=== design 1 ===
**Design 1: wiring heat map**

The die is cut into 9 by 9 equal tiles; black is low, pale yellow is high, scaled to the fullest tile. Values are wire area over tile area, all layers added.
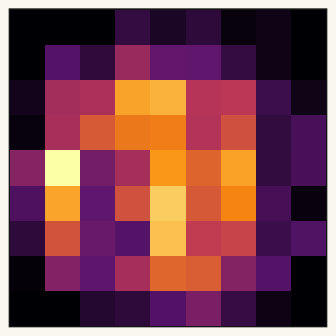

**src/rtl/mem_ack_arbiter_if.sv**
```systemverilog
// ACK bus between the requesting modules and mem_ack_arbiter.
// The master side drives requests. The slave side is the arbiter, which returns grants and the broadcast.
interface mem_ack_arbiter_if #(
    parameter int N_REQ = 4,
    parameter int ID_W  = 2
);
    logic [N_REQ-1:0]      req_valid;
    logic [N_REQ*ID_W-1:0] req_id;
    logic [N_REQ-1:0]      req_ready;
    logic                  ack_valid;
    logic [ID_W-1:0]       ack_id;

    modport master (
        output req_valid, req_id,
        input  req_ready, ack_valid, ack_id
    );

    modport slave (
        input  req_valid, req_id,
        output req_ready, ack_valid, ack_id
    );
endinterface

```
**src/rtl/mem_ack_arbiter.sv**
```systemverilog
// Round-robin arbiter for the shared ACK bus: grant one requester, then broadcast its ID for one cycle.
// Optional macro MEM_ACK_ID_CHECK_EN: a transferred ID must match its slot index, otherwise err is set and the broadcast is suppressed.
module mem_ack_arbiter #(
    parameter int N_REQ = 4,
    parameter int ID_W  = 2
) (
    input  logic               clk,
    input  logic               rst_n,
    mem_ack_arbiter_if.slave   bus,
    output logic               busy,
    output logic               err
);
    localparam int PTR_W = (N_REQ > 1) ? $clog2(N_REQ) : 1;

    typedef enum logic [1:0] {
        IDLE  = 2'd0,
        GRANT = 2'd1,
        BCAST = 2'd2
    } state_t;

    state_t             state_q, state_d;
    logic [PTR_W-1:0]   ptr_q, ptr_d;
    logic [PTR_W-1:0]   win_q, win_d;
    logic [N_REQ-1:0]   ready_q, ready_d;
    logic               ack_valid_q, ack_valid_d;
    logic [ID_W-1:0]    ack_id_q, ack_id_d;
    logic               busy_q, busy_d;
    logic               err_q, err_d;

    logic               any_req;
    logic               pick_found;
    logic [PTR_W-1:0]   pick_idx;
    logic               win_valid;
    logic [ID_W-1:0]    win_id;
    logic [PTR_W-1:0]   ptr_next;
`ifdef MEM_ACK_ID_CHECK_EN
    logic [ID_W-1:0]    win_exp_id;
    logic               id_bad;
`endif

    assign any_req = |bus.req_valid;

    // Round-robin pick: first search slots at or above ptr, then wrap to the low slots.
    always_comb begin
        pick_found = 1'b0;
        pick_idx   = '0;
        for (int i = 0; i < N_REQ; i++) begin
            if (!pick_found && (PTR_W'(i) >= ptr_q) && bus.req_valid[i]) begin
                pick_found = 1'b1;
                pick_idx   = PTR_W'(i);
            end
        end
        for (int i = 0; i < N_REQ; i++) begin
            if (!pick_found && bus.req_valid[i]) begin
                pick_found = 1'b1;
                pick_idx   = PTR_W'(i);
            end
        end
    end

    always_comb begin
        win_valid = 1'b0;
        win_id    = '0;
`ifdef MEM_ACK_ID_CHECK_EN
        win_exp_id = '0;
`endif
        for (int i = 0; i < N_REQ; i++) begin
            if (win_q == PTR_W'(i)) begin
                win_valid = bus.req_valid[i];
                win_id    = bus.req_id[i*ID_W +: ID_W];
`ifdef MEM_ACK_ID_CHECK_EN
                win_exp_id = ID_W'(i);
`endif
            end
        end
    end

`ifdef MEM_ACK_ID_CHECK_EN
    assign id_bad = (win_id != win_exp_id);
`endif

    assign ptr_next = (win_q == PTR_W'(N_REQ - 1)) ? '0 : win_q + PTR_W'(1);

    always_ff @(posedge clk) begin
        if (!rst_n) state_q <= IDLE;
        else        state_q <= state_d;
    end

    always_comb begin
        state_d = state_q;
        case (state_q)
            IDLE:  if (any_req) state_d = GRANT;
            GRANT: begin
                if (!win_valid) begin
                    state_d = IDLE;
                end else begin
`ifdef MEM_ACK_ID_CHECK_EN
                    state_d = id_bad ? IDLE : BCAST;
`else
                    state_d = BCAST;
`endif
                end
            end
            BCAST:   state_d = IDLE;
            default: state_d = IDLE;
        endcase
    end

    // A withdrawn grant leaves ptr alone, so the same slot wins again if it re-requests.
    always_comb begin
        ptr_d       = ptr_q;
        win_d       = win_q;
        ready_d     = '0;
        ack_valid_d = 1'b0;
        ack_id_d    = ack_id_q;
        err_d       = err_q;
        busy_d      = (state_d != IDLE);
        case (state_q)
            IDLE: begin
                if (pick_found) begin
                    win_d = pick_idx;
                    for (int i = 0; i < N_REQ; i++) begin
                        ready_d[i] = (pick_idx == PTR_W'(i));
                    end
                end
            end
            GRANT: begin
                if (win_valid) begin
                    ptr_d = ptr_next;
`ifdef MEM_ACK_ID_CHECK_EN
                    if (id_bad) begin
                        err_d = 1'b1;
                    end else begin
                        ack_valid_d = 1'b1;
                        ack_id_d    = win_id;
                    end
`else
                    ack_valid_d = 1'b1;
                    ack_id_d    = win_id;
`endif
                end else begin
                    err_d = 1'b1;
                end
            end
            default: ;
        endcase
    end

    always_ff @(posedge clk) begin
        if (!rst_n) begin
            ptr_q       <= '0;
            win_q       <= '0;
            ready_q     <= '0;
            ack_valid_q <= 1'b0;
            ack_id_q    <= '0;
            busy_q      <= 1'b0;
            err_q       <= 1'b0;
        end else begin
            ptr_q       <= ptr_d;
            win_q       <= win_d;
            ready_q     <= ready_d;
            ack_valid_q <= ack_valid_d;
            ack_id_q    <= ack_id_d;
            busy_q      <= busy_d;
            err_q       <= err_d;
        end
    end

    assign bus.req_ready = ready_q;
    assign bus.ack_valid = ack_valid_q;
    assign bus.ack_id    = ack_id_q;
    assign busy          = busy_q;
    assign err           = err_q;

endmodule

```
**src/flat_wrapper.sv**
```systemverilog
// flat-port wrapper written by rule: the top's interface ports become plain ports
module mem_ack_arbiter_flat 
#(
    parameter int N_REQ = 4,
    parameter int ID_W  = 2
)
  (clk, rst_n, busy, err, bus_req_valid, bus_req_id, bus_req_ready, bus_ack_valid, bus_ack_id);
  mem_ack_arbiter_if #(.N_REQ(N_REQ), .ID_W(ID_W)) bus_i ();
  input  logic clk;
  input  logic rst_n;
  output logic busy;
  output logic err;
  input wire logic [$bits(bus_i.req_valid)-1:0] bus_req_valid;
  input wire logic [$bits(bus_i.req_id)-1:0] bus_req_id;
  output wire logic [$bits(bus_i.req_ready)-1:0] bus_req_ready;
  output wire logic [$bits(bus_i.ack_valid)-1:0] bus_ack_valid;
  output wire logic [$bits(bus_i.ack_id)-1:0] bus_ack_id;
  assign bus_i.req_valid = bus_req_valid;
  assign bus_i.req_id = bus_req_id;
  assign bus_req_ready = bus_i.req_ready;
  assign bus_ack_valid = bus_i.ack_valid;
  assign bus_ack_id = bus_i.ack_id;
  mem_ack_arbiter #(.N_REQ(N_REQ), .ID_W(ID_W)) u_core (.clk(clk), .rst_n(rst_n), .bus(bus_i), .busy(busy), .err(err));
endmodule
```
**config.mk**
```make
export PLATFORM = sky130hd
export DESIGN_NAME = mem_ack_arbiter_flat
export DESIGN_NICKNAME = d
export VERILOG_FILES = /design/src/rtl/mem_ack_arbiter_if.sv /design/src/rtl/mem_ack_arbiter.sv /design/src/flat_wrapper.sv
export SDC_FILE = /design/constraint.sdc
export NUM_CORES = 1
export LEC_CHECK = 0
export CORE_MARGIN = 2
export CORE_UTILIZATION = 45
export DETAILED_ROUTE_END_ITERATION = 6
export HOLD_SLACK_MARGIN = 0.08
export PLACE_DENSITY = 0.88
export SLEW_MARGIN = 40
export SYNTH_ARGS = -nofsm -noshare
export SYNTH_HDL_FRONTEND = slang
export SYNTH_SLANG_ARGS = --single-unit
export TNS_END_PERCENT = 10
```
**constraint.sdc**
```tcl
create_clock -name clk -period 1.9 [get_ports clk]
set_input_delay 0.475 -clock clk [delete_from_list [all_inputs] [get_ports clk]]
set_output_delay 0.475 -clock clk [all_outputs]
set_load 0.02 [all_outputs]
```
=== design 2 ===
File: src/rtl/pcn_dec_pkg.sv
// Shared definitions for the stochastic LDPC decode controller:
// the controller state encoding and the default cycle-budget constants.
package pcn_dec_pkg;

    typedef enum logic [1:0] {
        IDLE = 2'd0,
        LOAD = 2'd1,
        RUN  = 2'd2,
        DONE = 2'd3
    } state_t;

    localparam int MAX_CYC_DEF  = 1024;
    localparam int SAT_HOLD_DEF = 8;

endpackage

File: src/rtl/pcn_sat_monitor.sv
// Tracks how long every parity-check node has been satisfied in a row.
// sat_ok flags the cycle on which the run of satisfied cycles reaches SAT_HOLD.
module pcn_sat_monitor #(
    parameter int NUM_PCN  = 6,
    parameter int SAT_HOLD = 8
) (
    input  logic               clk,
    input  logic               rst_n,
    input  logic               clear,
    input  logic               enable,
    input  logic [NUM_PCN-1:0] pc_sat,
    output logic               sat_ok
);

    localparam int SAT_W = $clog2(SAT_HOLD + 1);
    localparam logic [SAT_W-1:0] SAT_LAST = SAT_W'(SAT_HOLD - 1);

    logic             sat_r;
    logic [SAT_W-1:0] sat_cnt;

    always_ff @(posedge clk or negedge rst_n) begin
        if (!rst_n) begin
            sat_r   <= 1'b0;
            sat_cnt <= '0;
        end else if (clear) begin
            sat_r   <= 1'b0;
            sat_cnt <= '0;
        end else if (enable) begin
            sat_r <= &pc_sat;
            // Any unsatisfied cycle restarts the run; the count parks at its last value.
            if (!sat_r)
                sat_cnt <= '0;
            else if (sat_cnt != SAT_LAST)
                sat_cnt <= sat_cnt + SAT_W'(1);
        end
    end

    assign sat_ok = sat_r && (sat_cnt == SAT_LAST);

endmodule

File: src/rtl/pcn_decode_ctrl.sv
// Decode sequencer: IDLE -> LOAD -> RUN -> DONE, ending early on sustained parity success.
// Optional PCN_DECODE_ABORT_EN adds an abort input that ends RUN immediately without success.
module pcn_decode_ctrl
    import pcn_dec_pkg::*;
#(
    parameter int NUM_PCN  = 6,
    parameter int MAX_CYC  = MAX_CYC_DEF,
    parameter int SAT_HOLD = SAT_HOLD_DEF,
    localparam int CNT_W   = $clog2(MAX_CYC + 1)
) (
    input  logic               CLK,
    input  logic               RSTn,
    input  logic               start,
    input  logic [NUM_PCN-1:0] PC_sat,
`ifdef PCN_DECODE_ABORT_EN
    input  logic               abort,
`endif
    output logic               load,
    output logic               run,
    output logic               busy,
    output logic               done,
    output logic               success,
    output logic [CNT_W-1:0]   cyc_count
);

    state_t state;
    state_t next_state;
    logic   sat_ok;
    logic   timeout;
    logic   abort_hit;

`ifdef PCN_DECODE_ABORT_EN
    assign abort_hit = abort;
`else
    assign abort_hit = 1'b0;
`endif

    assign timeout = (cyc_count == CNT_W'(MAX_CYC - 1));

    pcn_sat_monitor #(
        .NUM_PCN  (NUM_PCN),
        .SAT_HOLD (SAT_HOLD)
    ) u_sat_monitor (
        .clk    (CLK),
        .rst_n  (RSTn),
        .clear  (state == LOAD),
        .enable (state == RUN),
        .pc_sat (PC_sat),
        .sat_ok (sat_ok)
    );

    always_ff @(posedge CLK or negedge RSTn) begin
        if (!RSTn)
            state <= IDLE;
        else
            state <= next_state;
    end

    always_comb begin
        next_state = state;
        load       = 1'b0;
        run        = 1'b0;
        busy       = 1'b0;
        done       = 1'b0;
        case (state)
            IDLE: begin
                if (start)
                    next_state = LOAD;
            end
            LOAD: begin
                load       = 1'b1;
                busy       = 1'b1;
                next_state = RUN;
            end
            RUN: begin
                run  = 1'b1;
                busy = 1'b1;
                if (abort_hit || sat_ok || timeout)
                    next_state = DONE;
            end
            DONE: begin
                done       = 1'b1;
                busy       = 1'b1;
                next_state = IDLE;
            end
            default: next_state = IDLE;
        endcase
    end

    // Result registers stay valid after DONE until the next LOAD wipes them.
    always_ff @(posedge CLK or negedge RSTn) begin
        if (!RSTn) begin
            cyc_count <= '0;
            success   <= 1'b0;
        end else if (state == LOAD) begin
            cyc_count <= '0;
            success   <= 1'b0;
        end else if (state == RUN) begin
            cyc_count <= cyc_count + CNT_W'(1);
            if (!abort_hit && sat_ok)
                success <= 1'b1;
        end
    end

endmodule

File: config.mk
export PLATFORM = sky130hd
export DESIGN_NAME = pcn_decode_ctrl
export DESIGN_NICKNAME = d
export VERILOG_FILES = /design/src/rtl/pcn_dec_pkg.sv /design/src/rtl/pcn_sat_monitor.sv /design/src/rtl/pcn_decode_ctrl.sv
export SDC_FILE = /design/constraint.sdc
export NUM_CORES = 1
export LEC_CHECK = 0
export ABC_CLOCK_PERIOD_IN_PS = 2600
export CAP_MARGIN = 30
export CORE_ASPECT_RATIO = 1.2
export CORE_MARGIN = 4
export CORE_UTILIZATION = 45
export DETAILED_ROUTE_END_ITERATION = 6
export GPL_ROUTABILITY_DRIVEN = 0
export HOLD_SLACK_MARGIN = 0.08
export PLACE_DENSITY_LB_ADDON = 0.3
export REMOVE_ABC_BUFFERS = 1
export SLEW_MARGIN = 20
export SYNTH_ARGS = -nofsm -noshare
export SYNTH_HDL_FRONTEND = slang
export SYNTH_SLANG_ARGS = --single-unit
File: constraint.sdc
create_clock -name CLK -period 2.6 [get_ports CLK]
set_clock_uncertainty 0.2 [all_clocks]
set_input_delay 0.39 -clock CLK [delete_from_list [all_inputs] [get_ports CLK]]
set_output_delay 0.39 -clock CLK [all_outputs]
set_load 0.005 [all_outputs]
=== design 3 ===
--- src/rtl/exec_pkg.sv ---
`default_nettype none
// ============================================================================
//  Module      : exec_pkg
//  Description : Shared types for the execute stage. Holds the ALU opcode
//                and condition-code encodings, the NZCV flag struct, the
//                multi-cycle FSM state type and the ARM condition evaluator.
//  Ports       : none (package)
//  Revision    : 1.0 - initial release
// ============================================================================
package exec_pkg;

  typedef enum logic [3:0] {
    OP_ADD = 4'd0,
    OP_SUB = 4'd1,
    OP_AND = 4'd2,
    OP_ORR = 4'd3,
    OP_EOR = 4'd4,
    OP_LSL = 4'd5,
    OP_LSR = 4'd6,
    OP_MOV = 4'd7,
    OP_MUL = 4'd8
  } alu_op_t;

  typedef enum logic [3:0] {
    COND_EQ = 4'd0,  COND_NE = 4'd1,  COND_CS = 4'd2,  COND_CC = 4'd3,
    COND_MI = 4'd4,  COND_PL = 4'd5,  COND_VS = 4'd6,  COND_VC = 4'd7,
    COND_HI = 4'd8,  COND_LS = 4'd9,  COND_GE = 4'd10, COND_LT = 4'd11,
    COND_GT = 4'd12, COND_LE = 4'd13, COND_AL = 4'd14, COND_NV = 4'd15
  } cond_t;

  typedef struct packed {
    logic n;
    logic z;
    logic c;
    logic v;
  } flags_t;

  typedef enum logic [1:0] {
    IDLE = 2'd0,
    RUN  = 2'd1,
    DONE = 2'd2
  } mc_state_t;

  // NV (15) is deliberately folded into AL: it always passes.
  function automatic logic cond_eval(input cond_t cond, input flags_t f);
    logic r;
    case (cond)
      COND_EQ: r = f.z;
      COND_NE: r = ~f.z;
      COND_CS: r = f.c;
      COND_CC: r = ~f.c;
      COND_MI: r = f.n;
      COND_PL: r = ~f.n;
      COND_VS: r = f.v;
      COND_VC: r = ~f.v;
      COND_HI: r = f.c & ~f.z;
      COND_LS: r = ~f.c | f.z;
      COND_GE: r = (f.n == f.v);
      COND_LT: r = (f.n != f.v);
      COND_GT: r = ~f.z & (f.n == f.v);
      COND_LE: r = f.z | (f.n != f.v);
      default: r = 1'b1;
    endcase
    return r;
  endfunction

endpackage
`default_nettype wire

--- src/rtl/execute_mc_mul.sv ---
`default_nettype none
// ============================================================================
//  Module      : mul_iter
//  Description : Iterative shift-add multiplier producing the low WIDTH bits
//                of an unsigned product, MUL_BPC multiplier bits per cycle.
//  Ports       : clk, rst (sync, active-low)
//                start  - load a/b and begin; ignored unless idle
//                a, b   - multiplicand / multiplier
//                done   - high during the final step; result is valid from
//                         the following cycle until the next start
//                result - accumulated product (low WIDTH bits)
//  Revision    : 1.0 - initial release
// ============================================================================
module mul_iter #(
  parameter int WIDTH   = 32,
  parameter int MUL_BPC = 2
) (
  input  logic             clk,
  input  logic             rst,
  input  logic             start,
  input  logic [WIDTH-1:0] a,
  input  logic [WIDTH-1:0] b,
  output logic             done,
  output logic [WIDTH-1:0] result
);

  localparam int c_steps = WIDTH / MUL_BPC;
  localparam int c_cw    = $clog2(c_steps);
  localparam logic [c_cw-1:0] c_last = c_cw'(c_steps - 1);

  logic [WIDTH-1:0] r_mcand;
  logic [WIDTH-1:0] r_mplier;
  logic [WIDTH-1:0] r_acc;
  logic [c_cw-1:0]  r_cnt;
  logic             r_busy;
  logic [WIDTH-1:0] w_addend;

  // Partial product for the MUL_BPC low multiplier bits. The multiplicand is
  // pre-shifted each step, so only the low WIDTH bits ever matter.
  always_comb begin
    w_addend = '0;
    for (int i = 0; i < MUL_BPC; i++) begin
      if (r_mplier[i]) w_addend = w_addend + (r_mcand << i);
    end
  end

  assign done   = r_busy && (r_cnt == c_last);
  assign result = r_acc;

  always_ff @(posedge clk) begin
    if (!rst) begin
      r_mcand  <= '0;
      r_mplier <= '0;
      r_acc    <= '0;
      r_cnt    <= '0;
      r_busy   <= 1'b0;
    end else if (start && !r_busy) begin
      r_mcand  <= a;
      r_mplier <= b;
      r_acc    <= '0;
      r_cnt    <= '0;
      r_busy   <= 1'b1;
    end else if (r_busy) begin
      r_acc    <= r_acc + w_addend;
      r_mcand  <= r_mcand << MUL_BPC;
      r_mplier <= r_mplier >> MUL_BPC;
      r_cnt    <= r_cnt + 1'b1;
      if (done) r_busy <= 1'b0;
    end
  end

endmodule
`default_nettype wire

--- src/rtl/execute_mc.sv ---
`default_nettype none
// ============================================================================
//  Module      : execute_mc
//  Description : Execute stage: ALU, NZCV flag register, ARM condition
//                evaluation and a multi-cycle multiplier with stall handshake.
//  Ports       : clk, rst (sync, active-low)
//                ValidE, CondE, FlagWE, RegWriteE, MemWriteE, BranchE,
//                NoWriteE, ALUSrcE, ALUControlE, RD1E, RD2E, immExtE - inputs
//                ALUResultE - result; PCSrcE/RegWE/MemWE - gated enables
//                StallE - EX busy; FlagsE - current {N,Z,C,V}
//  Revision    : 1.0 - initial release
// ============================================================================
module execute_mc
  import exec_pkg::*;
#(
  parameter int WIDTH   = 32,
  parameter int MUL_BPC = 2
) (
  input  logic             clk,
  input  logic             rst,
  input  logic             ValidE,
  input  logic [3:0]       CondE,
  input  logic             FlagWE,
  input  logic             RegWriteE,
  input  logic             MemWriteE,
  input  logic             BranchE,
  input  logic             NoWriteE,
  input  logic             ALUSrcE,
  input  logic [3:0]       ALUControlE,
  input  logic [WIDTH-1:0] RD1E,
  input  logic [WIDTH-1:0] RD2E,
  input  logic [WIDTH-1:0] immExtE,
  output logic [WIDTH-1:0] ALUResultE,
  output logic             PCSrcE,
  output logic             RegWE,
  output logic             MemWE,
  output logic             StallE,
  output logic [3:0]       FlagsE
);

  localparam int c_shw = $clog2(WIDTH);
  localparam int c_msb = WIDTH - 1;

  mc_state_t        r_state;
  flags_t           r_flags;
  logic             r_mul_we;
  logic             r_mul_fwe;

  logic [WIDTH-1:0] w_srcb;
  logic [WIDTH:0]   w_add;
  logic [WIDTH:0]   w_sub;
  logic [WIDTH-1:0] w_res;
  logic             w_c;
  logic             w_v;
  flags_t           w_new_flags;
  alu_op_t          w_op;
  logic             w_pass;
  logic             w_is_mul;
  logic             w_reserved;
  logic             w_exec;
  logic             w_mul_go;
  logic             w_mul_done;
  logic [WIDTH-1:0] w_mul_res;

  assign w_op       = alu_op_t'(ALUControlE);
  assign w_srcb     = ALUSrcE ? immExtE : RD2E;
  assign w_add      = {1'b0, RD1E} + {1'b0, w_srcb};
  // Two's-complement subtract: the carry-out is NOT borrow.
  assign w_sub      = {1'b0, RD1E} + {1'b0, ~w_srcb} + {{WIDTH{1'b0}}, 1'b1};
  assign w_pass     = ValidE & cond_eval(cond_t'(CondE), r_flags);
  assign w_is_mul   = (ALUControlE == 4'd8);
  assign w_reserved = (ALUControlE > 4'd8);
  // Single-cycle instruction that actually executes this cycle.
  assign w_exec     = (r_state == IDLE) & w_pass & ~w_is_mul & ~w_reserved;
  assign w_mul_go   = (r_state == IDLE) & w_pass & w_is_mul;

  always_comb begin
    w_res = '0;
    w_c   = r_flags.c;
    w_v   = r_flags.v;
    case (w_op)
      OP_ADD: begin
        w_res = w_add[c_msb:0];
        w_c   = w_add[WIDTH];
        w_v   = (RD1E[c_msb] == w_srcb[c_msb]) && (w_res[c_msb] != RD1E[c_msb]);
      end
      OP_SUB: begin
        w_res = w_sub[c_msb:0];
        w_c   = w_sub[WIDTH];
        w_v   = (RD1E[c_msb] != w_srcb[c_msb]) && (w_res[c_msb] != RD1E[c_msb]);
      end
      OP_AND:  w_res = RD1E & w_srcb;
      OP_ORR:  w_res = RD1E | w_srcb;
      OP_EOR:  w_res = RD1E ^ w_srcb;
      OP_LSL:  w_res = RD1E << w_srcb[c_shw-1:0];
      OP_LSR:  w_res = RD1E >> w_srcb[c_shw-1:0];
      OP_MOV:  w_res = w_srcb;
      default: w_res = '0;
    endcase
    w_new_flags.n = w_res[c_msb];
    w_new_flags.z = (w_res == '0);
    w_new_flags.c = w_c;
    w_new_flags.v = w_v;
  end

  mul_iter #(
    .WIDTH   (WIDTH),
    .MUL_BPC (MUL_BPC)
  ) u_mul (
    .clk    (clk),
    .rst    (rst),
    .start  (w_mul_go),
    .a      (RD1E),
    .b      (w_srcb),
    .done   (w_mul_done),
    .result (w_mul_res)
  );

  // Handshake outputs must react in the issuing cycle, so they are decoded
  // from the registered state rather than registered themselves. All of
  // them are held low while rst is asserted.
  always_comb begin
    ALUResultE = (r_state == DONE) ? w_mul_res : w_res;
    StallE     = rst & (w_mul_go | (r_state == RUN));
    PCSrcE     = rst & w_exec & BranchE;
    MemWE      = rst & w_exec & MemWriteE;
    RegWE      = rst & ((w_exec & RegWriteE & ~NoWriteE) |
                        ((r_state == DONE) & r_mul_we));
    FlagsE     = r_flags;
  end

  always_ff @(posedge clk) begin
    if (!rst) begin
      r_state   <= IDLE;
      r_flags   <= '0;
      r_mul_we  <= 1'b0;
      r_mul_fwe <= 1'b0;
    end else begin
      case (r_state)
        IDLE: begin
          if (w_exec && FlagWE) r_flags <= w_new_flags;
          if (w_mul_go) begin
            r_mul_we  <= RegWriteE & ~NoWriteE;
            r_mul_fwe <= FlagWE;
            r_state   <= RUN;
          end
        end
        RUN: begin
          if (w_mul_done) r_state <= DONE;
        end
        DONE: begin
          // MUL only touches N and Z; C and V carry through.
          if (r_mul_fwe) begin
            r_flags.n <= w_mul_res[c_msb];
            r_flags.z <= (w_mul_res == '0);
          end
          r_state <= IDLE;
        end
        default: r_state <= IDLE;
      endcase
    end
  end

endmodule
`default_nettype wire

--- config.mk ---
export PLATFORM = sky130hd
export DESIGN_NAME = execute_mc
export DESIGN_NICKNAME = d
export VERILOG_FILES = /design/src/rtl/exec_pkg.sv /design/src/rtl/execute_mc_mul.sv /design/src/rtl/execute_mc.sv
export SDC_FILE = /design/constraint.sdc
export NUM_CORES = 1
export LEC_CHECK = 0
export CELL_PAD_IN_SITES_DETAIL_PLACEMENT = 0
export CELL_PAD_IN_SITES_GLOBAL_PLACEMENT = 1
export CORE_MARGIN = 2
export CORE_UTILIZATION = 40
export DETAILED_ROUTE_END_ITERATION = 7
export PLACE_DENSITY_LB_ADDON = 0.1
export SLEW_MARGIN = 25
export SYNTH_ARGS = -nofsm -noshare
export SYNTH_HDL_FRONTEND = slang
export SYNTH_SLANG_ARGS = --single-unit
--- constraint.sdc ---
create_clock -name clk -period 15.75 [get_ports clk]
set_clock_uncertainty 0.1 [all_clocks]
set_input_delay 3.15 -clock clk [delete_from_list [all_inputs] [get_ports clk]]
set_output_delay 3.15 -clock clk [all_outputs]
set_load 0.02 [all_outputs]
**Design 2: placed standard cells**

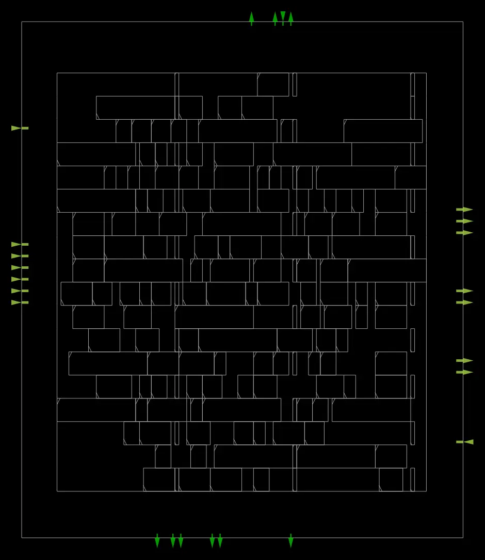
number of filler instances in the final layout: 199
Layout Cells excl Fill: 163
number of standard-cell rows in the floorplan: 18
sequential fraction of total cell area: 35.6%

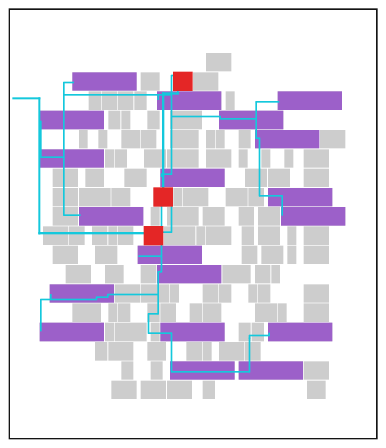
**Above:** design 2 (routed clock nets over the placement).
[cells driving clock nets] red | count: 3
[flip-flops] purple | count: 19
[clock wires] cyan | length: 239 µm
routed clock nets: 4

==> results.py, design 2 <==
# Auto-generated metrics
metrics = {
    "status": {
        "run_status": "finished, final reports clean",
    },
    "layout": {
        "lay_top_cells": "24 x sky130_fd_sc_hd__clkdlybuf4s50_1, 19 x sky130_fd_sc_hd__dfrtp_1, 11 x sky130_fd_sc_hd__inv_1",
        "regMostFlops": "cyc_count",
    },
    "sta": {
        "max-slew-margin-rel_pct": 75.9,
        "report.final.setup_viol": 0,
        "timing.final.max_slew_violations": 0,
    },
    "synthesis": {
        "most_used_standard_cells_in_the_synthesized_netlist": "19 x sky130_fd_sc_hd__dfrtp_1, 11 x sky130_fd_sc_hd__inv_1, 8 x sky130_fd_sc_hd__nor2_1",
        "register_area_share_after_synthesis_pct": 46.2,
        "ys.flops": 19,
    },
    "grt": {
        "track_usage_pct": 15.3,
        "groute.layer.met2.usage_pct": 30.0,
    },
    "drt": {
        "drt_pre_antenna_iters": 4,
        "routed_wl_um": 2130,
        "highest_layer_used_for_signal_routing": "met4",
    },
    "worst_setup_path": {
        "startpoint_type": "flip-flop",
        "r2r_slack_ps": 580,
    },
    "pwr": {
        "p_int_w": 0.000759,
    },
    "clock_network": {
        "cts_buffers": 3,
    },
}
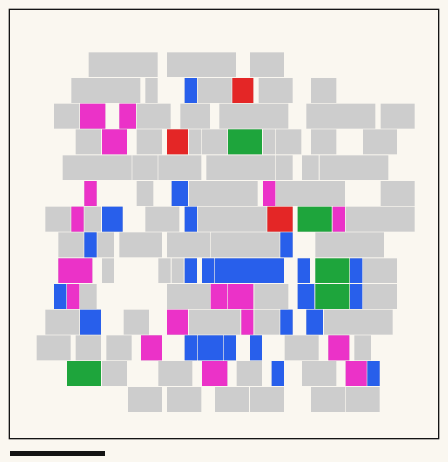
**Above:** design 1 (logic cells by family).
Scale bar: 10 µm.
| family | colour | cells |
|---|---|---|
| NOR gates | magenta | 17 |
| NAND gates | blue | 23 |
| multiplexers | green | 5 |
| AND and OR gates | red | 3 |

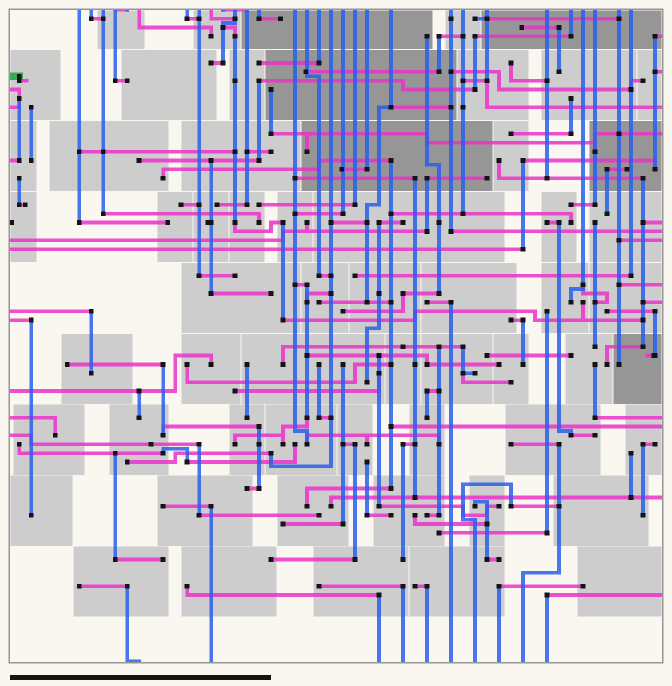
**Above:** design 1 (zoomed window).
Scale bar: 10 µm. Window x 10 to 35, y 1 to 26 µm. Cells in grey, sequential cells in the stronger grey; small squares are vias.
| layer | colour |
|---|---|
| met1 | magenta |
| met2 | blue |
| met3 | green |
netlist names of flops here include: u_core.ptr_q (2), u_core.state_q (2)
cells with their middle in the window: 57
sequential cells in the window: 4
most frequent: nand2_1 (10), clkdlybuf4s50_1 (10), dfxtp_1 (4)

Notes on 'wiring heat map' of design 1 above:
densest ninth of the die: centre
tiles over half the peak: 26%
nearly empty tiles: 14%
emptiest ninth of the die: north-east

==> results.py, design 1 <==
# Auto-generated metrics
metrics = {
    "worst_setup_path": {
        "worstPathRequired_ps": 2070,
        "critPathArrivalTime_ps": 1940,
        "critical_path.endpoint": "u_core.bus.req_ready[3]",
    },
    "sta": {
        "timing.final.hold_violations": 0,
    },
    "layout": {
        "sequential_cell_total": 15,
        "number_of_flip_flops_in_the_largest_register": 4,
        "final_nets": 139,
    },
    "synthesis": {
        "synth_compound_gate_area_share_pct": 13.6,
    },
    "pwr": {
        "peakVddDrop_mv": 0.482,
    },
    "grt": {
        "global_route.usage.met3_pct": 4.80,
    },
    "status": {
        "run_status": "finished, final reports clean",
    },
    "clock_network": {
        "clk_latency_ps": 270,
        "cts_max_path_bufs": 2,
    },
    "drt": {
        "initialDrtViolationCount": 16,
        "highest_layer_used_for_signal_routing": "met3",
    },
}
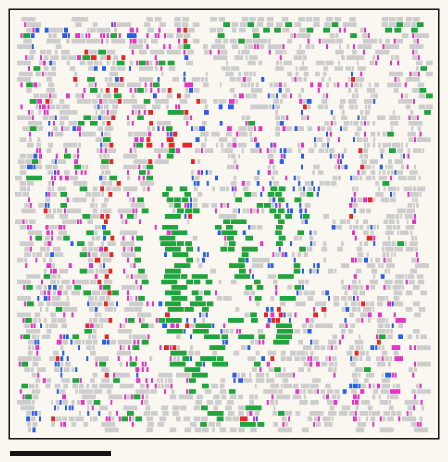
**Above:** design 3 (logic cells by family).
Scale bar: 50 µm.
| family | colour | cells |
|---|---|---|
| NAND gates | blue | 236 |
| NOR gates | magenta | 440 |
| multiplexers | green | 245 |
| AND and OR gates | red | 76 |

==> results.py, design 3 <==
# Auto-generated metrics
metrics = {
    "synthesis": {
        "synth.lib_cells_used.distinct": 87,
        "flip_flops_with_a_built_in_enable": 0,
        "synthAdderAreaFrac_pct": 12.8,
        "register_area_share_after_synthesis_pct": 12.5,
    },
    "layout": {
        "comb_cells": 1959,
        "final_nets": 2680,
        "antenna_cells_inserted": 0,
        "area.growth.synth_to_final_pct": 13.0,
        "fin_area_um2": 19700,
        "mostFrequentLayoutCell": "sky130_fd_sc_hd__nor2_1",
        "clock_area_share_pct": 1.61,
    },
    "worst_setup_path": {
        "critPathArrivalTime_ps": 9720,
        "path_depth": 23,
    },
    "clock_network": {
        "cts_max_path_bufs": 2,
        "clk_root_buffer_cell": "sky130_fd_sc_hd__clkbuf_16",
        "cts.repair.resized": 0,
    },
    "pwr": {
        "p_int_w": 0.000599,
        "sequential_share_of_power_pct": 26.0,
        "peakVddDrop_mv": 0.0500,
        "share_clk_of_total_power_pct": 24.1,
    },
    "drt": {
        "drtAntennaViolNets": 0,
    },
    "grt": {
        "grt_first_pass_wirelength_um": 111000,
        "top_usage_layer": "met2",
        "vias_in_the_first_global_route": 17610,
    },
    "status": {
        "run_status": "finished, final reports clean",
    },
    "sta": {
        "worst-slew-pin-transition_ps": 1080,
        "timing.final.ws_setup_ps": 2780,
    },
    "placed_design": {
        "post-place-cells": 2963,
    },
}

=== design 4 ===
File: config.mk
export PLATFORM = sky130hd
export DESIGN_NAME = x_delay_fifo
export DESIGN_NICKNAME = d
export VERILOG_FILES = /design/src/rtl/x_delay_pkg.sv /design/src/rtl/x_delay_ram.sv /design/src/rtl/x_delay_fifo.sv
export SDC_FILE = /design/constraint.sdc
export NUM_CORES = 1
export LEC_CHECK = 0
export ABC_AREA = 1
export CAP_MARGIN = 5
export CORE_ASPECT_RATIO = 0.75
export CORE_UTILIZATION = 57
export CTS_CLUSTER_DIAMETER = 80
export CTS_CLUSTER_SIZE = 14
export DETAILED_ROUTE_END_ITERATION = 8
export MAX_ROUTING_LAYER = met4
export PLACE_DENSITY = 0.85
export SETUP_SLACK_MARGIN = 0.1
export SYNTH_ARGS = -nofsm -noshare
export SYNTH_HDL_FRONTEND = slang
export SYNTH_SLANG_ARGS = --single-unit
File: constraint.sdc
create_clock -name i_clk -period 3.28 [get_ports i_clk]
set_input_delay 0.492 -clock i_clk [delete_from_list [all_inputs] [get_ports i_clk]]
set_output_delay 0.492 -clock i_clk [all_outputs]
set_load 0.01 [all_outputs]
File: src/rtl/x_delay_pkg.sv
// Shared types and sizing helper for the timed byte delay buffer.
// The timestamp width is derived from the worst-case age an entry can reach.
package x_delay_pkg;

  typedef logic [7:0] byte_t;

  localparam byte_t BYTE_ZERO = 8'h00;

  // An entry is compared at most p_delay + p_depth cycles after arrival; one extra bit keeps the age unambiguous.
  function automatic int ts_width(input int delay, input int depth);
    return $clog2(delay + depth) + 1;
  endfunction

endpackage

File: src/rtl/x_delay_ram.sv
// Entry storage for the delay buffer: one write port and two combinational read
// ports (head byte, ripeness-frontier timestamp). Contents are never reset.
module x_delay_ram
  import x_delay_pkg::*;
#(
  parameter int p_depth = 16,
  parameter int p_ts_w  = 24
) (
  input  logic                       clk_i,
  input  logic                       we_i,
  input  logic [$clog2(p_depth)-1:0] waddr_i,
  input  byte_t                      wdata_i,
  input  logic [p_ts_w-1:0]          wts_i,
  input  logic [$clog2(p_depth)-1:0] head_addr_i,
  output byte_t                      head_data_o,
  input  logic [$clog2(p_depth)-1:0] front_addr_i,
  output logic [p_ts_w-1:0]          front_ts_o
);

  typedef struct packed {
    byte_t               data;
    logic [p_ts_w-1:0]   ts;
  } entry_t;

  entry_t mem_q [p_depth];

  // Entry write port
  always_ff @(posedge clk_i) begin
    if (we_i) begin
      mem_q[waddr_i] <= '{data: wdata_i, ts: wts_i};
    end
  end

  assign head_data_o = mem_q[head_addr_i].data;
  assign front_ts_o  = mem_q[front_addr_i].ts;

endmodule

File: src/rtl/x_delay_fifo.sv
// Timed byte buffer: each byte is released in arrival order no earlier than
// p_delay cycles after it was strobed in, under a valid/accept handshake.
module x_delay_fifo
  import x_delay_pkg::*;
#(
  parameter int p_depth = 16,
  parameter int p_delay = 5000000
) (
  input  logic                     i_clk,
  input  logic                     i_rst,
  input  logic                     i_valid,
  input  byte_t                    i_data,
  output logic                     o_valid,
  output byte_t                    o_data,
  input  logic                     i_accept,
  output logic                     o_overflow,
  output logic [$clog2(p_depth):0] o_level
);

  localparam int TS_W = ts_width(p_delay, p_depth);
  localparam int AW   = $clog2(p_depth);
  localparam int PW   = AW + 1;

  localparam logic [TS_W-1:0] DELAY_TS = TS_W'(p_delay);
  localparam logic [TS_W-1:0] TS_ONE   = TS_W'(1);
  localparam logic [PW-1:0]   DEPTH_P  = PW'(p_depth);
  localparam logic [PW-1:0]   PTR_ONE  = PW'(1);

  logic [TS_W-1:0] now_q, now_d;
  logic [PW-1:0]   wr_q, wr_d;
  logic [PW-1:0]   rp_q, rp_d;
  logic [PW-1:0]   rd_q, rd_d;
  logic            ovf_q, ovf_d;

  logic [PW-1:0]   level_s;
  logic            full_s;
  logic            wr_en_s;
  logic            ripe_s;
  logic            offer_s;
  logic            pop_s;
  logic [TS_W-1:0] age_s;
  logic [TS_W-1:0] front_ts_s;
  byte_t           head_data_s;

  x_delay_ram #(
    .p_depth (p_depth),
    .p_ts_w  (TS_W)
  ) u_ram (
    .clk_i        (i_clk),
    .we_i         (wr_en_s),
    .waddr_i      (wr_q[AW-1:0]),
    .wdata_i      (i_data),
    .wts_i        (now_q),
    .head_addr_i  (rd_q[AW-1:0]),
    .head_data_o  (head_data_s),
    .front_addr_i (rp_q[AW-1:0]),
    .front_ts_o   (front_ts_s)
  );

  // Pointer, clock-count and overflow next-state; fullness is judged before any same-cycle pop
  always_comb begin
    level_s = wr_q - rd_q;
    full_s  = (level_s == DEPTH_P);
    wr_en_s = i_valid & ~full_s;
    age_s   = now_q - front_ts_s;
    ripe_s  = (rp_q != wr_q) && (age_s >= DELAY_TS);
    offer_s = (rd_q != rp_q);
    pop_s   = offer_s & i_accept;
    now_d   = now_q + TS_ONE;

    if (wr_en_s) begin
      wr_d = wr_q + PTR_ONE;
    end else begin
      wr_d = wr_q;
    end

    if (ripe_s) begin
      rp_d = rp_q + PTR_ONE;
    end else begin
      rp_d = rp_q;
    end

    if (pop_s) begin
      rd_d = rd_q + PTR_ONE;
    end else begin
      rd_d = rd_q;
    end

    if (i_valid && full_s) begin
      ovf_d = 1'b1;
    end else begin
      ovf_d = ovf_q;
    end
  end

  // State registers
  always_ff @(posedge i_clk or negedge i_rst) begin
    if (!i_rst) begin
      now_q <= '0;
      wr_q  <= '0;
      rp_q  <= '0;
      rd_q  <= '0;
      ovf_q <= 1'b0;
    end else begin
      now_q <= now_d;
      wr_q  <= wr_d;
      rp_q  <= rp_d;
      rd_q  <= rd_d;
      ovf_q <= ovf_d;
    end
  end

  // Output view of the pointer state; data is forced to zero when nothing is offered
  always_comb begin
    o_valid    = offer_s;
    o_overflow = ovf_q;
    o_level    = level_s;
    if (offer_s) begin
      o_data = head_data_s;
    end else begin
      o_data = BYTE_ZERO;
    end
  end

endmodule

=== design 5 ===
<file path="src/rtl/edabk_wb_pkg.sv">
// Shared types for the Wishbone classic initiator:
// command record, FSM states and default bus widths.
package edabk_wb_pkg;

    localparam int WB_ADDR_W = 32;
    localparam int WB_DATA_W = 32;
    localparam int WB_SEL_W  = WB_DATA_W / 8;
    localparam int WB_TMO_W  = 16;

    typedef struct packed {
        logic                 we;
        logic [WB_ADDR_W-1:0] adr;
        logic [WB_DATA_W-1:0] dat;
        logic [WB_SEL_W-1:0]  sel;
    } wb_cmd_t;

    typedef enum logic [1:0] {
        ST_IDLE,
        ST_BUS,
        ST_RESP
    } wb_init_state_e;

endpackage

</file>
<file path="src/rtl/wb_cmd_fifo.sv">
// Synchronous command FIFO of wb_cmd_t records.
// DEPTH must be a power of two so the pointers wrap naturally.
module wb_cmd_fifo
    import edabk_wb_pkg::*;
#(
    parameter int DEPTH = 2
) (
    input  logic    clk,
    input  logic    rst,
    input  logic    push,
    input  wb_cmd_t din,
    input  logic    pop,
    output wb_cmd_t dout,
    output logic    full,
    output logic    empty
);

    localparam int PTR_W = (DEPTH > 1) ? $clog2(DEPTH) : 1;
    localparam int CNT_W = PTR_W + 1;

    wb_cmd_t          mem_q [DEPTH];
    logic [PTR_W-1:0] wr_ptr_q, wr_ptr_d;
    logic [PTR_W-1:0] rd_ptr_q, rd_ptr_d;
    logic [CNT_W-1:0] cnt_q, cnt_d;
    logic             wr_en, rd_en;

    assign full  = (cnt_q == CNT_W'(DEPTH));
    assign empty = (cnt_q == '0);
    assign dout  = mem_q[rd_ptr_q];

    // A push into a full FIFO is only taken when the head leaves in the same cycle.
    assign wr_en = push && (!full || pop);
    assign rd_en = pop && !empty;

    always_comb begin
        wr_ptr_d = wr_ptr_q;
        rd_ptr_d = rd_ptr_q;
        cnt_d    = cnt_q;
        if (wr_en) wr_ptr_d = wr_ptr_q + PTR_W'(1);
        if (rd_en) rd_ptr_d = rd_ptr_q + PTR_W'(1);
        if (wr_en && !rd_en) cnt_d = cnt_q + CNT_W'(1);
        else if (rd_en && !wr_en) cnt_d = cnt_q - CNT_W'(1);
    end

    always_ff @(posedge clk or posedge rst) begin
        if (rst) begin
            wr_ptr_q <= '0;
            rd_ptr_q <= '0;
            cnt_q    <= '0;
        end else begin
            wr_ptr_q <= wr_ptr_d;
            rd_ptr_q <= rd_ptr_d;
            cnt_q    <= cnt_d;
        end
    end

    always_ff @(posedge clk) begin
        if (wr_en) mem_q[wr_ptr_q] <= din;
    end

endmodule

</file>
<file path="src/rtl/wb_initiator.sv">
// Wishbone classic initiator: one bus cycle per queued command, one response each.
// Define WB_INIT_TIMEOUT_EN to abort bus cycles that see no ack within TIMEOUT_CYCLES.
module wb_initiator
    import edabk_wb_pkg::*;
#(
    parameter int ADDR_W         = WB_ADDR_W,
    parameter int DATA_W         = WB_DATA_W,
    parameter int FIFO_DEPTH     = 2,
    parameter int TIMEOUT_CYCLES = 255
) (
    input  logic                clk,
    input  logic                rst,
    input  logic                cmd_valid,
    output logic                cmd_ready,
    input  logic                cmd_we,
    input  logic [ADDR_W-1:0]   cmd_adr,
    input  logic [DATA_W-1:0]   cmd_dat,
    input  logic [DATA_W/8-1:0] cmd_sel,
    output logic                rsp_valid,
    input  logic                rsp_ready,
    output logic [DATA_W-1:0]   rsp_dat,
    output logic                rsp_err,
    output logic                wbm_cyc_o,
    output logic                wbm_stb_o,
    output logic                wbm_we_o,
    output logic [ADDR_W-1:0]   wbm_adr_o,
    output logic [DATA_W-1:0]   wbm_dat_o,
    output logic [DATA_W/8-1:0] wbm_sel_o,
    input  logic [DATA_W-1:0]   wbm_dat_i,
    input  logic                wbm_ack_i,
    output logic                busy
);

    localparam int SEL_W = DATA_W / 8;

    if (FIFO_DEPTH < 2 || TIMEOUT_CYCLES < 1) begin : g_bad_cfg
        $error("wb_initiator: FIFO_DEPTH must be >= 2 and TIMEOUT_CYCLES >= 1");
    end

    wb_init_state_e    state_q, state_d;
    wb_cmd_t           push_cmd, head;
    logic              fifo_full, fifo_empty, push, pop, tmo_hit;
    logic              cyc_q, cyc_d, we_q, we_d;
    logic [ADDR_W-1:0] adr_q, adr_d;
    logic [DATA_W-1:0] dat_q, dat_d;
    logic [SEL_W-1:0]  sel_q, sel_d;
    logic              rsp_valid_q, rsp_valid_d;
    logic [DATA_W-1:0] rsp_dat_q, rsp_dat_d;

    assign push_cmd = '{
        we:  cmd_we,
        adr: WB_ADDR_W'(cmd_adr),
        dat: WB_DATA_W'(cmd_dat),
        sel: WB_SEL_W'(cmd_sel)
    };

    assign push = cmd_valid && cmd_ready;
    assign pop  = !fifo_empty &&
                  ((state_q == ST_IDLE) || (state_q == ST_RESP && rsp_ready));

    wb_cmd_fifo #(.DEPTH(FIFO_DEPTH)) u_fifo (
        .clk   (clk),
        .rst   (rst),
        .push  (push),
        .din   (push_cmd),
        .pop   (pop),
        .dout  (head),
        .full  (fifo_full),
        .empty (fifo_empty)
    );

`ifdef WB_INIT_TIMEOUT_EN
    logic [WB_TMO_W-1:0] tmo_q, tmo_d;
    logic                rsp_err_q, rsp_err_d;

    assign tmo_hit = (tmo_q == WB_TMO_W'(TIMEOUT_CYCLES - 1));
    assign rsp_err = rsp_err_q;

    always_comb begin
        tmo_d     = tmo_q;
        rsp_err_d = rsp_err_q;
        if (pop) tmo_d = '0;
        else if (state_q == ST_BUS) tmo_d = tmo_q + WB_TMO_W'(1);
        // An ack arriving on the expiry cycle still completes normally.
        if (state_q == ST_BUS) begin
            if (wbm_ack_i) rsp_err_d = 1'b0;
            else if (tmo_hit) rsp_err_d = 1'b1;
        end
    end

    always_ff @(posedge clk or posedge rst) begin
        if (rst) begin
            tmo_q     <= '0;
            rsp_err_q <= 1'b0;
        end else begin
            tmo_q     <= tmo_d;
            rsp_err_q <= rsp_err_d;
        end
    end
`else
    assign tmo_hit = 1'b0;
    assign rsp_err = 1'b0;
`endif

    always_ff @(posedge clk or posedge rst) begin
        if (rst) begin
            state_q     <= ST_IDLE;
            cyc_q       <= 1'b0;
            we_q        <= 1'b0;
            adr_q       <= '0;
            dat_q       <= '0;
            sel_q       <= '0;
            rsp_valid_q <= 1'b0;
            rsp_dat_q   <= '0;
        end else begin
            state_q     <= state_d;
            cyc_q       <= cyc_d;
            we_q        <= we_d;
            adr_q       <= adr_d;
            dat_q       <= dat_d;
            sel_q       <= sel_d;
            rsp_valid_q <= rsp_valid_d;
            rsp_dat_q   <= rsp_dat_d;
        end
    end

    always_comb begin
        state_d = state_q;
        unique case (state_q)
            ST_IDLE: if (!fifo_empty) state_d = ST_BUS;
            ST_BUS:  if (wbm_ack_i || tmo_hit) state_d = ST_RESP;
            ST_RESP: if (rsp_ready) state_d = fifo_empty ? ST_IDLE : ST_BUS;
            default: state_d = ST_IDLE;
        endcase
    end

    always_comb begin
        cyc_d       = cyc_q;
        we_d        = we_q;
        adr_d       = adr_q;
        dat_d       = dat_q;
        sel_d       = sel_q;
        rsp_valid_d = rsp_valid_q;
        rsp_dat_d   = rsp_dat_q;
        if (state_q == ST_RESP && rsp_ready) rsp_valid_d = 1'b0;
        if (state_q == ST_BUS) begin
            if (wbm_ack_i) begin
                cyc_d       = 1'b0;
                rsp_valid_d = 1'b1;
                rsp_dat_d   = we_q ? '0 : wbm_dat_i;
            end else if (tmo_hit) begin
                cyc_d       = 1'b0;
                rsp_valid_d = 1'b1;
                rsp_dat_d   = '0;
            end
        end
        if (pop) begin
            cyc_d = 1'b1;
            we_d  = head.we;
            adr_d = ADDR_W'(head.adr);
            dat_d = DATA_W'(head.dat);
            sel_d = SEL_W'(head.sel);
        end
    end

    assign cmd_ready = !fifo_full;
    assign busy      = !fifo_empty || (state_q != ST_IDLE);
    assign rsp_valid = rsp_valid_q;
    assign rsp_dat   = rsp_dat_q;
    assign wbm_cyc_o = cyc_q;
    assign wbm_stb_o = cyc_q;
    assign wbm_we_o  = we_q;
    assign wbm_adr_o = adr_q;
    assign wbm_dat_o = dat_q;
    assign wbm_sel_o = sel_q;

endmodule
</file>
<file path="config.mk">
export PLATFORM = sky130hd
export DESIGN_NAME = wb_initiator
export DESIGN_NICKNAME = d
export VERILOG_FILES = /design/src/rtl/edabk_wb_pkg.sv /design/src/rtl/wb_cmd_fifo.sv /design/src/rtl/wb_initiator.sv
export SDC_FILE = /design/constraint.sdc
export NUM_CORES = 1
export LEC_CHECK = 0
export CAP_MARGIN = 5
export CORE_MARGIN = 2
export CORE_UTILIZATION = 45
export CTS_CLUSTER_DIAMETER = 30
export DETAILED_ROUTE_END_ITERATION = 8
export PLACE_DENSITY_LB_ADDON = 0.15
export SYNTH_ARGS = -nofsm -noshare
export SYNTH_HDL_FRONTEND = slang
export SYNTH_SLANG_ARGS = --single-unit
</file>
<file path="constraint.sdc">
create_clock -name clk -period 3.9 [get_ports clk]
set_clock_uncertainty 0.15 [all_clocks]
set_input_delay 0.585 -clock clk [delete_from_list [all_inputs] [get_ports clk]]
set_output_delay 0.585 -clock clk [all_outputs]
set_load 0.005 [all_outputs]
</file>
=== design 6 ===
--- config.mk ---
export PLATFORM = sky130hd
export DESIGN_NAME = matrix_mult_seq
export DESIGN_NICKNAME = d
export VERILOG_FILES = /design/src/rtl/matrix_mult_pkg.sv /design/src/rtl/matrix_mult_seq_mac_unit.sv /design/src/rtl/matrix_mult_seq.sv
export SDC_FILE = /design/constraint.sdc
export NUM_CORES = 1
export LEC_CHECK = 0
export CORE_UTILIZATION = 60
export CTS_CLUSTER_SIZE = 14
export DETAILED_ROUTE_END_ITERATION = 16
export PLACE_DENSITY = 0.79
export SLEW_MARGIN = 5
export SYNTH_ARGS = -nofsm -noshare
export SYNTH_HDL_FRONTEND = slang
export SYNTH_SLANG_ARGS = --single-unit
--- constraint.sdc ---
create_clock -name clk -period 7.75 [get_ports clk]
set_input_delay 2.325 -clock clk [delete_from_list [all_inputs] [get_ports clk]]
set_output_delay 2.325 -clock clk [all_outputs]
set_load 0.05 [all_outputs]
--- src/rtl/matrix_mult_pkg.sv ---
// Shared types and width helpers for the sequential N x N matrix multiplier.
package matrix_mult_pkg;

  typedef enum logic [1:0] {
    LOAD    = 2'd0,
    COMPUTE = 2'd1,
    OUTPUT  = 2'd2
  } mm_state_t;

  // Bits needed to index n items; never less than one.
  function automatic int mm_idx_w(input int n);
    return (n < 2) ? 1 : $clog2(n);
  endfunction

  // Result width wide enough for N full-scale products without overflow.
  function automatic int mm_out_w(input int n, input int w);
    return 2 * w + $clog2(n);
  endfunction

endpackage

--- src/rtl/matrix_mult_seq_mac_unit.sv ---
// Multiply-accumulate slice: extends both operands to OW bits, then loads or
// accumulates their product.
module mac_unit #(
  parameter int W  = 2,
  parameter int OW = 5
) (
  input  logic          clk,
  input  logic          reset,
  input  logic [W-1:0]  a,
  input  logic [W-1:0]  b,
  input  logic          clear,
  input  logic          en,
  input  logic          signed_mode,
  output logic [OW-1:0] acc
);

  logic [OW-1:0] a_ext_s;
  logic [OW-1:0] b_ext_s;
  logic [OW-1:0] prod_s;

  // Operand extension; an OW-bit wrapped product is exact in both modes.
  always_comb begin
    if (signed_mode) begin
      a_ext_s = {{(OW-W){a[W-1]}}, a};
      b_ext_s = {{(OW-W){b[W-1]}}, b};
    end else begin
      a_ext_s = {{(OW-W){1'b0}}, a};
      b_ext_s = {{(OW-W){1'b0}}, b};
    end
    prod_s = a_ext_s * b_ext_s;
  end

  // Accumulator register.
  always_ff @(posedge clk) begin
    if (reset) begin
      acc <= {OW{1'b0}};
    end else if (en) begin
      if (clear) begin
        acc <= prod_s;
      end else begin
        acc <= acc + prod_s;
      end
    end
  end

endmodule

--- src/rtl/matrix_mult_seq.sv ---
// Sequential C = A*B over streamed N x N matrices with one time-shared MAC.
// Elements arrive A then B row-major; results leave row-major.
module matrix_mult_seq
  import matrix_mult_pkg::*;
#(
  parameter int N  = 2,
  parameter int W  = 2,
  parameter int OW = mm_out_w(N, W)
) (
  input  logic          clk,
  input  logic          reset,
  input  logic [W-1:0]  in_data,
  input  logic          in_valid,
  output logic          in_ready,
  input  logic          signed_mode,
  output logic [OW-1:0] out_data,
  output logic          out_valid,
  input  logic          out_ready,
  output logic          busy
);

  localparam int NN = N * N;
  localparam int IW = mm_idx_w(N);
  localparam int EW = mm_idx_w(NN);
  localparam int LW = mm_idx_w(2 * NN);
  localparam logic [IW-1:0] LAST_IDX  = IW'(N - 1);
  localparam logic [LW-1:0] LAST_LOAD = LW'(2 * NN - 1);
  localparam logic [LW-1:0] NN_L      = LW'(NN);
  localparam logic [EW-1:0] LAST_OUT  = EW'(NN - 1);

  mm_state_t     state_r, state_next_s;
  logic [LW-1:0] load_cnt_r;
  logic [IW-1:0] i_r, j_r, k_r;
  logic [EW-1:0] out_idx_r, wr_idx_r, a_idx_s, b_idx_s;
  logic          wr_pend_r, signed_r, in_ready_r, out_valid_r, busy_r;
  logic [OW-1:0] out_data_r, acc_s;
  logic [W-1:0]  a_mem_r [NN];
  logic [W-1:0]  b_mem_r [NN];
  logic [OW-1:0] c_mem_r [NN];
  logic          load_fire_s, out_fire_s, mac_en_s, mac_clear_s, last_k_s, last_mac_s;

  assign in_ready  = in_ready_r;
  assign out_valid = out_valid_r;
  assign out_data  = out_data_r;
  assign busy      = busy_r;

  // Next-state and MAC control decode.
  always_comb begin
    load_fire_s  = in_valid & in_ready_r;
    out_fire_s   = out_valid_r & out_ready;
    last_k_s     = (k_r == LAST_IDX);
    last_mac_s   = last_k_s && (i_r == LAST_IDX) && (j_r == LAST_IDX);
    a_idx_s      = EW'(int'(i_r) * N + int'(k_r));
    b_idx_s      = EW'(int'(k_r) * N + int'(j_r));
    mac_en_s     = 1'b0;
    mac_clear_s  = 1'b0;
    state_next_s = state_r;
    case (state_r)
      LOAD: begin
        if (load_fire_s && (load_cnt_r == LAST_LOAD)) state_next_s = COMPUTE;
        else                                          state_next_s = LOAD;
      end
      COMPUTE: begin
        mac_en_s    = 1'b1;
        mac_clear_s = (k_r == {IW{1'b0}});
        if (last_mac_s) state_next_s = OUTPUT;
        else            state_next_s = COMPUTE;
      end
      OUTPUT: begin
        if (out_fire_s && (out_idx_r == LAST_OUT)) state_next_s = LOAD;
        else                                       state_next_s = OUTPUT;
      end
      default: state_next_s = LOAD;
    endcase
  end

  // State register.
  always_ff @(posedge clk) begin
    if (reset) state_r <= LOAD;
    else       state_r <= state_next_s;
  end

  // Counters, latched mode and registered stream outputs.
  always_ff @(posedge clk) begin
    if (reset) begin
      load_cnt_r  <= {LW{1'b0}};
      i_r         <= {IW{1'b0}};
      j_r         <= {IW{1'b0}};
      k_r         <= {IW{1'b0}};
      out_idx_r   <= {EW{1'b0}};
      wr_idx_r    <= {EW{1'b0}};
      wr_pend_r   <= 1'b0;
      signed_r    <= 1'b0;
      in_ready_r  <= 1'b1;
      out_valid_r <= 1'b0;
      busy_r      <= 1'b0;
      out_data_r  <= {OW{1'b0}};
    end else begin
      in_ready_r <= (state_next_s == LOAD);
      busy_r     <= (state_next_s != LOAD);
      if (load_fire_s) begin
        if (load_cnt_r == {LW{1'b0}}) signed_r <= signed_mode;
        if (load_cnt_r == LAST_LOAD) load_cnt_r <= {LW{1'b0}};
        else                         load_cnt_r <= load_cnt_r + 1'b1;
      end
      if (mac_en_s) begin
        if (last_k_s) begin
          k_r <= {IW{1'b0}};
          if (j_r == LAST_IDX) begin
            j_r <= {IW{1'b0}};
            if (i_r == LAST_IDX) i_r <= {IW{1'b0}};
            else                 i_r <= i_r + 1'b1;
          end else begin
            j_r <= j_r + 1'b1;
          end
        end else begin
          k_r <= k_r + 1'b1;
        end
      end
      // The accumulator holds the finished dot product one cycle after k=N-1.
      wr_pend_r <= mac_en_s & last_k_s;
      wr_idx_r  <= EW'(int'(i_r) * N + int'(j_r));
      if (state_r == OUTPUT) begin
        if (!out_valid_r) begin
          out_valid_r <= 1'b1;
          out_data_r  <= c_mem_r[0];
          out_idx_r   <= {EW{1'b0}};
        end else if (out_fire_s) begin
          if (out_idx_r == LAST_OUT) begin
            out_valid_r <= 1'b0;
            out_idx_r   <= {EW{1'b0}};
          end else begin
            out_idx_r  <= out_idx_r + 1'b1;
            out_data_r <= c_mem_r[out_idx_r + 1'b1];
          end
        end
      end
    end
  end

  // Matrix storage; contents after reset are don't-care.
  always_ff @(posedge clk) begin
    if (load_fire_s) begin
      if (load_cnt_r < NN_L) a_mem_r[EW'(load_cnt_r)]        <= in_data;
      else                   b_mem_r[EW'(load_cnt_r - NN_L)] <= in_data;
    end
    if (wr_pend_r) c_mem_r[wr_idx_r] <= acc_s;
  end

  mac_unit #(.W(W), .OW(OW)) u_mac (
    .clk         (clk),
    .reset       (reset),
    .a           (a_mem_r[a_idx_s]),
    .b           (b_mem_r[b_idx_s]),
    .clear       (mac_clear_s),
    .en          (mac_en_s),
    .signed_mode (signed_r),
    .acc         (acc_s)
  );

endmodule

=== design 7 ===
--- config.mk ---
export PLATFORM = sky130hd
export DESIGN_NAME = trng_word_arbiter_flat
export DESIGN_NICKNAME = d
export VERILOG_FILES = /design/src/rtl/trng_word_arbiter_pkg.sv /design/src/rtl/trng_word_arbiter_if.sv /design/src/rtl/trng_word_arbiter_sync.sv /design/src/rtl/trng_word_arbiter.sv /design/src/flat_wrapper.sv
export SDC_FILE = /design/constraint.sdc
export NUM_CORES = 1
export LEC_CHECK = 0
export CAP_MARGIN = 20
export CORE_MARGIN = 3
export CORE_UTILIZATION = 50
export CTS_CLUSTER_DIAMETER = 120
export DETAILED_ROUTE_END_ITERATION = 7
export GPL_TIMING_DRIVEN = 0
export HOLD_SLACK_MARGIN = 0.06
export MAX_ROUTING_LAYER = met4
export PLACE_DENSITY = 0.77
export SYNTH_ARGS = -nofsm -noshare
export SYNTH_HDL_FRONTEND = slang
export SYNTH_SLANG_ARGS = --single-unit
--- constraint.sdc ---
create_clock -name CLK -period 2.1 [get_ports CLK]
set_input_delay 0.315 -clock CLK [delete_from_list [all_inputs] [get_ports CLK]]
set_output_delay 0.315 -clock CLK [all_outputs]
set_load 0.02 [all_outputs]
--- src/rtl/trng_word_arbiter_pkg.sv ---
// Shared types and helpers for the TRNG word arbiter: FSM state encoding,
// default sizes and the round-robin pick function.
package trng_pkg;

  localparam int DEF_WORD_W      = 16;
  localparam int DEF_SYNC_STAGES = 2;

  typedef enum logic [2:0] {
    DRAIN,
    IDLE,
    GRANT,
    WAIT_RDY,
    ACK_HI,
    DONE
  } trng_arb_state_t;

  // One-hot pick of the first requester above 'last' (with wrap) among n.
  // Walks the candidates backwards so the nearest one wins the last write.
  function automatic logic [3:0] rr_next(input logic [3:0] req, input logic [1:0] last,
                                         input int n);
    logic [3:0] g;
    int         idx;
    g = '0;
    for (int k = 4; k >= 1; k--) begin
      idx = (int'(last) + k) % n;
      if (k <= n && req[idx[1:0]]) g = 4'b0001 << idx[1:0];
    end
    return g;
  endfunction

endpackage

--- src/rtl/trng_word_arbiter_if.sv ---
// Requester and TRNG-core signals of the word arbiter; master is the arbiter
// side, slave is the environment (consumers plus TRNG core).
interface trng_word_arbiter_if #(
  parameter int WORD_W  = 16,
  parameter int NUM_REQ = 2
);
  logic [NUM_REQ-1:0] REQ;
  logic [NUM_REQ-1:0] GNT;
  logic [WORD_W-1:0]  WORD;
  logic [NUM_REQ-1:0] WORD_VALID;
  logic               BUSY;
  logic               TRNG_EN;
  logic               TRNG_BIT;
  logic               TRNG_READY;
  logic               TRNG_ACK;
  logic               HEALTH_FAIL;

  modport master (
    input  REQ, TRNG_BIT, TRNG_READY,
    output GNT, WORD, WORD_VALID, BUSY, TRNG_EN, TRNG_ACK, HEALTH_FAIL
  );

  modport slave (
    output REQ, TRNG_BIT, TRNG_READY,
    input  GNT, WORD, WORD_VALID, BUSY, TRNG_EN, TRNG_ACK, HEALTH_FAIL
  );
endinterface

--- src/rtl/trng_word_arbiter_sync.sv ---
// N-flop synchronizer for the asynchronous TRNG ready line, cleared by a
// synchronous reset.
module trng_sync #(
  parameter int STAGES = 2
) (
  input  logic clk_i,
  input  logic rst_i,
  input  logic d_i,
  output logic q_o
);
  logic [STAGES-1:0] sync_q;

  always_ff @(posedge clk_i) begin
    if (rst_i) sync_q <= '0;
    else       sync_q <= {sync_q[STAGES-2:0], d_i};
  end

  assign q_o = sync_q[STAGES-1];
endmodule

--- src/rtl/trng_word_arbiter.sv ---
// Round-robin word arbiter over a 4-phase TRNG bit handshake.
// Optional repetition-count health test: define TRNG_REPCOUNT_TEST_EN.
module trng_word_arbiter
  import trng_pkg::*;
#(
  parameter int WORD_W      = DEF_WORD_W,
  parameter int NUM_REQ     = 2,
  parameter int SYNC_STAGES = DEF_SYNC_STAGES,
  parameter int REP_LIMIT   = 8
) (
  input  logic                CLK,
  input  logic                RST,
  trng_word_arbiter_if.master bus
);
  localparam int CW = $clog2(WORD_W + 1);
  localparam int DW = $clog2(SYNC_STAGES + 1);

  trng_arb_state_t    state_q;
  logic [NUM_REQ-1:0] gnt_q, vld_q;
  logic [WORD_W-1:0]  word_q;
  logic [CW-1:0]      cnt_q;
  logic [DW-1:0]      drain_q;
  logic [1:0]         last_q, gidx_q, gidx_d;
  logic [3:0]         req4, gnt4;
  logic               busy_q, en_q, ack_q, rdy_s, discard_d;

  trng_sync #(.STAGES(SYNC_STAGES)) u_sync (
    .clk_i(CLK), .rst_i(RST), .d_i(bus.TRNG_READY), .q_o(rdy_s)
  );

  always_comb begin
    req4               = '0;
    req4[NUM_REQ-1:0]  = bus.REQ;
    gnt4               = rr_next(req4, last_q, NUM_REQ);
    gidx_d             = '0;
    for (int i = 0; i < 4; i++) if (gnt4[i]) gidx_d = 2'(i);
  end

`ifdef TRNG_REPCOUNT_TEST_EN
  localparam int RW = $clog2(REP_LIMIT + 1);
  logic [RW-1:0] run_q, run_d;
  logic          run_bit_q, hfail_q;

  always_comb begin
    run_d     = (run_q != '0 && bus.TRNG_BIT == run_bit_q) ? run_q + 1'b1 : RW'(1);
    discard_d = (run_d >= RW'(REP_LIMIT));
  end

  // Run restarts after a discard so the fresh word gets a clean test.
  always_ff @(posedge CLK) begin
    if (RST) begin
      run_q     <= '0;
      run_bit_q <= 1'b0;
      hfail_q   <= 1'b0;
    end else if (state_q == GRANT) begin
      run_q <= '0;
    end else if (state_q == WAIT_RDY && rdy_s) begin
      run_q     <= discard_d ? '0 : run_d;
      run_bit_q <= bus.TRNG_BIT;
      if (discard_d) hfail_q <= 1'b1;
    end
  end

  assign bus.HEALTH_FAIL = hfail_q;
`else
  assign discard_d       = 1'b0;
  assign bus.HEALTH_FAIL = 1'b0;
`endif

  always_ff @(posedge CLK) begin
    if (RST) begin
      state_q <= DRAIN;
      gnt_q   <= '0;
      vld_q   <= '0;
      word_q  <= '0;
      cnt_q   <= '0;
      drain_q <= '0;
      last_q  <= 2'(NUM_REQ - 1);
      gidx_q  <= '0;
      busy_q  <= 1'b0;
      en_q    <= 1'b0;
      ack_q   <= 1'b0;
    end else begin
      vld_q  <= '0;
      busy_q <= 1'b1;
      unique case (state_q)
        // The synchronizer restarts empty, so give it time to refill before
        // trusting a low rdy_s as "no bit pending".
        DRAIN: begin
          if (drain_q != DW'(SYNC_STAGES)) drain_q <= drain_q + 1'b1;
          else if (!rdy_s) begin
            state_q <= IDLE;
            busy_q  <= 1'b0;
          end
        end
        IDLE: begin
          if (|bus.REQ) begin
            state_q <= GRANT;
            gnt_q   <= gnt4[NUM_REQ-1:0];
            gidx_q  <= gidx_d;
            en_q    <= 1'b1;
            cnt_q   <= '0;
            word_q  <= '0;
          end else begin
            busy_q <= 1'b0;
          end
        end
        GRANT: state_q <= WAIT_RDY;
        WAIT_RDY: begin
          if (rdy_s) begin
            ack_q   <= 1'b1;
            state_q <= ACK_HI;
            if (discard_d) begin
              cnt_q  <= '0;
              word_q <= '0;
            end else begin
              word_q <= word_q | (WORD_W'(bus.TRNG_BIT) << cnt_q);
              cnt_q  <= cnt_q + 1'b1;
            end
          end
        end
        ACK_HI: begin
          if (!rdy_s) begin
            ack_q <= 1'b0;
            if (cnt_q == CW'(WORD_W)) begin
              state_q <= DONE;
              vld_q   <= gnt_q;
              en_q    <= 1'b0;
            end else begin
              state_q <= WAIT_RDY;
            end
          end
        end
        DONE: begin
          gnt_q   <= '0;
          last_q  <= gidx_q;
          state_q <= IDLE;
          busy_q  <= 1'b0;
        end
        default: state_q <= DRAIN;
      endcase
    end
  end

  assign bus.GNT        = gnt_q;
  assign bus.WORD       = word_q;
  assign bus.WORD_VALID = vld_q;
  assign bus.BUSY       = busy_q;
  assign bus.TRNG_EN    = en_q;
  assign bus.TRNG_ACK   = ack_q;
endmodule

--- src/flat_wrapper.sv ---
// flat-port wrapper written by rule: the top's interface ports become plain ports
module trng_word_arbiter_flat import trng_pkg::*;
#(
  parameter int WORD_W      = DEF_WORD_W,
  parameter int NUM_REQ     = 2,
  parameter int SYNC_STAGES = DEF_SYNC_STAGES,
  parameter int REP_LIMIT   = 8
)
  (CLK, RST, bus_REQ, bus_TRNG_BIT, bus_TRNG_READY, bus_GNT, bus_WORD, bus_WORD_VALID, bus_BUSY, bus_TRNG_EN, bus_TRNG_ACK, bus_HEALTH_FAIL);
  trng_word_arbiter_if #(.WORD_W(WORD_W), .NUM_REQ(NUM_REQ)) bus_i ();
  input  logic CLK;
  input  logic RST;
  input wire logic [$bits(bus_i.REQ)-1:0] bus_REQ;
  input wire logic [$bits(bus_i.TRNG_BIT)-1:0] bus_TRNG_BIT;
  input wire logic [$bits(bus_i.TRNG_READY)-1:0] bus_TRNG_READY;
  output wire logic [$bits(bus_i.GNT)-1:0] bus_GNT;
  output wire logic [$bits(bus_i.WORD)-1:0] bus_WORD;
  output wire logic [$bits(bus_i.WORD_VALID)-1:0] bus_WORD_VALID;
  output wire logic [$bits(bus_i.BUSY)-1:0] bus_BUSY;
  output wire logic [$bits(bus_i.TRNG_EN)-1:0] bus_TRNG_EN;
  output wire logic [$bits(bus_i.TRNG_ACK)-1:0] bus_TRNG_ACK;
  output wire logic [$bits(bus_i.HEALTH_FAIL)-1:0] bus_HEALTH_FAIL;
  assign bus_i.REQ = bus_REQ;
  assign bus_i.TRNG_BIT = bus_TRNG_BIT;
  assign bus_i.TRNG_READY = bus_TRNG_READY;
  assign bus_GNT = bus_i.GNT;
  assign bus_WORD = bus_i.WORD;
  assign bus_WORD_VALID = bus_i.WORD_VALID;
  assign bus_BUSY = bus_i.BUSY;
  assign bus_TRNG_EN = bus_i.TRNG_EN;
  assign bus_TRNG_ACK = bus_i.TRNG_ACK;
  assign bus_HEALTH_FAIL = bus_i.HEALTH_FAIL;
  trng_word_arbiter #(.WORD_W(WORD_W), .NUM_REQ(NUM_REQ), .SYNC_STAGES(SYNC_STAGES), .REP_LIMIT(REP_LIMIT)) u_core (.CLK(CLK), .RST(RST), .bus(bus_i));
endmodule
**Design 5: wiring heat map**

The die is cut into 30 by 30 equal tiles; black is low, pale yellow is high, scaled to the fullest tile. Values are wire area over tile area, all layers added.
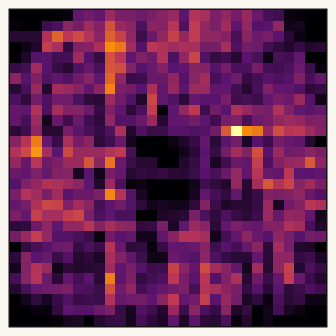
mean over tiles: 0.15
tiles over half the peak: 5.8%
nearly empty tiles: 6.8%
fullest tile: 0.56
emptiest ninth of the die: centre
total track usage: 18.5%
routed wire length per instance: 18.0 µm
WL final: 19800 µm
number of vias after detailed routing: 5375

==> results.py, design 5 <==
# Auto-generated metrics
metrics = {
    "status": {
        "run_status": "finished, final reports clean",
    },
    "clock_network": {
        "clock_tree_from_tritoncts": "yes",
        "clock-sinks": 247,
    },
    "synthesis": {
        "flip_flops_with_a_built_in_enable": 138,
        "netlist_logic_family_top": "multiplexers",
        "synthesis.area_um2": 9270,
        "synth_compound_gate_area_share_pct": 1.97,
        "synth_top_cell_by_area": "sky130_fd_sc_hd__edfxtp_1",
    },
    "layout": {
        "mi_logic_area_um2": 2220,
        "final_cells": 1096,
        "comb_cells": 261,
        "biggestCellCategory": "sequential cells",
    },
    "floorplan": {
        "taps": 270,
    },
    "placed_design": {
        "placedInstanceArea_um2": 11700,
        "gp_congestion": 0.765,
    },
    "worst_setup_path": {
        "critPathArrivalTime_ps": 2010,
        "worstPathBufferInverterCount": 1,
        "rr_worst_depth": 4,
    },
    "drt": {
        "route.met3.wl_um": 1230,
    },
    "pwr": {
        "power_switching_w": 0.00307,
        "peakVddDrop_mv": 0.538,
    },
    "sta": {
        "timing.final.max_slew_violations": 0,
        "fin_hold_ws_ps": 327,
    },
    "grt": {
        "groute.layer.met2.usage_pct": 30.8,
    },
}
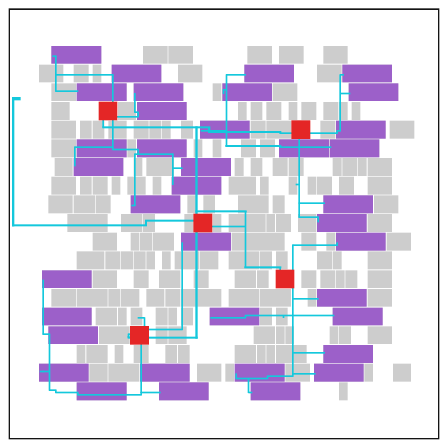
**Above:** design 7 (routed clock nets over the placement).
[clock wires] cyan | length: 420 µm
[cells driving clock nets] red | count: 5
[flip-flops] purple | count: 37
routed clock nets: 6
flops lie: all over the die

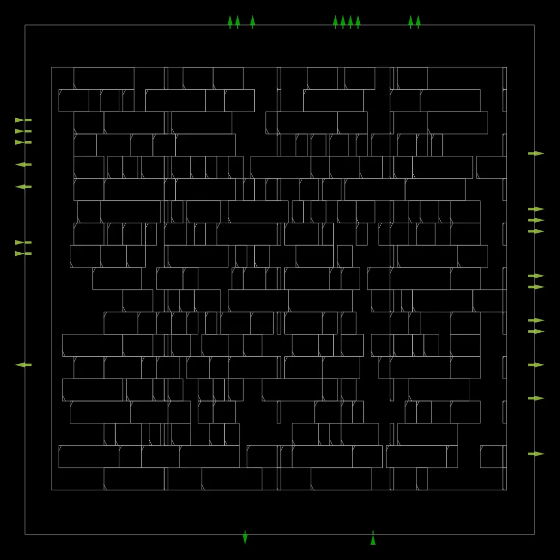
**Above:** design 7 (placed standard cells).
sequential cell count: 37
number of filler instances in the final layout: 251
sequential fraction of total cell area: 37.6%

==> results.py, design 7 <==
# Auto-generated metrics
metrics = {
    "status": {
        "run_status": "finished, final reports clean",
    },
    "sta": {
        "clock_period_minus_final_worst_setup_slack_ps": 1650,
        "fin_skew_ps": 3.97,
    },
    "placed_design": {
        "gp_congestion": 0.934,
    },
    "worst_setup_path": {
        "critical_path.endpoint": "bus_GNT[1]",
        "r2r_slack_ps": 600,
    },
    "floorplan": {
        "die.size.x_um": 62.3,
    },
    "pwr": {
        "comb_power_w": 0.000664,
    },
    "synthesis": {
        "syn-mean-instance-area_um2": 9.43,
        "yosys.stat.chipArea_um2": 1580,
        "register_area_share_after_synthesis_pct": 46.8,
    },
    "layout": {
        "sh_comb_area_pct": 38.4,
        "final_cells": 246,
        "area.growth.synth_to_final_pct": 24.2,
    },
    "drt": {
        "detail_route.wl_per_cell_um": 13.0,
    },
    "run": {
        "timing.max_cap.violations": 0,
    },
}
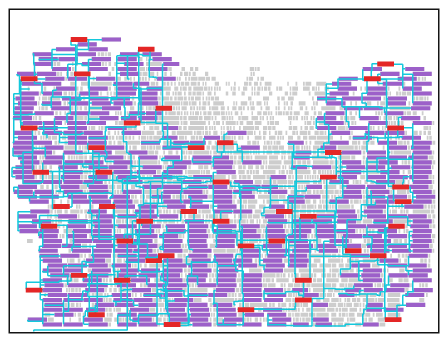
**Above:** design 4 (routed clock nets over the placement).
[cells driving clock nets] red | count: 45
[flip-flops] purple | count: 552
[clock wires] cyan | length: 6000 µm
flops lie: all over the die
routed clock nets: 46

==> results.py, design 4 <==
# Auto-generated metrics
metrics = {
    "status": {
        "run_status": "finished with violations",
        "failed_checks": "negative setup slack",
    },
    "layout": {
        "final_nets": 2232,
        "fin_area_um2": 28800,
        "final_cells": 2737,
        "clock_area_share_pct": 4.34,
        "fillCellCount": 2409,
    },
    "placed_design": {
        "placedInstanceArea_um2": 25900,
    },
    "synthesis": {
        "synth_compound_gate_area_share_pct": 9.91,
        "register_area_share_after_synthesis_pct": 69.4,
        "most_used_standard_cells_in_the_synthesized_netlist": "512 x sky130_fd_sc_hd__edfxtp_1, 363 x sky130_fd_sc_hd__nand2_1, 217 x sky130_fd_sc_hd__nor2_1, 191 x sky130_fd_sc_hd__o21ai_0, 88 x sky130_fd_sc_hd__inv_1",
        "syn-mean-instance-area_um2": 11.9,
    },
    "grt": {
        "groute.layer.met2.usage_pct": 55.1,
    },
    "clock_network": {
        "clk_latency_ps": 590,
    },
    "sta": {
        "report.final.setup_viol": 5,
        "worst-slew-pin-transition_ps": 779,
        "timing.final.ws_setup_ps": -534,
    },
    "pwr": {
        "share_clk_of_total_power_pct": 17.5,
        "total_power_w": 0.0285,
    },
    "worst_setup_path": {
        "worstPathBufferInverterCount": 6,
        "cp_slowest_cell": "sky130_fd_sc_hd__dfrtp_4",
        "worstPathMaxFanout": 11,
        "crit-reg2reg-launch": "rp_q[0]",
        "critical_path.endpoint": "rp_q[2]",
    },
    "drt": {
        "drtAntennaViolNets": 0,
    },
    "floorplan": {
        "num_io_pins": 27,
        "floorplanUtilization_pct": 57.9,
    },
    "min_path": {
        "min-delay-path-class": "reg -> reg",
    },
}
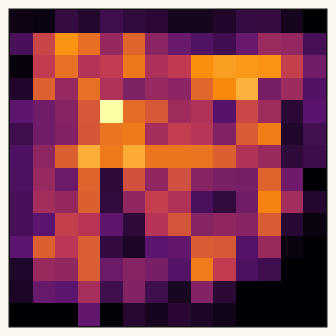
**Above:** design 6 (wiring heat map).
The die is cut into 14 by 14 equal tiles; black is low, pale yellow is high, scaled to the fullest tile. Values are wire area over tile area, all layers added.
tiles over half the peak: 28%
densest ninth of the die: centre
mean over tiles: 0.15
emptiest ninth of the die: south-east
nearly empty tiles: 8.7%
fullest tile: 0.44
routed wire length per instance: 16.2 µm
number of vias after detailed routing: 1786

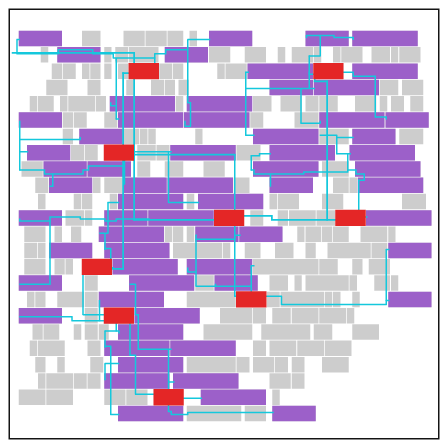
**Above:** design 6 (routed clock nets over the placement).
[cells driving clock nets] red | count: 9
[clock wires] cyan | length: 722 µm
[flip-flops] purple | count: 63
routed clock nets: 10

==> results.py, design 6 <==
# Auto-generated metrics
metrics = {
    "drt": {
        "route.met3.wl_um": 190,
        "initialDrtViolationCount": 75,
        "highest_layer_used_for_signal_routing": "met4",
    },
    "min_path": {
        "number_of_cells_traversed_by_the_worst_hold_path": 2,
    },
    "synthesis": {
        "simple_gate_share_pct": 12.3,
        "syn-mean-instance-area_um2": 12.3,
        "synthesis.area_um2": 2890,
    },
    "sta": {
        "timing.final.hold_violations": 0,
        "fin_hold_ws_ps": 499,
        "fin_tns_setup_ps": 0,
    },
    "pwr": {
        "powerDensity_nw_per_um2": 209,
        "power_switching_share_pct": 19.6,
    },
    "layout": {
        "final.signal_buffer_count": 14,
        "signal_buffer_area_fraction_pct": 4.28,
    },
    "status": {
        "run_status": "finished, final reports clean",
    },
}

==> screenshots <==
Logic cells by family.
image #1
Scale bar: 50 µm.
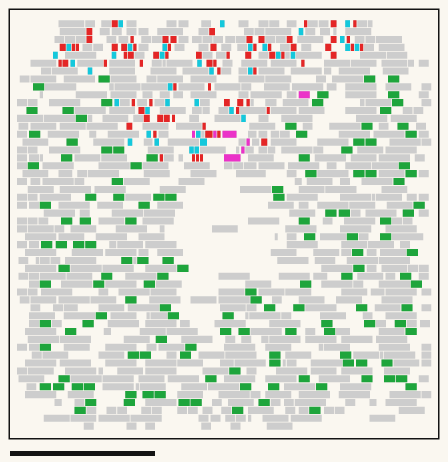
image #2
Scale bar: 20 µm.
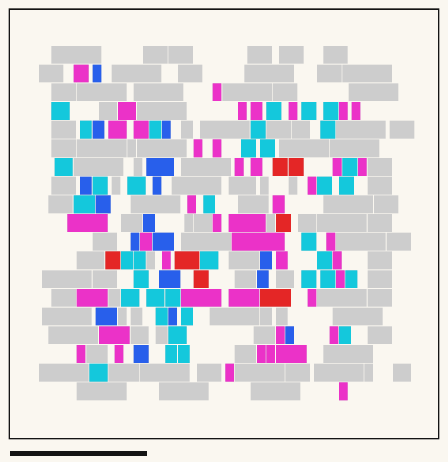
image #3
Scale bar: 50 µm.
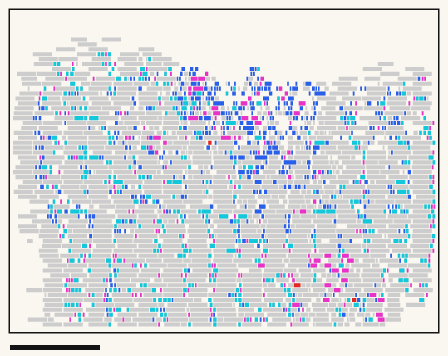
image #4
Scale bar: 20 µm.
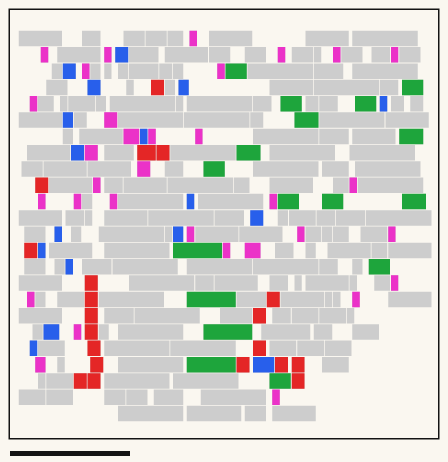
Image #3 comes from design 4.
Image #1 comes from design 5.
Image #4 comes from design 6.
Image #2 comes from design 7.
- most cells: image #3
- smallest die: image #2

Key to image #2:
| family | colour | cells |
|---|---|---|
| inverting AOI/OAI gates | cyan | 37 |
| NOR gates | magenta | 43 |
| AND and OR gates | red | 7 |
| NAND gates | blue | 17 |


=== design 8 ===
<file path="config.mk">
export PLATFORM = sky130hd
export DESIGN_NAME = soc_mode_ctrl
export DESIGN_NICKNAME = d
export VERILOG_FILES = /design/src/rtl/soc_mode_pkg.sv /design/src/rtl/bit_sync.sv /design/src/rtl/soc_mode_ctrl.sv
export SDC_FILE = /design/constraint.sdc
export NUM_CORES = 1
export LEC_CHECK = 0
export CORE_MARGIN = 3
export CORE_UTILIZATION = 53
export DETAILED_ROUTE_END_ITERATION = 7
export GPL_ROUTABILITY_DRIVEN = 0
export GPL_TIMING_DRIVEN = 0
export PLACE_DENSITY = 0.86
export SLEW_MARGIN = 20
export SYNTH_ARGS = -nofsm -noshare
export SYNTH_HDL_FRONTEND = slang
export SYNTH_SLANG_ARGS = --single-unit
</file>
<file path="constraint.sdc">
create_clock -name clk_i -period 2.2 [get_ports clk_i]
set_input_delay 0.44 -clock clk_i [delete_from_list [all_inputs] [get_ports clk_i]]
set_output_delay 0.44 -clock clk_i [all_outputs]
set_load 0.05 [all_outputs]
</file>
<file path="src/rtl/soc_mode_pkg.sv">
// Shared types and constants for the board-level mode/reset sequencer.
package soc_mode_pkg;

    // Sequencer states; encodings are visible on the debug state output.
    typedef enum logic [1:0] {
        ST_BOOT   = 2'd0,
        ST_RUN    = 2'd1,
        ST_SWITCH = 2'd2,
        ST_PROG   = 2'd3
    } mode_state_e;

    // Level of an idle UART RX line.
    localparam logic RX_IDLE = 1'b1;

endpackage

</file>
<file path="src/rtl/bit_sync.sv">
// Two-flop synchroniser for a bus of independent asynchronous bits.
module bit_sync #(
    parameter int               WIDTH     = 1,
    parameter logic [WIDTH-1:0] RESET_VAL = '0
) (
    input  logic             clk,
    input  logic             rst_n,
    input  logic [WIDTH-1:0] d,
    output logic [WIDTH-1:0] q
);

    logic [WIDTH-1:0] meta_r;
    logic [WIDTH-1:0] sync_r;

    // Two back-to-back capture stages; the first may go metastable.
    always_ff @(posedge clk or negedge rst_n) begin
        if (!rst_n) begin
            meta_r <= RESET_VAL;
            sync_r <= RESET_VAL;
        end else begin
            meta_r <= d;
            sync_r <= meta_r;
        end
    end

    assign q = sync_r;

endmodule

</file>
<file path="src/rtl/soc_mode_ctrl.sv">
// Board-level mode and reset sequencer: debounces the programmer-mode pin,
// sequences core/programmer resets so they are never released together, and
// routes synchronised UART RX lines. Optional break-based mode entry is
// compiled in with the macro SOC_MODE_CTRL_BREAK_ENTRY_EN.
module soc_mode_ctrl
    import soc_mode_pkg::*;
#(
    parameter int NUM_UART          = 2,
    parameter int DEBOUNCE_CYCLES   = 16,
    parameter int RESET_HOLD_CYCLES = 32,
    parameter int BREAK_CYCLES      = 1000000
) (
    input  logic                clk_i,
    input  logic                reset_ni,
    input  logic                prog_mode_i,
    input  logic [NUM_UART-1:0] uart_rx_i,
    output logic [NUM_UART-1:0] core_uart_rx_o,
    output logic                prog_rx_o,
    output logic                core_reset_no,
    output logic                prog_reset_no,
    output logic                prog_enable_o,
    output logic [1:0]          state_o
);

    localparam int DEB_W  = $clog2(DEBOUNCE_CYCLES + 1);
    localparam int HOLD_W = $clog2(RESET_HOLD_CYCLES + 1);
    localparam logic [DEB_W-1:0]    DEB_MAX   = DEB_W'(DEBOUNCE_CYCLES);
    localparam logic [HOLD_W-1:0]   HOLD_LAST = HOLD_W'(RESET_HOLD_CYCLES - 1);
    localparam logic [HOLD_W-1:0]   HOLD_MAX  = HOLD_W'(RESET_HOLD_CYCLES);
    localparam logic [NUM_UART-1:0] ALL_CH    = {NUM_UART{1'b1}};
    // In PROG channel 0 belongs to the programmer, the rest stay with the core.
    localparam logic [NUM_UART-1:0] PROG_CORE_CH = ~(NUM_UART'(1'b1));

    if (NUM_UART < 1 || DEBOUNCE_CYCLES < 1 || RESET_HOLD_CYCLES < 1 || BREAK_CYCLES < 1) begin : g_bad_cfg
        $error("soc_mode_ctrl: all size parameters must be at least 1");
    end

    logic                mode_sync_s;
    logic [NUM_UART-1:0] rx_sync_s;
    logic                mode_prev_r;
    logic [DEB_W-1:0]    deb_cnt_r;
    logic [DEB_W-1:0]    deb_cnt_s;
    logic                mode_stable_r;
    logic                break_latch_s;
    logic                eff_mode_s;
    mode_state_e         state_r;
    mode_state_e         next_state_s;
    logic [HOLD_W-1:0]   hold_cnt_r;
    logic                core_reset_r;
    logic                prog_reset_r;
    logic                prog_en_r;
    logic [NUM_UART-1:0] core_rx_en_r;
    logic                prog_rx_en_r;

    bit_sync #(.WIDTH(1), .RESET_VAL(1'b0)) u_mode_sync (
        .clk   (clk_i),
        .rst_n (reset_ni),
        .d     (prog_mode_i),
        .q     (mode_sync_s)
    );

    bit_sync #(.WIDTH(NUM_UART), .RESET_VAL({NUM_UART{RX_IDLE}})) u_rx_sync (
        .clk   (clk_i),
        .rst_n (reset_ni),
        .d     (uart_rx_i),
        .q     (rx_sync_s)
    );

    // Length of the current run of equal synchronised mode values, capped.
    always_comb begin
        deb_cnt_s = deb_cnt_r;
        if (mode_sync_s != mode_prev_r) begin
            deb_cnt_s = DEB_W'(1);
        end else if (deb_cnt_r != DEB_MAX) begin
            deb_cnt_s = deb_cnt_r + DEB_W'(1);
        end else begin
            deb_cnt_s = deb_cnt_r;
        end
    end

    // Debounce registers: accept the mode once the run is long enough.
    always_ff @(posedge clk_i or negedge reset_ni) begin
        if (!reset_ni) begin
            mode_prev_r   <= 1'b0;
            deb_cnt_r     <= '0;
            mode_stable_r <= 1'b0;
        end else begin
            mode_prev_r <= mode_sync_s;
            deb_cnt_r   <= deb_cnt_s;
            if (deb_cnt_s == DEB_MAX) begin
                mode_stable_r <= mode_sync_s;
            end else begin
                mode_stable_r <= mode_stable_r;
            end
        end
    end

`ifdef SOC_MODE_CTRL_BREAK_ENTRY_EN
    localparam int BRK_W = $clog2(BREAK_CYCLES + 1);
    localparam logic [BRK_W-1:0] BRK_MAX = BRK_W'(BREAK_CYCLES);

    logic [BRK_W-1:0] brk_cnt_r;
    logic [BRK_W-1:0] brk_cnt_s;
    logic             brk_hit_s;
    logic             break_latch_r;

    // Count low cycles on ch0 while an agent runs; one-shot hit at the limit.
    always_comb begin
        brk_cnt_s = brk_cnt_r;
        brk_hit_s = 1'b0;
        if (state_r == ST_BOOT || state_r == ST_SWITCH) begin
            brk_cnt_s = '0;
        end else if (rx_sync_s[0] == RX_IDLE) begin
            brk_cnt_s = '0;
        end else if (brk_cnt_r != BRK_MAX) begin
            brk_cnt_s = brk_cnt_r + BRK_W'(1);
            brk_hit_s = (brk_cnt_r == BRK_MAX - BRK_W'(1));
        end else begin
            brk_cnt_s = brk_cnt_r;
        end
    end

    // Break counter and latch: a break in RUN requests PROG, in PROG releases it.
    always_ff @(posedge clk_i or negedge reset_ni) begin
        if (!reset_ni) begin
            brk_cnt_r     <= '0;
            break_latch_r <= 1'b0;
        end else begin
            brk_cnt_r <= brk_cnt_s;
            if (brk_hit_s && state_r == ST_RUN) begin
                break_latch_r <= 1'b1;
            end else if (brk_hit_s && state_r == ST_PROG) begin
                break_latch_r <= 1'b0;
            end else begin
                break_latch_r <= break_latch_r;
            end
        end
    end

    assign break_latch_s = break_latch_r;
`else
    assign break_latch_s = 1'b0;
`endif

    assign eff_mode_s = mode_stable_r | break_latch_s;

    // Next-state logic; hold states sample the target mode only at exit.
    always_comb begin
        next_state_s = state_r;
        case (state_r)
            ST_BOOT, ST_SWITCH: begin
                if (hold_cnt_r == HOLD_LAST) begin
                    next_state_s = eff_mode_s ? ST_PROG : ST_RUN;
                end else begin
                    next_state_s = state_r;
                end
            end
            ST_RUN: begin
                if (eff_mode_s) begin
                    next_state_s = ST_SWITCH;
                end else begin
                    next_state_s = ST_RUN;
                end
            end
            ST_PROG: begin
                if (!eff_mode_s) begin
                    next_state_s = ST_SWITCH;
                end else begin
                    next_state_s = ST_PROG;
                end
            end
            default: next_state_s = ST_BOOT;
        endcase
    end

    // State register and saturating hold counter cleared on every state entry.
    always_ff @(posedge clk_i or negedge reset_ni) begin
        if (!reset_ni) begin
            state_r    <= ST_BOOT;
            hold_cnt_r <= '0;
        end else begin
            state_r <= next_state_s;
            if (next_state_s != state_r) begin
                hold_cnt_r <= '0;
            end else if (hold_cnt_r != HOLD_MAX) begin
                hold_cnt_r <= hold_cnt_r + HOLD_W'(1);
            end else begin
                hold_cnt_r <= hold_cnt_r;
            end
        end
    end

    // Output registers decoded from the next state so they change with state_r.
    always_ff @(posedge clk_i or negedge reset_ni) begin
        if (!reset_ni) begin
            core_reset_r <= 1'b0;
            prog_reset_r <= 1'b0;
            prog_en_r    <= 1'b0;
            core_rx_en_r <= '0;
            prog_rx_en_r <= 1'b0;
        end else begin
            case (next_state_s)
                ST_RUN: begin
                    core_reset_r <= 1'b1;
                    prog_reset_r <= 1'b0;
                    prog_en_r    <= 1'b0;
                    core_rx_en_r <= ALL_CH;
                    prog_rx_en_r <= 1'b0;
                end
                ST_PROG: begin
                    core_reset_r <= 1'b0;
                    prog_reset_r <= 1'b1;
                    prog_en_r    <= 1'b1;
                    core_rx_en_r <= PROG_CORE_CH;
                    prog_rx_en_r <= 1'b1;
                end
                ST_SWITCH: begin
                    core_reset_r <= 1'b0;
                    prog_reset_r <= 1'b0;
                    prog_en_r    <= prog_en_r;
                    core_rx_en_r <= '0;
                    prog_rx_en_r <= 1'b0;
                end
                default: begin
                    core_reset_r <= 1'b0;
                    prog_reset_r <= 1'b0;
                    prog_en_r    <= 1'b0;
                    core_rx_en_r <= '0;
                    prog_rx_en_r <= 1'b0;
                end
            endcase
        end
    end

    // Disabled RX paths idle high; enabled ones carry the synchroniser output.
    assign core_uart_rx_o = (rx_sync_s & core_rx_en_r) | ({NUM_UART{RX_IDLE}} & ~core_rx_en_r);
    assign prog_rx_o      = prog_rx_en_r ? rx_sync_s[0] : RX_IDLE;
    assign core_reset_no  = core_reset_r;
    assign prog_reset_no  = prog_reset_r;
    assign prog_enable_o  = prog_en_r;
    assign state_o        = state_r;

endmodule

</file>
=== design 9 ===
## config.mk

```make
export PLATFORM = sky130hd
export DESIGN_NAME = struct_rec_deser_flat
export DESIGN_NICKNAME = d
export VERILOG_FILES = /design/src/rtl/struct_rec_pkg.sv /design/src/rtl/struct_rec_deser_if.sv /design/src/rtl/struct_rec_field_rev.sv /design/src/rtl/struct_rec_deser.sv /design/src/flat_wrapper.sv
export SDC_FILE = /design/constraint.sdc
export NUM_CORES = 1
export LEC_CHECK = 0
export ABC_AREA = 1
export CORE_UTILIZATION = 50
export CTS_BUF_LIST = sky130_fd_sc_hd__clkbuf_2
export DETAILED_ROUTE_END_ITERATION = 16
export HOLD_SLACK_MARGIN = 0.03
export MAX_ROUTING_LAYER = met4
export PLACE_DENSITY = 0.78
export SYNTH_ARGS = -nofsm -noshare
export SYNTH_HDL_FRONTEND = slang
export SYNTH_SLANG_ARGS = --single-unit
export TNS_END_PERCENT = 30
```

## constraint.sdc

```tcl
create_clock -name clk -period 1.9 [get_ports clk]
set_clock_uncertainty 0.2 [all_clocks]
set_input_delay 0.38 -clock clk [delete_from_list [all_inputs] [get_ports clk]]
set_output_delay 0.38 -clock clk [all_outputs]
set_load 0.02 [all_outputs]
```

## src/rtl/struct_rec_pkg.sv

```systemverilog
// Shared types for the 15-bit record link.
// Used by both the serializer and the deserializer.
package struct_rec_pkg;

  localparam int E0_W = 1;
  localparam int E1_W = 2;
  localparam int E2_W = 4;
  localparam int E3_W = 8;

  typedef struct packed {
    logic [E0_W-1:0] e0;
    logic [E1_W-1:0] e1;
    logic [E2_W-1:0] e2;
    logic [E3_W-1:0] e3;
  } rec_t;

  localparam int REC_W = $bits(rec_t);
  localparam int CNT_W = 4;
  localparam logic [CNT_W-1:0] LAST = CNT_W'(REC_W - 1);

  typedef enum logic {
    IDLE,
    SHIFT
  } state_e;

endpackage

```

## src/rtl/struct_rec_deser_if.sv

```systemverilog
// Serial input stream plus packed-record output buffer.
// master drives bits and ready, slave is the deserializer.
interface struct_rec_deser_if;
  import struct_rec_pkg::*;

  logic in_valid;
  logic in_bit;
  logic in_sof;
  logic out_valid;
  logic out_ready;
  rec_t out_rec;

  modport master (
    output in_valid, in_bit, in_sof, out_ready,
    input  out_valid, out_rec
  );

  modport slave (
    input  in_valid, in_bit, in_sof, out_ready,
    output out_valid, out_rec
  );

endinterface

```

## src/rtl/struct_rec_field_rev.sv

```systemverilog
// Optional in-place bit reversal of e1/e2/e3.
// e0 passes through; shared with the serializer.
module struct_rec_field_rev
  import struct_rec_pkg::*;
#(
  parameter bit EN = 1'b1
) (
  input  rec_t rec_i,
  output rec_t rec_o
);

  // reverse each multi-bit field when enabled
  always_comb begin
    rec_o = rec_i;
    if (EN) begin
      for (int i = 0; i < E1_W; i++)
        rec_o.e1[i] = rec_i.e1[E1_W-1-i];
      for (int i = 0; i < E2_W; i++)
        rec_o.e2[i] = rec_i.e2[E2_W-1-i];
      for (int i = 0; i < E3_W; i++)
        rec_o.e3[i] = rec_i.e3[E3_W-1-i];
    end
  end

endmodule

```

## src/rtl/struct_rec_deser.sv

```systemverilog
// Serial-to-packed record receiver with a one-entry
// valid/ready output buffer and sticky error flags.
module struct_rec_deser
  import struct_rec_pkg::*;
#(
  parameter bit MSB_FIRST = 1'b1,
  parameter bit FIELD_ASC = 1'b0
) (
  input  logic               clk,
  input  logic               rst_n,
  struct_rec_deser_if.slave  io,
  input  logic               clr_err,
  output logic               overrun,
  output logic               frame_err
);

  state_e             state_q, state_d;
  logic [CNT_W-1:0]   cnt_q, cnt_d;
  logic [REC_W-1:0]   sh_q, sh_d;
  logic               vld_q, vld_d;
  rec_t               rec_q, rec_d;
  logic               ovr_q, ovr_d;
  logic               fe_q, fe_d;

  logic [CNT_W-1:0]   idx;
  logic [CNT_W-1:0]   idx0;
  logic [REC_W-1:0]   full;
  logic               done;
  logic               fe_ev;
  logic               ov_ev;
  rec_t               rec_new;

  assign idx0 = MSB_FIRST ? LAST : '0;
  assign idx  = MSB_FIRST ? LAST - cnt_q : cnt_q;

  // shift register with the current bit merged in
  always_comb begin
    full      = sh_q;
    full[idx] = io.in_bit;
  end

  struct_rec_field_rev #(
    .EN (FIELD_ASC)
  ) u_rev (
    .rec_i (rec_t'(full)),
    .rec_o (rec_new)
  );

  // frame assembly: sof restarts, 15th bit completes
  always_comb begin
    state_d = state_q;
    cnt_d   = cnt_q;
    sh_d    = sh_q;
    done    = 1'b0;
    fe_ev   = 1'b0;
    if (io.in_valid) begin
      if (io.in_sof) begin
        fe_ev      = (state_q == SHIFT);
        sh_d       = '0;
        sh_d[idx0] = io.in_bit;
        cnt_d      = CNT_W'(1);
        state_d    = SHIFT;
      end else if (state_q == SHIFT) begin
        if (cnt_q == LAST) begin
          done    = 1'b1;
          sh_d    = '0;
          cnt_d   = '0;
          state_d = IDLE;
        end else begin
          sh_d  = full;
          cnt_d = cnt_q + CNT_W'(1);
        end
      end
    end
  end

  // output buffer and sticky flags; set beats clear
  always_comb begin
    vld_d = vld_q;
    rec_d = rec_q;
    ov_ev = 1'b0;
    if (vld_q && io.out_ready)
      vld_d = 1'b0;
    if (done) begin
      if (!vld_q || io.out_ready) begin
        vld_d = 1'b1;
        rec_d = rec_new;
      end else begin
        ov_ev = 1'b1;
      end
    end
    ovr_d = (ovr_q & ~clr_err) | ov_ev;
    fe_d  = (fe_q & ~clr_err) | fe_ev;
  end

  // state registers
  always_ff @(posedge clk or negedge rst_n) begin
    if (!rst_n) begin
      state_q <= IDLE;
      cnt_q   <= '0;
      sh_q    <= '0;
      vld_q   <= 1'b0;
      rec_q   <= '0;
      ovr_q   <= 1'b0;
      fe_q    <= 1'b0;
    end else begin
      state_q <= state_d;
      cnt_q   <= cnt_d;
      sh_q    <= sh_d;
      vld_q   <= vld_d;
      rec_q   <= rec_d;
      ovr_q   <= ovr_d;
      fe_q    <= fe_d;
    end
  end

  assign io.out_valid = vld_q;
  assign io.out_rec   = rec_q;
  assign overrun      = ovr_q;
  assign frame_err    = fe_q;

endmodule

```

## src/flat_wrapper.sv

```systemverilog
// flat-port wrapper written by rule: the top's interface ports become plain ports
module struct_rec_deser_flat import struct_rec_pkg::*;
#(
  parameter bit MSB_FIRST = 1'b1,
  parameter bit FIELD_ASC = 1'b0
)
  (clk, rst_n, clr_err, overrun, frame_err, io_in_valid, io_in_bit, io_in_sof, io_out_ready, io_out_valid, io_out_rec);
  struct_rec_deser_if io_i ();
  input  logic clk;
  input  logic rst_n;
  input  logic clr_err;
  output logic overrun;
  output logic frame_err;
  input wire logic [$bits(io_i.in_valid)-1:0] io_in_valid;
  input wire logic [$bits(io_i.in_bit)-1:0] io_in_bit;
  input wire logic [$bits(io_i.in_sof)-1:0] io_in_sof;
  input wire logic [$bits(io_i.out_ready)-1:0] io_out_ready;
  output wire logic [$bits(io_i.out_valid)-1:0] io_out_valid;
  output wire logic [$bits(io_i.out_rec)-1:0] io_out_rec;
  assign io_i.in_valid = io_in_valid;
  assign io_i.in_bit = io_in_bit;
  assign io_i.in_sof = io_in_sof;
  assign io_i.out_ready = io_out_ready;
  assign io_out_valid = io_i.out_valid;
  assign io_out_rec = io_i.out_rec;
  struct_rec_deser #(.MSB_FIRST(MSB_FIRST), .FIELD_ASC(FIELD_ASC)) u_core (.clk(clk), .rst_n(rst_n), .io(io_i), .clr_err(clr_err), .overrun(overrun), .frame_err(frame_err));
endmodule
```

=== design 10 ===
[config.mk]
export PLATFORM = sky130hd
export DESIGN_NAME = alu_arbitro
export DESIGN_NICKNAME = d
export VERILOG_FILES = /design/src/rtl/alu_arbitro.sv
export SDC_FILE = /design/constraint.sdc
export NUM_CORES = 1
export LEC_CHECK = 0
export CORE_UTILIZATION = 43
export CTS_BUF_LIST = sky130_fd_sc_hd__clkbuf_16
export DETAILED_ROUTE_END_ITERATION = 10
export GPL_TIMING_DRIVEN = 0
export MAX_ROUTING_LAYER = met4
export PLACE_DENSITY = 0.84
export SLEW_MARGIN = 30
export SYNTH_ARGS = -nofsm -noshare
export SYNTH_HDL_FRONTEND = slang
export SYNTH_SLANG_ARGS = --single-unit
export TNS_END_PERCENT = 1
[constraint.sdc]
create_clock -name clk -period 3.34 [get_ports clk]
set_input_delay 0.668 -clock clk [delete_from_list [all_inputs] [get_ports clk]]
set_output_delay 0.668 -clock clk [all_outputs]
set_load 0.005 [all_outputs]
[src/rtl/alu_arbitro.sv]
// Round-robin arbiter and sequencer that shares one external ALU between two requesters.
// Optional per-requester response counters are enabled with `define ALU_ARBITRO_STATS_EN.
module alu_arbitro #(
    parameter int ANCHO = 4
) (
    input  logic             clk,
    input  logic             rst_n,
    input  logic             req0_valid,
    output logic             req0_ready,
    input  logic [ANCHO-1:0] req0_a,
    input  logic [ANCHO-1:0] req0_b,
    input  logic [3:0]       req0_op,
    input  logic             req1_valid,
    output logic             req1_ready,
    input  logic [ANCHO-1:0] req1_a,
    input  logic [ANCHO-1:0] req1_b,
    input  logic [3:0]       req1_op,
    output logic [ANCHO-1:0] alu_a,
    output logic [ANCHO-1:0] alu_b,
    output logic [3:0]       alu_sel,
    input  logic [ANCHO-1:0] alu_resultado,
    input  logic [3:0]       alu_banderas,
    output logic             rsp_valid,
    input  logic             rsp_ready,
    output logic             rsp_id,
    output logic [ANCHO-1:0] rsp_resultado,
    output logic [3:0]       rsp_banderas,
    output logic             rsp_error
`ifdef ALU_ARBITRO_STATS_EN
    ,
    output logic [7:0]       cnt0,
    output logic [7:0]       cnt1
`endif
);

    typedef enum logic [1:0] {
        IDLE = 2'd0,
        EXEC = 2'd1,
        RESP = 2'd2
    } state_t;

    state_t           state;
    state_t           state_next;
    logic             last_served;
    logic             grant0;
    logic             grant1;
    logic             accept;
    logic             id_q;
    logic             err_q;
    logic             err_next;
    logic [ANCHO-1:0] a_sel;
    logic [ANCHO-1:0] b_sel;
    logic [3:0]       op_sel;

    // The requester that was not served last wins a tie, so grants alternate.
    always_comb begin
        grant0 = req0_valid && (!req1_valid || last_served);
        grant1 = req1_valid && (!req0_valid || !last_served);
        accept = (req0_valid && req0_ready) || (req1_valid && req1_ready);
        a_sel  = req1_ready ? req1_a  : req0_a;
        b_sel  = req1_ready ? req1_b  : req0_b;
        op_sel = req1_ready ? req1_op : req0_op;
        err_next = (op_sel >= 4'd10) ||
                   (((op_sel == 4'd3) || (op_sel == 4'd4)) && (b_sel == '0));
    end

    always_ff @(posedge clk or negedge rst_n) begin
        if (!rst_n) begin
            state <= IDLE;
        end else begin
            state <= state_next;
        end
    end

    always_comb begin
        state_next = state;
        case (state)
            IDLE:    if (accept)    state_next = EXEC;
            EXEC:                   state_next = RESP;
            RESP:    if (rsp_ready) state_next = IDLE;
            default:                state_next = IDLE;
        endcase
    end

    always_comb begin
        req0_ready = (state == IDLE) && grant0;
        req1_ready = (state == IDLE) && grant1;
    end

    always_ff @(posedge clk or negedge rst_n) begin
        if (!rst_n) begin
            alu_a         <= '0;
            alu_b         <= '0;
            alu_sel       <= '0;
            err_q         <= 1'b0;
            id_q          <= 1'b0;
            last_served   <= 1'b1;
            rsp_valid     <= 1'b0;
            rsp_id        <= 1'b0;
            rsp_resultado <= '0;
            rsp_banderas  <= '0;
            rsp_error     <= 1'b0;
        end else begin
            if ((state == IDLE) && accept) begin
                alu_a       <= a_sel;
                alu_b       <= b_sel;
                alu_sel     <= op_sel;
                err_q       <= err_next;
                id_q        <= req1_ready;
                last_served <= req1_ready;
            end
            // Illegal operations report zero result and flags regardless of the ALU.
            if (state == EXEC) begin
                rsp_resultado <= err_q ? '0 : alu_resultado;
                rsp_banderas  <= err_q ? 4'h0 : alu_banderas;
                rsp_error     <= err_q;
                rsp_id        <= id_q;
                rsp_valid     <= 1'b1;
            end
            if ((state == RESP) && rsp_ready) begin
                rsp_valid <= 1'b0;
            end
        end
    end

`ifdef ALU_ARBITRO_STATS_EN
    // Saturating completion counters, bumped on each response handshake.
    always_ff @(posedge clk or negedge rst_n) begin
        if (!rst_n) begin
            cnt0 <= 8'd0;
            cnt1 <= 8'd0;
        end else if ((state == RESP) && rsp_ready) begin
            if (!rsp_id && (cnt0 != 8'hFF)) cnt0 <= cnt0 + 8'd1;
            if (rsp_id && (cnt1 != 8'hFF))  cnt1 <= cnt1 + 8'd1;
        end
    end
`endif

endmodule


==> notes/layouts.md <==
Pictures saved along the way, in no particular order.

Logic cells by family.
Scale bar: 20 µm.
Plate I
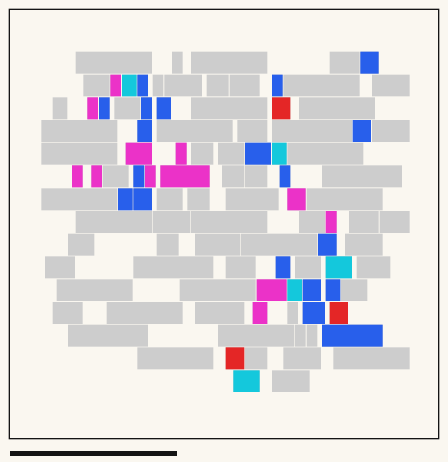
Plate II
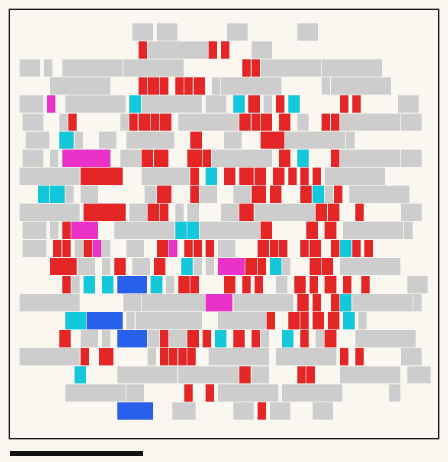
Plate III
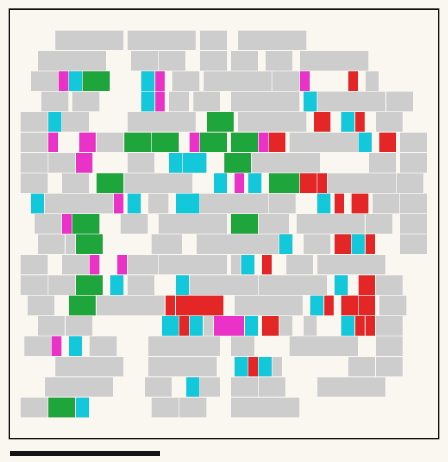
Plate III comes from design 10.
Plate I comes from design 8.
Plate II comes from design 9.
The one with the most cells is Plate II.
The one with the largest die is Plate II.

**Design 8: zoomed window**

Scale bar: 10 µm. Window x 13 to 38, y 3 to 28 µm. Cells in grey, sequential cells in the stronger grey; small squares are vias.
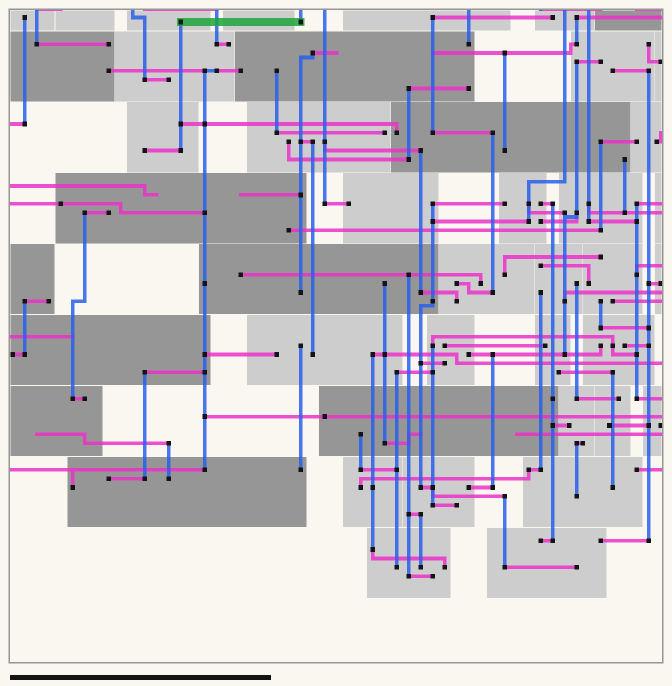
| layer | colour |
|---|---|
| met3 | green |
| met2 | blue |
| met1 | magenta |
most frequent: dfrtp_1 (6), inv_1 (3), ha_1 (3)
netlist names of flops here include: deb_cnt_r (3)
cells with their middle in the window: 29
sequential cells in the window: 7

==> results.py, design 8 <==
# Auto-generated metrics
metrics = {
    "pwr": {
        "powerSeq_w": 0.000629,
        "largestPowerGroup": "registers",
        "power_switching_w": 0.000518,
        "powerDensity_nw_per_um2": 1050,
        "power_switching_share_pct": 39.2,
    },
    "worst_setup_path": {
        "critical_path.endpoint": "state_o[0]",
        "setup.worst_path.end_class": "primary output",
    },
    "synthesis": {
        "ff_type": "sky130_fd_sc_hd__dfrtp_1",
        "synthAdderAreaFrac_pct": 4.62,
        "ys.warnings.count": 0,
        "synth-cells-yosys": 89,
    },
    "layout": {
        "layout_top_registers": "hold_cnt_r (6), deb_cnt_r (5)",
        "comb_cells": 59,
        "signal_buffer_area_fraction_pct": 10.6,
    },
    "clock_network": {
        "cts_max_path_bufs": 2,
        "cts_buffers": 3,
    },
    "grt": {
        "global_route.usage.met3_pct": 3.50,
    },
    "placed_design": {
        "pre_cts_ws_ps": 360,
    },
    "status": {
        "run_status": "finished, final reports clean",
    },
    "floorplan": {
        "die.size.x_um": 51.2,
        "num_rows": 15,
    },
    "run": {
        "timing.max_cap.violations": 0,
    },
}
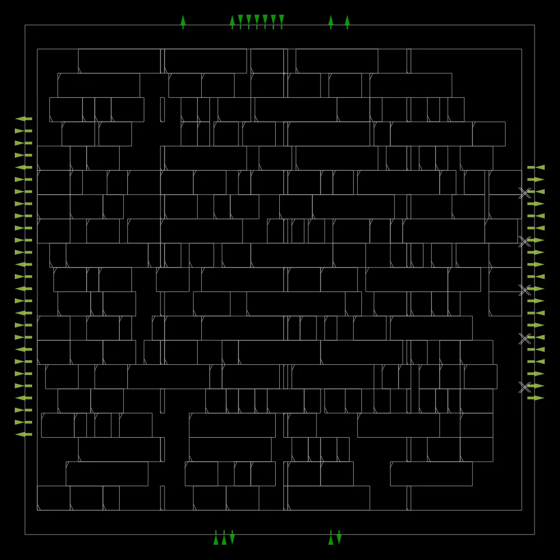
**Above:** design 10 (placed standard cells).
sequential cell count: 28
number of standard-cell rows in the floorplan: 19

==> results.py, design 10 <==
# Auto-generated metrics
metrics = {
    "clock_network": {
        "ctsHtreeMaxLevel": 1,
    },
    "layout": {
        "antenna_cells_inserted": 0,
        "signal_buffer_area_fraction_pct": 32.0,
        "mostFrequentLayoutCell": "sky130_fd_sc_hd__clkdlybuf4s50_1",
        "final.signal_buffer_count": 67,
        "final_nets": 229,
        "seq_share_pct": 34.2,
    },
    "status": {
        "run_status": "finished with violations",
        "failed_checks": "design-rule violations",
    },
    "pwr": {
        "p_int_w": 0.00121,
        "powerDensity_nw_per_um2": 856,
        "power_switching_w": 0.000550,
        "sequential_share_of_power_pct": 34.9,
    },
    "worst_setup_path": {
        "path_delay_family": "buffers and inverters",
        "cp_slowest_cell": "sky130_fd_sc_hd__clkdlybuf4s50_1",
        "path_depth": 5,
        "critPathMaxStageDelay_ps": 570,
        "setup.worst_path.end_class": "primary output",
        "end_of_the_worst_register_to_register_path": "alu_b[3]",
    },
    "drt": {
        "post-route-drc-count": 10,
        "routed_wl_um": 3130,
    },
    "synthesis": {
        "synth_top_cell_by_area": "sky130_fd_sc_hd__dfrtp_1",
        "ys.warnings.count": 0,
    },
    "sta": {
        "max-slew-margin-rel_pct": 58.6,
        "fin_tns_setup_ps": 0,
        "fin_hold_ws_ps": 416,
        "timing.final.hold_violations": 0,
    },
    "floorplan": {
        "placeableCoreArea_um2": 2810,
        "die_h_um": 57.1,
    },
}
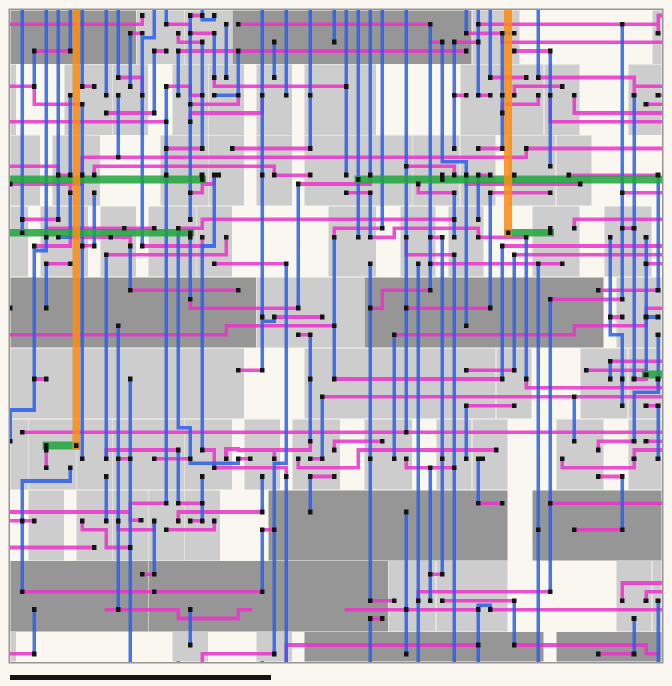
**Above:** design 9 (zoomed window).
Scale bar: 10 µm. Window x 20 to 45, y 7 to 32 µm. Cells in grey, sequential cells in the stronger grey; small squares are vias.
| layer | colour |
|---|---|
| met1 | magenta |
| met2 | blue |
| met3 | green |
| met4 | orange |
netlist names of flops here include: u_core.sh_q (6)
cells with their middle in the window: 65
most frequent: nand2_1 (21), nand3_1 (13), dfrtp_1 (7)
sequential cells in the window: 8

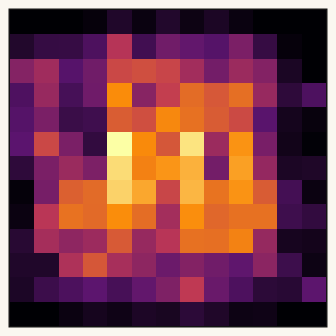
**Above:** design 9 (wiring heat map).
The die is cut into 13 by 13 equal tiles; black is low, pale yellow is high, scaled to the fullest tile. Values are wire area over tile area, all layers added.
densest ninth of the die: centre
mean over tiles: 0.16
emptiest ninth of the die: north-east
fullest tile: 0.46
nearly empty tiles: 9.5%
tiles over half the peak: 28%

==> results.py, design 9 <==
# Auto-generated metrics
metrics = {
    "clock_network": {
        "cts_max_path_bufs": 2,
        "clk_root_buffer_cell": "sky130_fd_sc_hd__clkbuf_2",
        "path_clk_slew_ps": 190,
    },
    "layout": {
        "biggestCellCategory": "sequential cells",
        "sequential_cell_total": 38,
        "final_nets": 287,
        "fillCellCount": 348,
    },
    "sta": {
        "report.final.setup_viol": 0,
    },
    "pwr": {
        "powerDensity_nw_per_um2": 697,
        "total_power_w": 0.00167,
    },
    "synthesis": {
        "netlist_logic_family_top": "simple AND/OR/NAND/NOR gates",
        "post_synth_inst_count": 234,
        "synth-cells-yosys": 234,
        "synth.lib_cells_used.distinct": 24,
        "yosys.stat.chipArea_um2": 1950,
        "simple_gate_share_pct": 32.1,
    },
    "worst_setup_path": {
        "startpoint_type": "flip-flop",
        "critical_path.endpoint": "u_core.io.out_rec[4]",
        "cp_slowest_cell": "sky130_fd_sc_hd__dfrtp_1",
    },
    "floorplan": {
        "die.size.x_um": 64.5,
    },
    "grt": {
        "vias_in_the_first_global_route": 1577,
    },
    "placed_design": {
        "detailed_place_hpwl_um": 2940,
        "pre_cts_ws_ps": -29.4,
    },
    "status": {
        "run_status": "finished, final reports clean",
    },
    "drt": {
        "drtAntennaViolNets": 0,
        "post-route-drc-count": 0,
        "routed-wl-met2_um": 2010,
        "route.met3.wl_um": 170,
    },
    "run": {
        "warnings": 29,
    },
}

=== design 11 ===
**Design 11: routed clock nets over the placement**

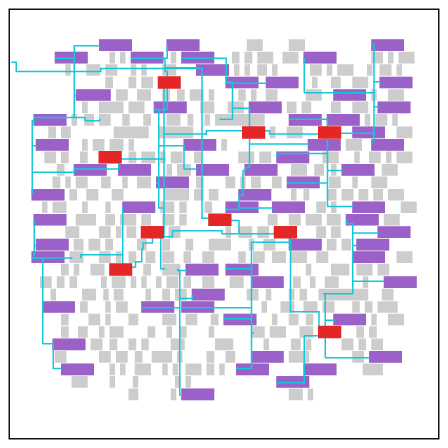
**Design 11: wiring heat map**

The die is cut into 19 by 19 equal tiles; black is low, pale yellow is high, scaled to the fullest tile. Values are wire area over tile area, all layers added.
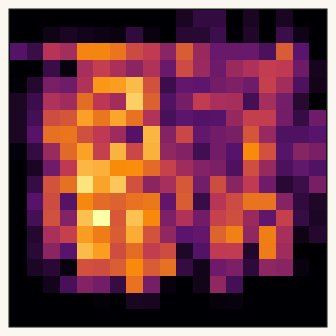
[config.mk]
export PLATFORM = sky130hd
export DESIGN_NAME = ftdi_receiver
export DESIGN_NICKNAME = d
export VERILOG_FILES = /design/src/rtl/ftdi_receiver.sv
export SDC_FILE = /design/constraint.sdc
export NUM_CORES = 1
export LEC_CHECK = 0
export CAP_MARGIN = 0
export CELL_PAD_IN_SITES_DETAIL_PLACEMENT = 1
export CELL_PAD_IN_SITES_GLOBAL_PLACEMENT = 1
export CORE_MARGIN = 4
export CORE_UTILIZATION = 41
export CTS_CLUSTER_SIZE = 30
export DETAILED_ROUTE_END_ITERATION = 10
export HOLD_SLACK_MARGIN = 0.1
export PLACE_DENSITY = 0.74
export SLEW_MARGIN = 20
export SYNTH_ARGS = -nofsm -noshare
export SYNTH_HDL_FRONTEND = slang
export SYNTH_SLANG_ARGS = --single-unit
[constraint.sdc]
create_clock -name clk -period 2.1 [get_ports clk]
set_input_delay 0.315 -clock clk [delete_from_list [all_inputs] [get_ports clk]]
set_output_delay 0.315 -clock clk [all_outputs]
set_load 0.01 [all_outputs]
[src/rtl/ftdi_receiver.sv]
// UART 8N1 receive path for the FTDI link: 16x oversampled deserialiser
// feeding a one-byte holding register with a valid/ack handshake.
module ftdi_receiver #(
  parameter int unsigned FREQUENCY         = 50_000_000,
  parameter int unsigned BAUD_RATE         = 115200,
  parameter int unsigned OVERSAMPLE        = 16,
  parameter int unsigned BAUD_RG_WIDTH     = 32,
  parameter logic [63:0] BAUD_INCREMENT_BY =
    ((64'(BAUD_RATE) * 64'(OVERSAMPLE)) << BAUD_RG_WIDTH) / 64'(FREQUENCY)
) (
  input  logic       clk,
  input  logic       reset,
  input  logic       FTDI_TX,
  output logic       FTDI_RTS,
  output logic [7:0] data,
  output logic       data_valid,
  input  logic       data_ack,
  output logic       framing_error,
  output logic       overrun,
  output logic [1:0] state_test
);

  localparam int unsigned W = BAUD_RG_WIDTH;
  localparam logic [W:0] INC = BAUD_INCREMENT_BY[W:0];

  typedef enum logic [1:0] {
    IDLE  = 2'b00,
    START = 2'b01,
    DATA  = 2'b10,
    STOP  = 2'b11
  } state_t;

  state_t     state;
  logic       sync1;
  logic       rx_s;
  logic       rx_prev;
  logic [W:0] acc;
  logic       tick;
  logic [3:0] tcnt;
  logic [2:0] bcnt;
  logic [7:0] shreg;
  logic       half_bit;
  logic       full_bit;

  assign tick       = acc[W];
  assign state_test = state;

  always_comb begin
    half_bit = tick && (tcnt == 4'd7);
    full_bit = tick && (tcnt == 4'd15);
  end

  always_ff @(posedge clk) begin
    if (!reset) begin
      state         <= IDLE;
      sync1         <= 1'b1;
      rx_s          <= 1'b1;
      rx_prev       <= 1'b1;
      acc           <= '0;
      tcnt          <= '0;
      bcnt          <= '0;
      shreg         <= '0;
      data          <= '0;
      data_valid    <= 1'b0;
      FTDI_RTS      <= 1'b1;
      framing_error <= 1'b0;
      overrun       <= 1'b0;
    end else begin
      sync1         <= FTDI_TX;
      rx_s          <= sync1;
      rx_prev       <= rx_s;
      framing_error <= 1'b0;

      if (state == IDLE)
        acc <= '0;
      else
        acc <= {1'b0, acc[W-1:0]} + INC;

      if (tick)
        tcnt <= tcnt + 4'd1;

      // Ack handled first so a coincident stop-bit load below takes priority.
      if (data_valid && data_ack) begin
        data_valid <= 1'b0;
        overrun    <= 1'b0;
        FTDI_RTS   <= 1'b1;
      end

      case (state)
        IDLE: begin
          tcnt <= '0;
          if (!rx_s && rx_prev)
            state <= START;
        end
        START: begin
          if (half_bit) begin
            if (!rx_s) begin
              state <= DATA;
              tcnt  <= '0;
              bcnt  <= '0;
            end else begin
              state <= IDLE;
            end
          end
        end
        DATA: begin
          if (full_bit) begin
            shreg <= {rx_s, shreg[7:1]};
            bcnt  <= bcnt + 3'd1;
            if (bcnt == 3'd7)
              state <= STOP;
          end
        end
        STOP: begin
          if (full_bit) begin
            state <= IDLE;
            if (rx_s) begin
              data       <= shreg;
              data_valid <= 1'b1;
              FTDI_RTS   <= 1'b0;
              if (data_valid && !data_ack)
                overrun <= 1'b1;
            end else begin
              framing_error <= 1'b1;
            end
          end
        end
        default: state <= IDLE;
      endcase
    end
  end

endmodule

==> results.py <==
# Auto-generated metrics
metrics = {
    "status": {
        "run_status": "finished, final reports clean",
    },
    "placed_design": {
        "detailed_place_hpwl_um": 4900,
    },
    "layout": {
        "ff_latch_area_um2": 1280,
    },
    "sta": {
        "rsz0062_at_grt": "yes",
        "worst-slew-pin-transition_ps": 533,
    },
    "synthesis": {
        "register_area_share_after_synthesis_pct": 42.9,
        "ys.flops": 64,
        "synth.lib_cells_used.distinct": 55,
        "ys_sh_mux_pct": 4.69,
        "ys.warnings.count": 0,
        "synthAdderAreaFrac_pct": 1.68,
    },
    "grt": {
        "grt_overflow": 0,
    },
    "worst_setup_path": {
        "cp_slowest_cell": "sky130_fd_sc_hd__or4b_4",
        "r2r_slack_ps": 20,
        "path_class": "reg -> reg",
        "path_delay_family": "AND-OR/OR-AND gates",
    },
    "pwr": {
        "largestPowerGroup": "registers",
    },
}
About 'routed clock nets over the placement' of design 11:
[flip-flops] purple | count: 64
[clock wires] cyan | length: 880 µm
[cells driving clock nets] red | count: 9
routed clock nets: 10
flops lie: all over the die
Post-Route Skew: 9.69 ps
power share of the clock group: 46.6%
source-to-sink clock delay at the later pin of the worst-skew pair: 350 ps
clock-net power: 0.00121 W

About 'wiring heat map' of design 11:
emptiest ninth of the die: south-east
tiles over half the peak: 29%
nearly empty tiles: 22%
mean over tiles: 0.12
fullest tile: 0.39



==> notes/layouts.md <==
Pictures saved along the way, in no particular order.

Placed standard cells.
(a)
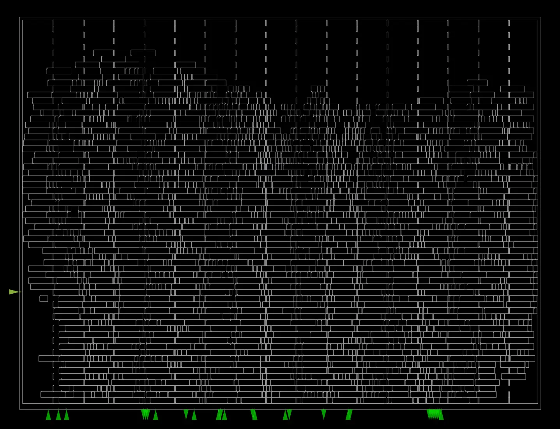
(b)
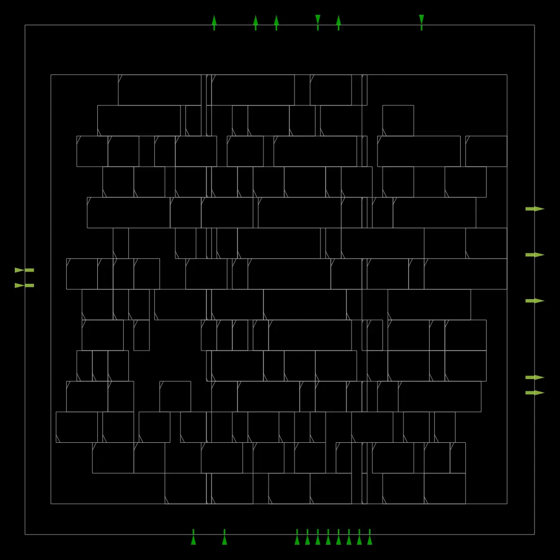
(c)
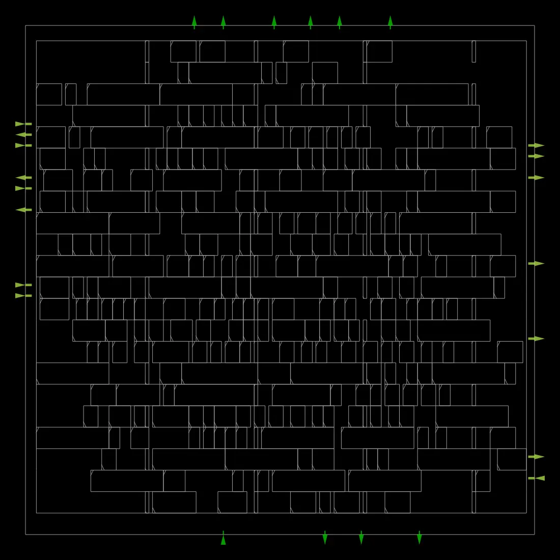
(d)
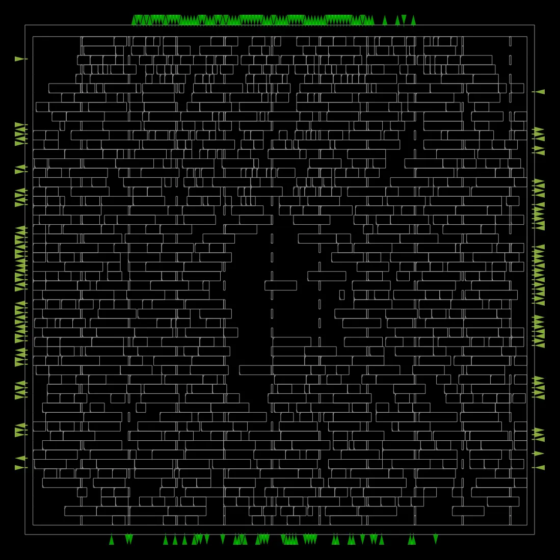
(e)
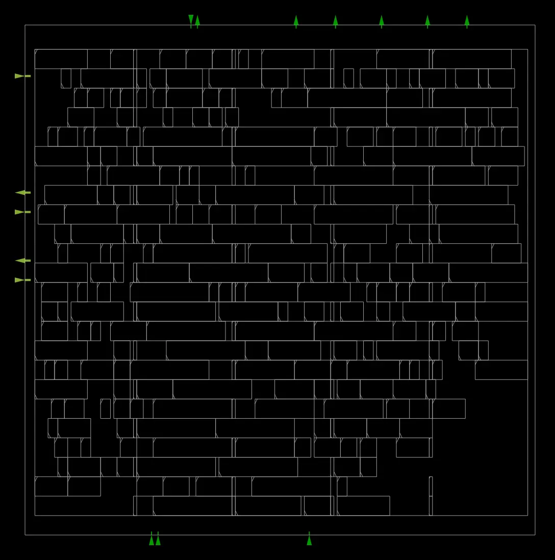
(f)
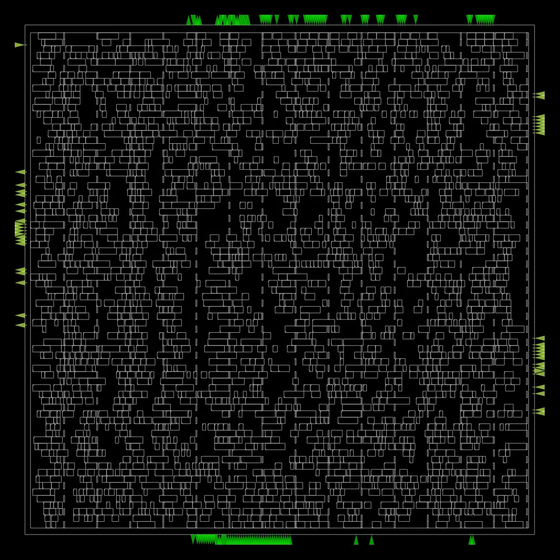
design 9 -> (c)
design 1 -> (b)
design 5 -> (d)
design 3 -> (f)
design 6 -> (e)
design 4 -> (a)


## Gallery

Wiring heat map.
shot_01.png
The die is cut into 24 by 18 equal tiles; black is low, pale yellow is high, scaled to the fullest tile. Values are wire area over tile area, all layers added.
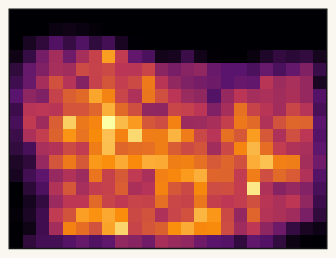
shot_02.png
The die is cut into 21 by 21 equal tiles; black is low, pale yellow is high, scaled to the fullest tile. Values are wire area over tile area, all layers added.
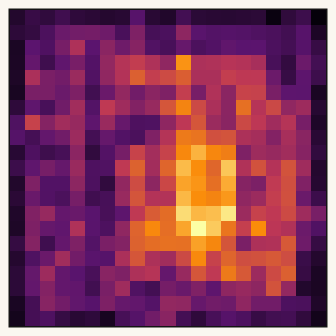
shot_03.png
The die is cut into 10 by 12 equal tiles; black is low, pale yellow is high, scaled to the fullest tile. Values are wire area over tile area, all layers added.
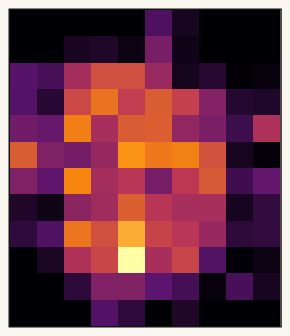
shot_04.png
The die is cut into 12 by 12 equal tiles; black is low, pale yellow is high, scaled to the fullest tile. Values are wire area over tile area, all layers added.
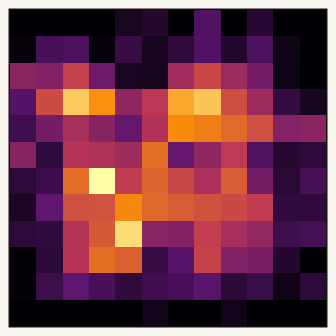
shot_05.png
The die is cut into 11 by 11 equal tiles; black is low, pale yellow is high, scaled to the fullest tile. Values are wire area over tile area, all layers added.
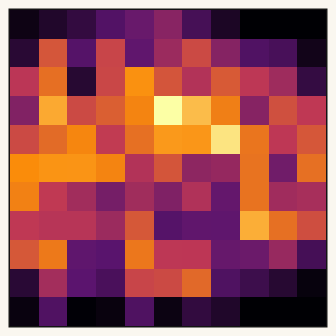
design 2 -> shot_03.png
design 10 -> shot_05.png
design 4 -> shot_01.png
design 7 -> shot_04.png
design 3 -> shot_02.png

Key to shot_04.png:
nearly empty tiles: 17%
tiles over half the peak: 24%
fullest tile: 0.46
mean over tiles: 0.14
densest ninth of the die: centre

Power is estimated from default activity; no workload was simulated.
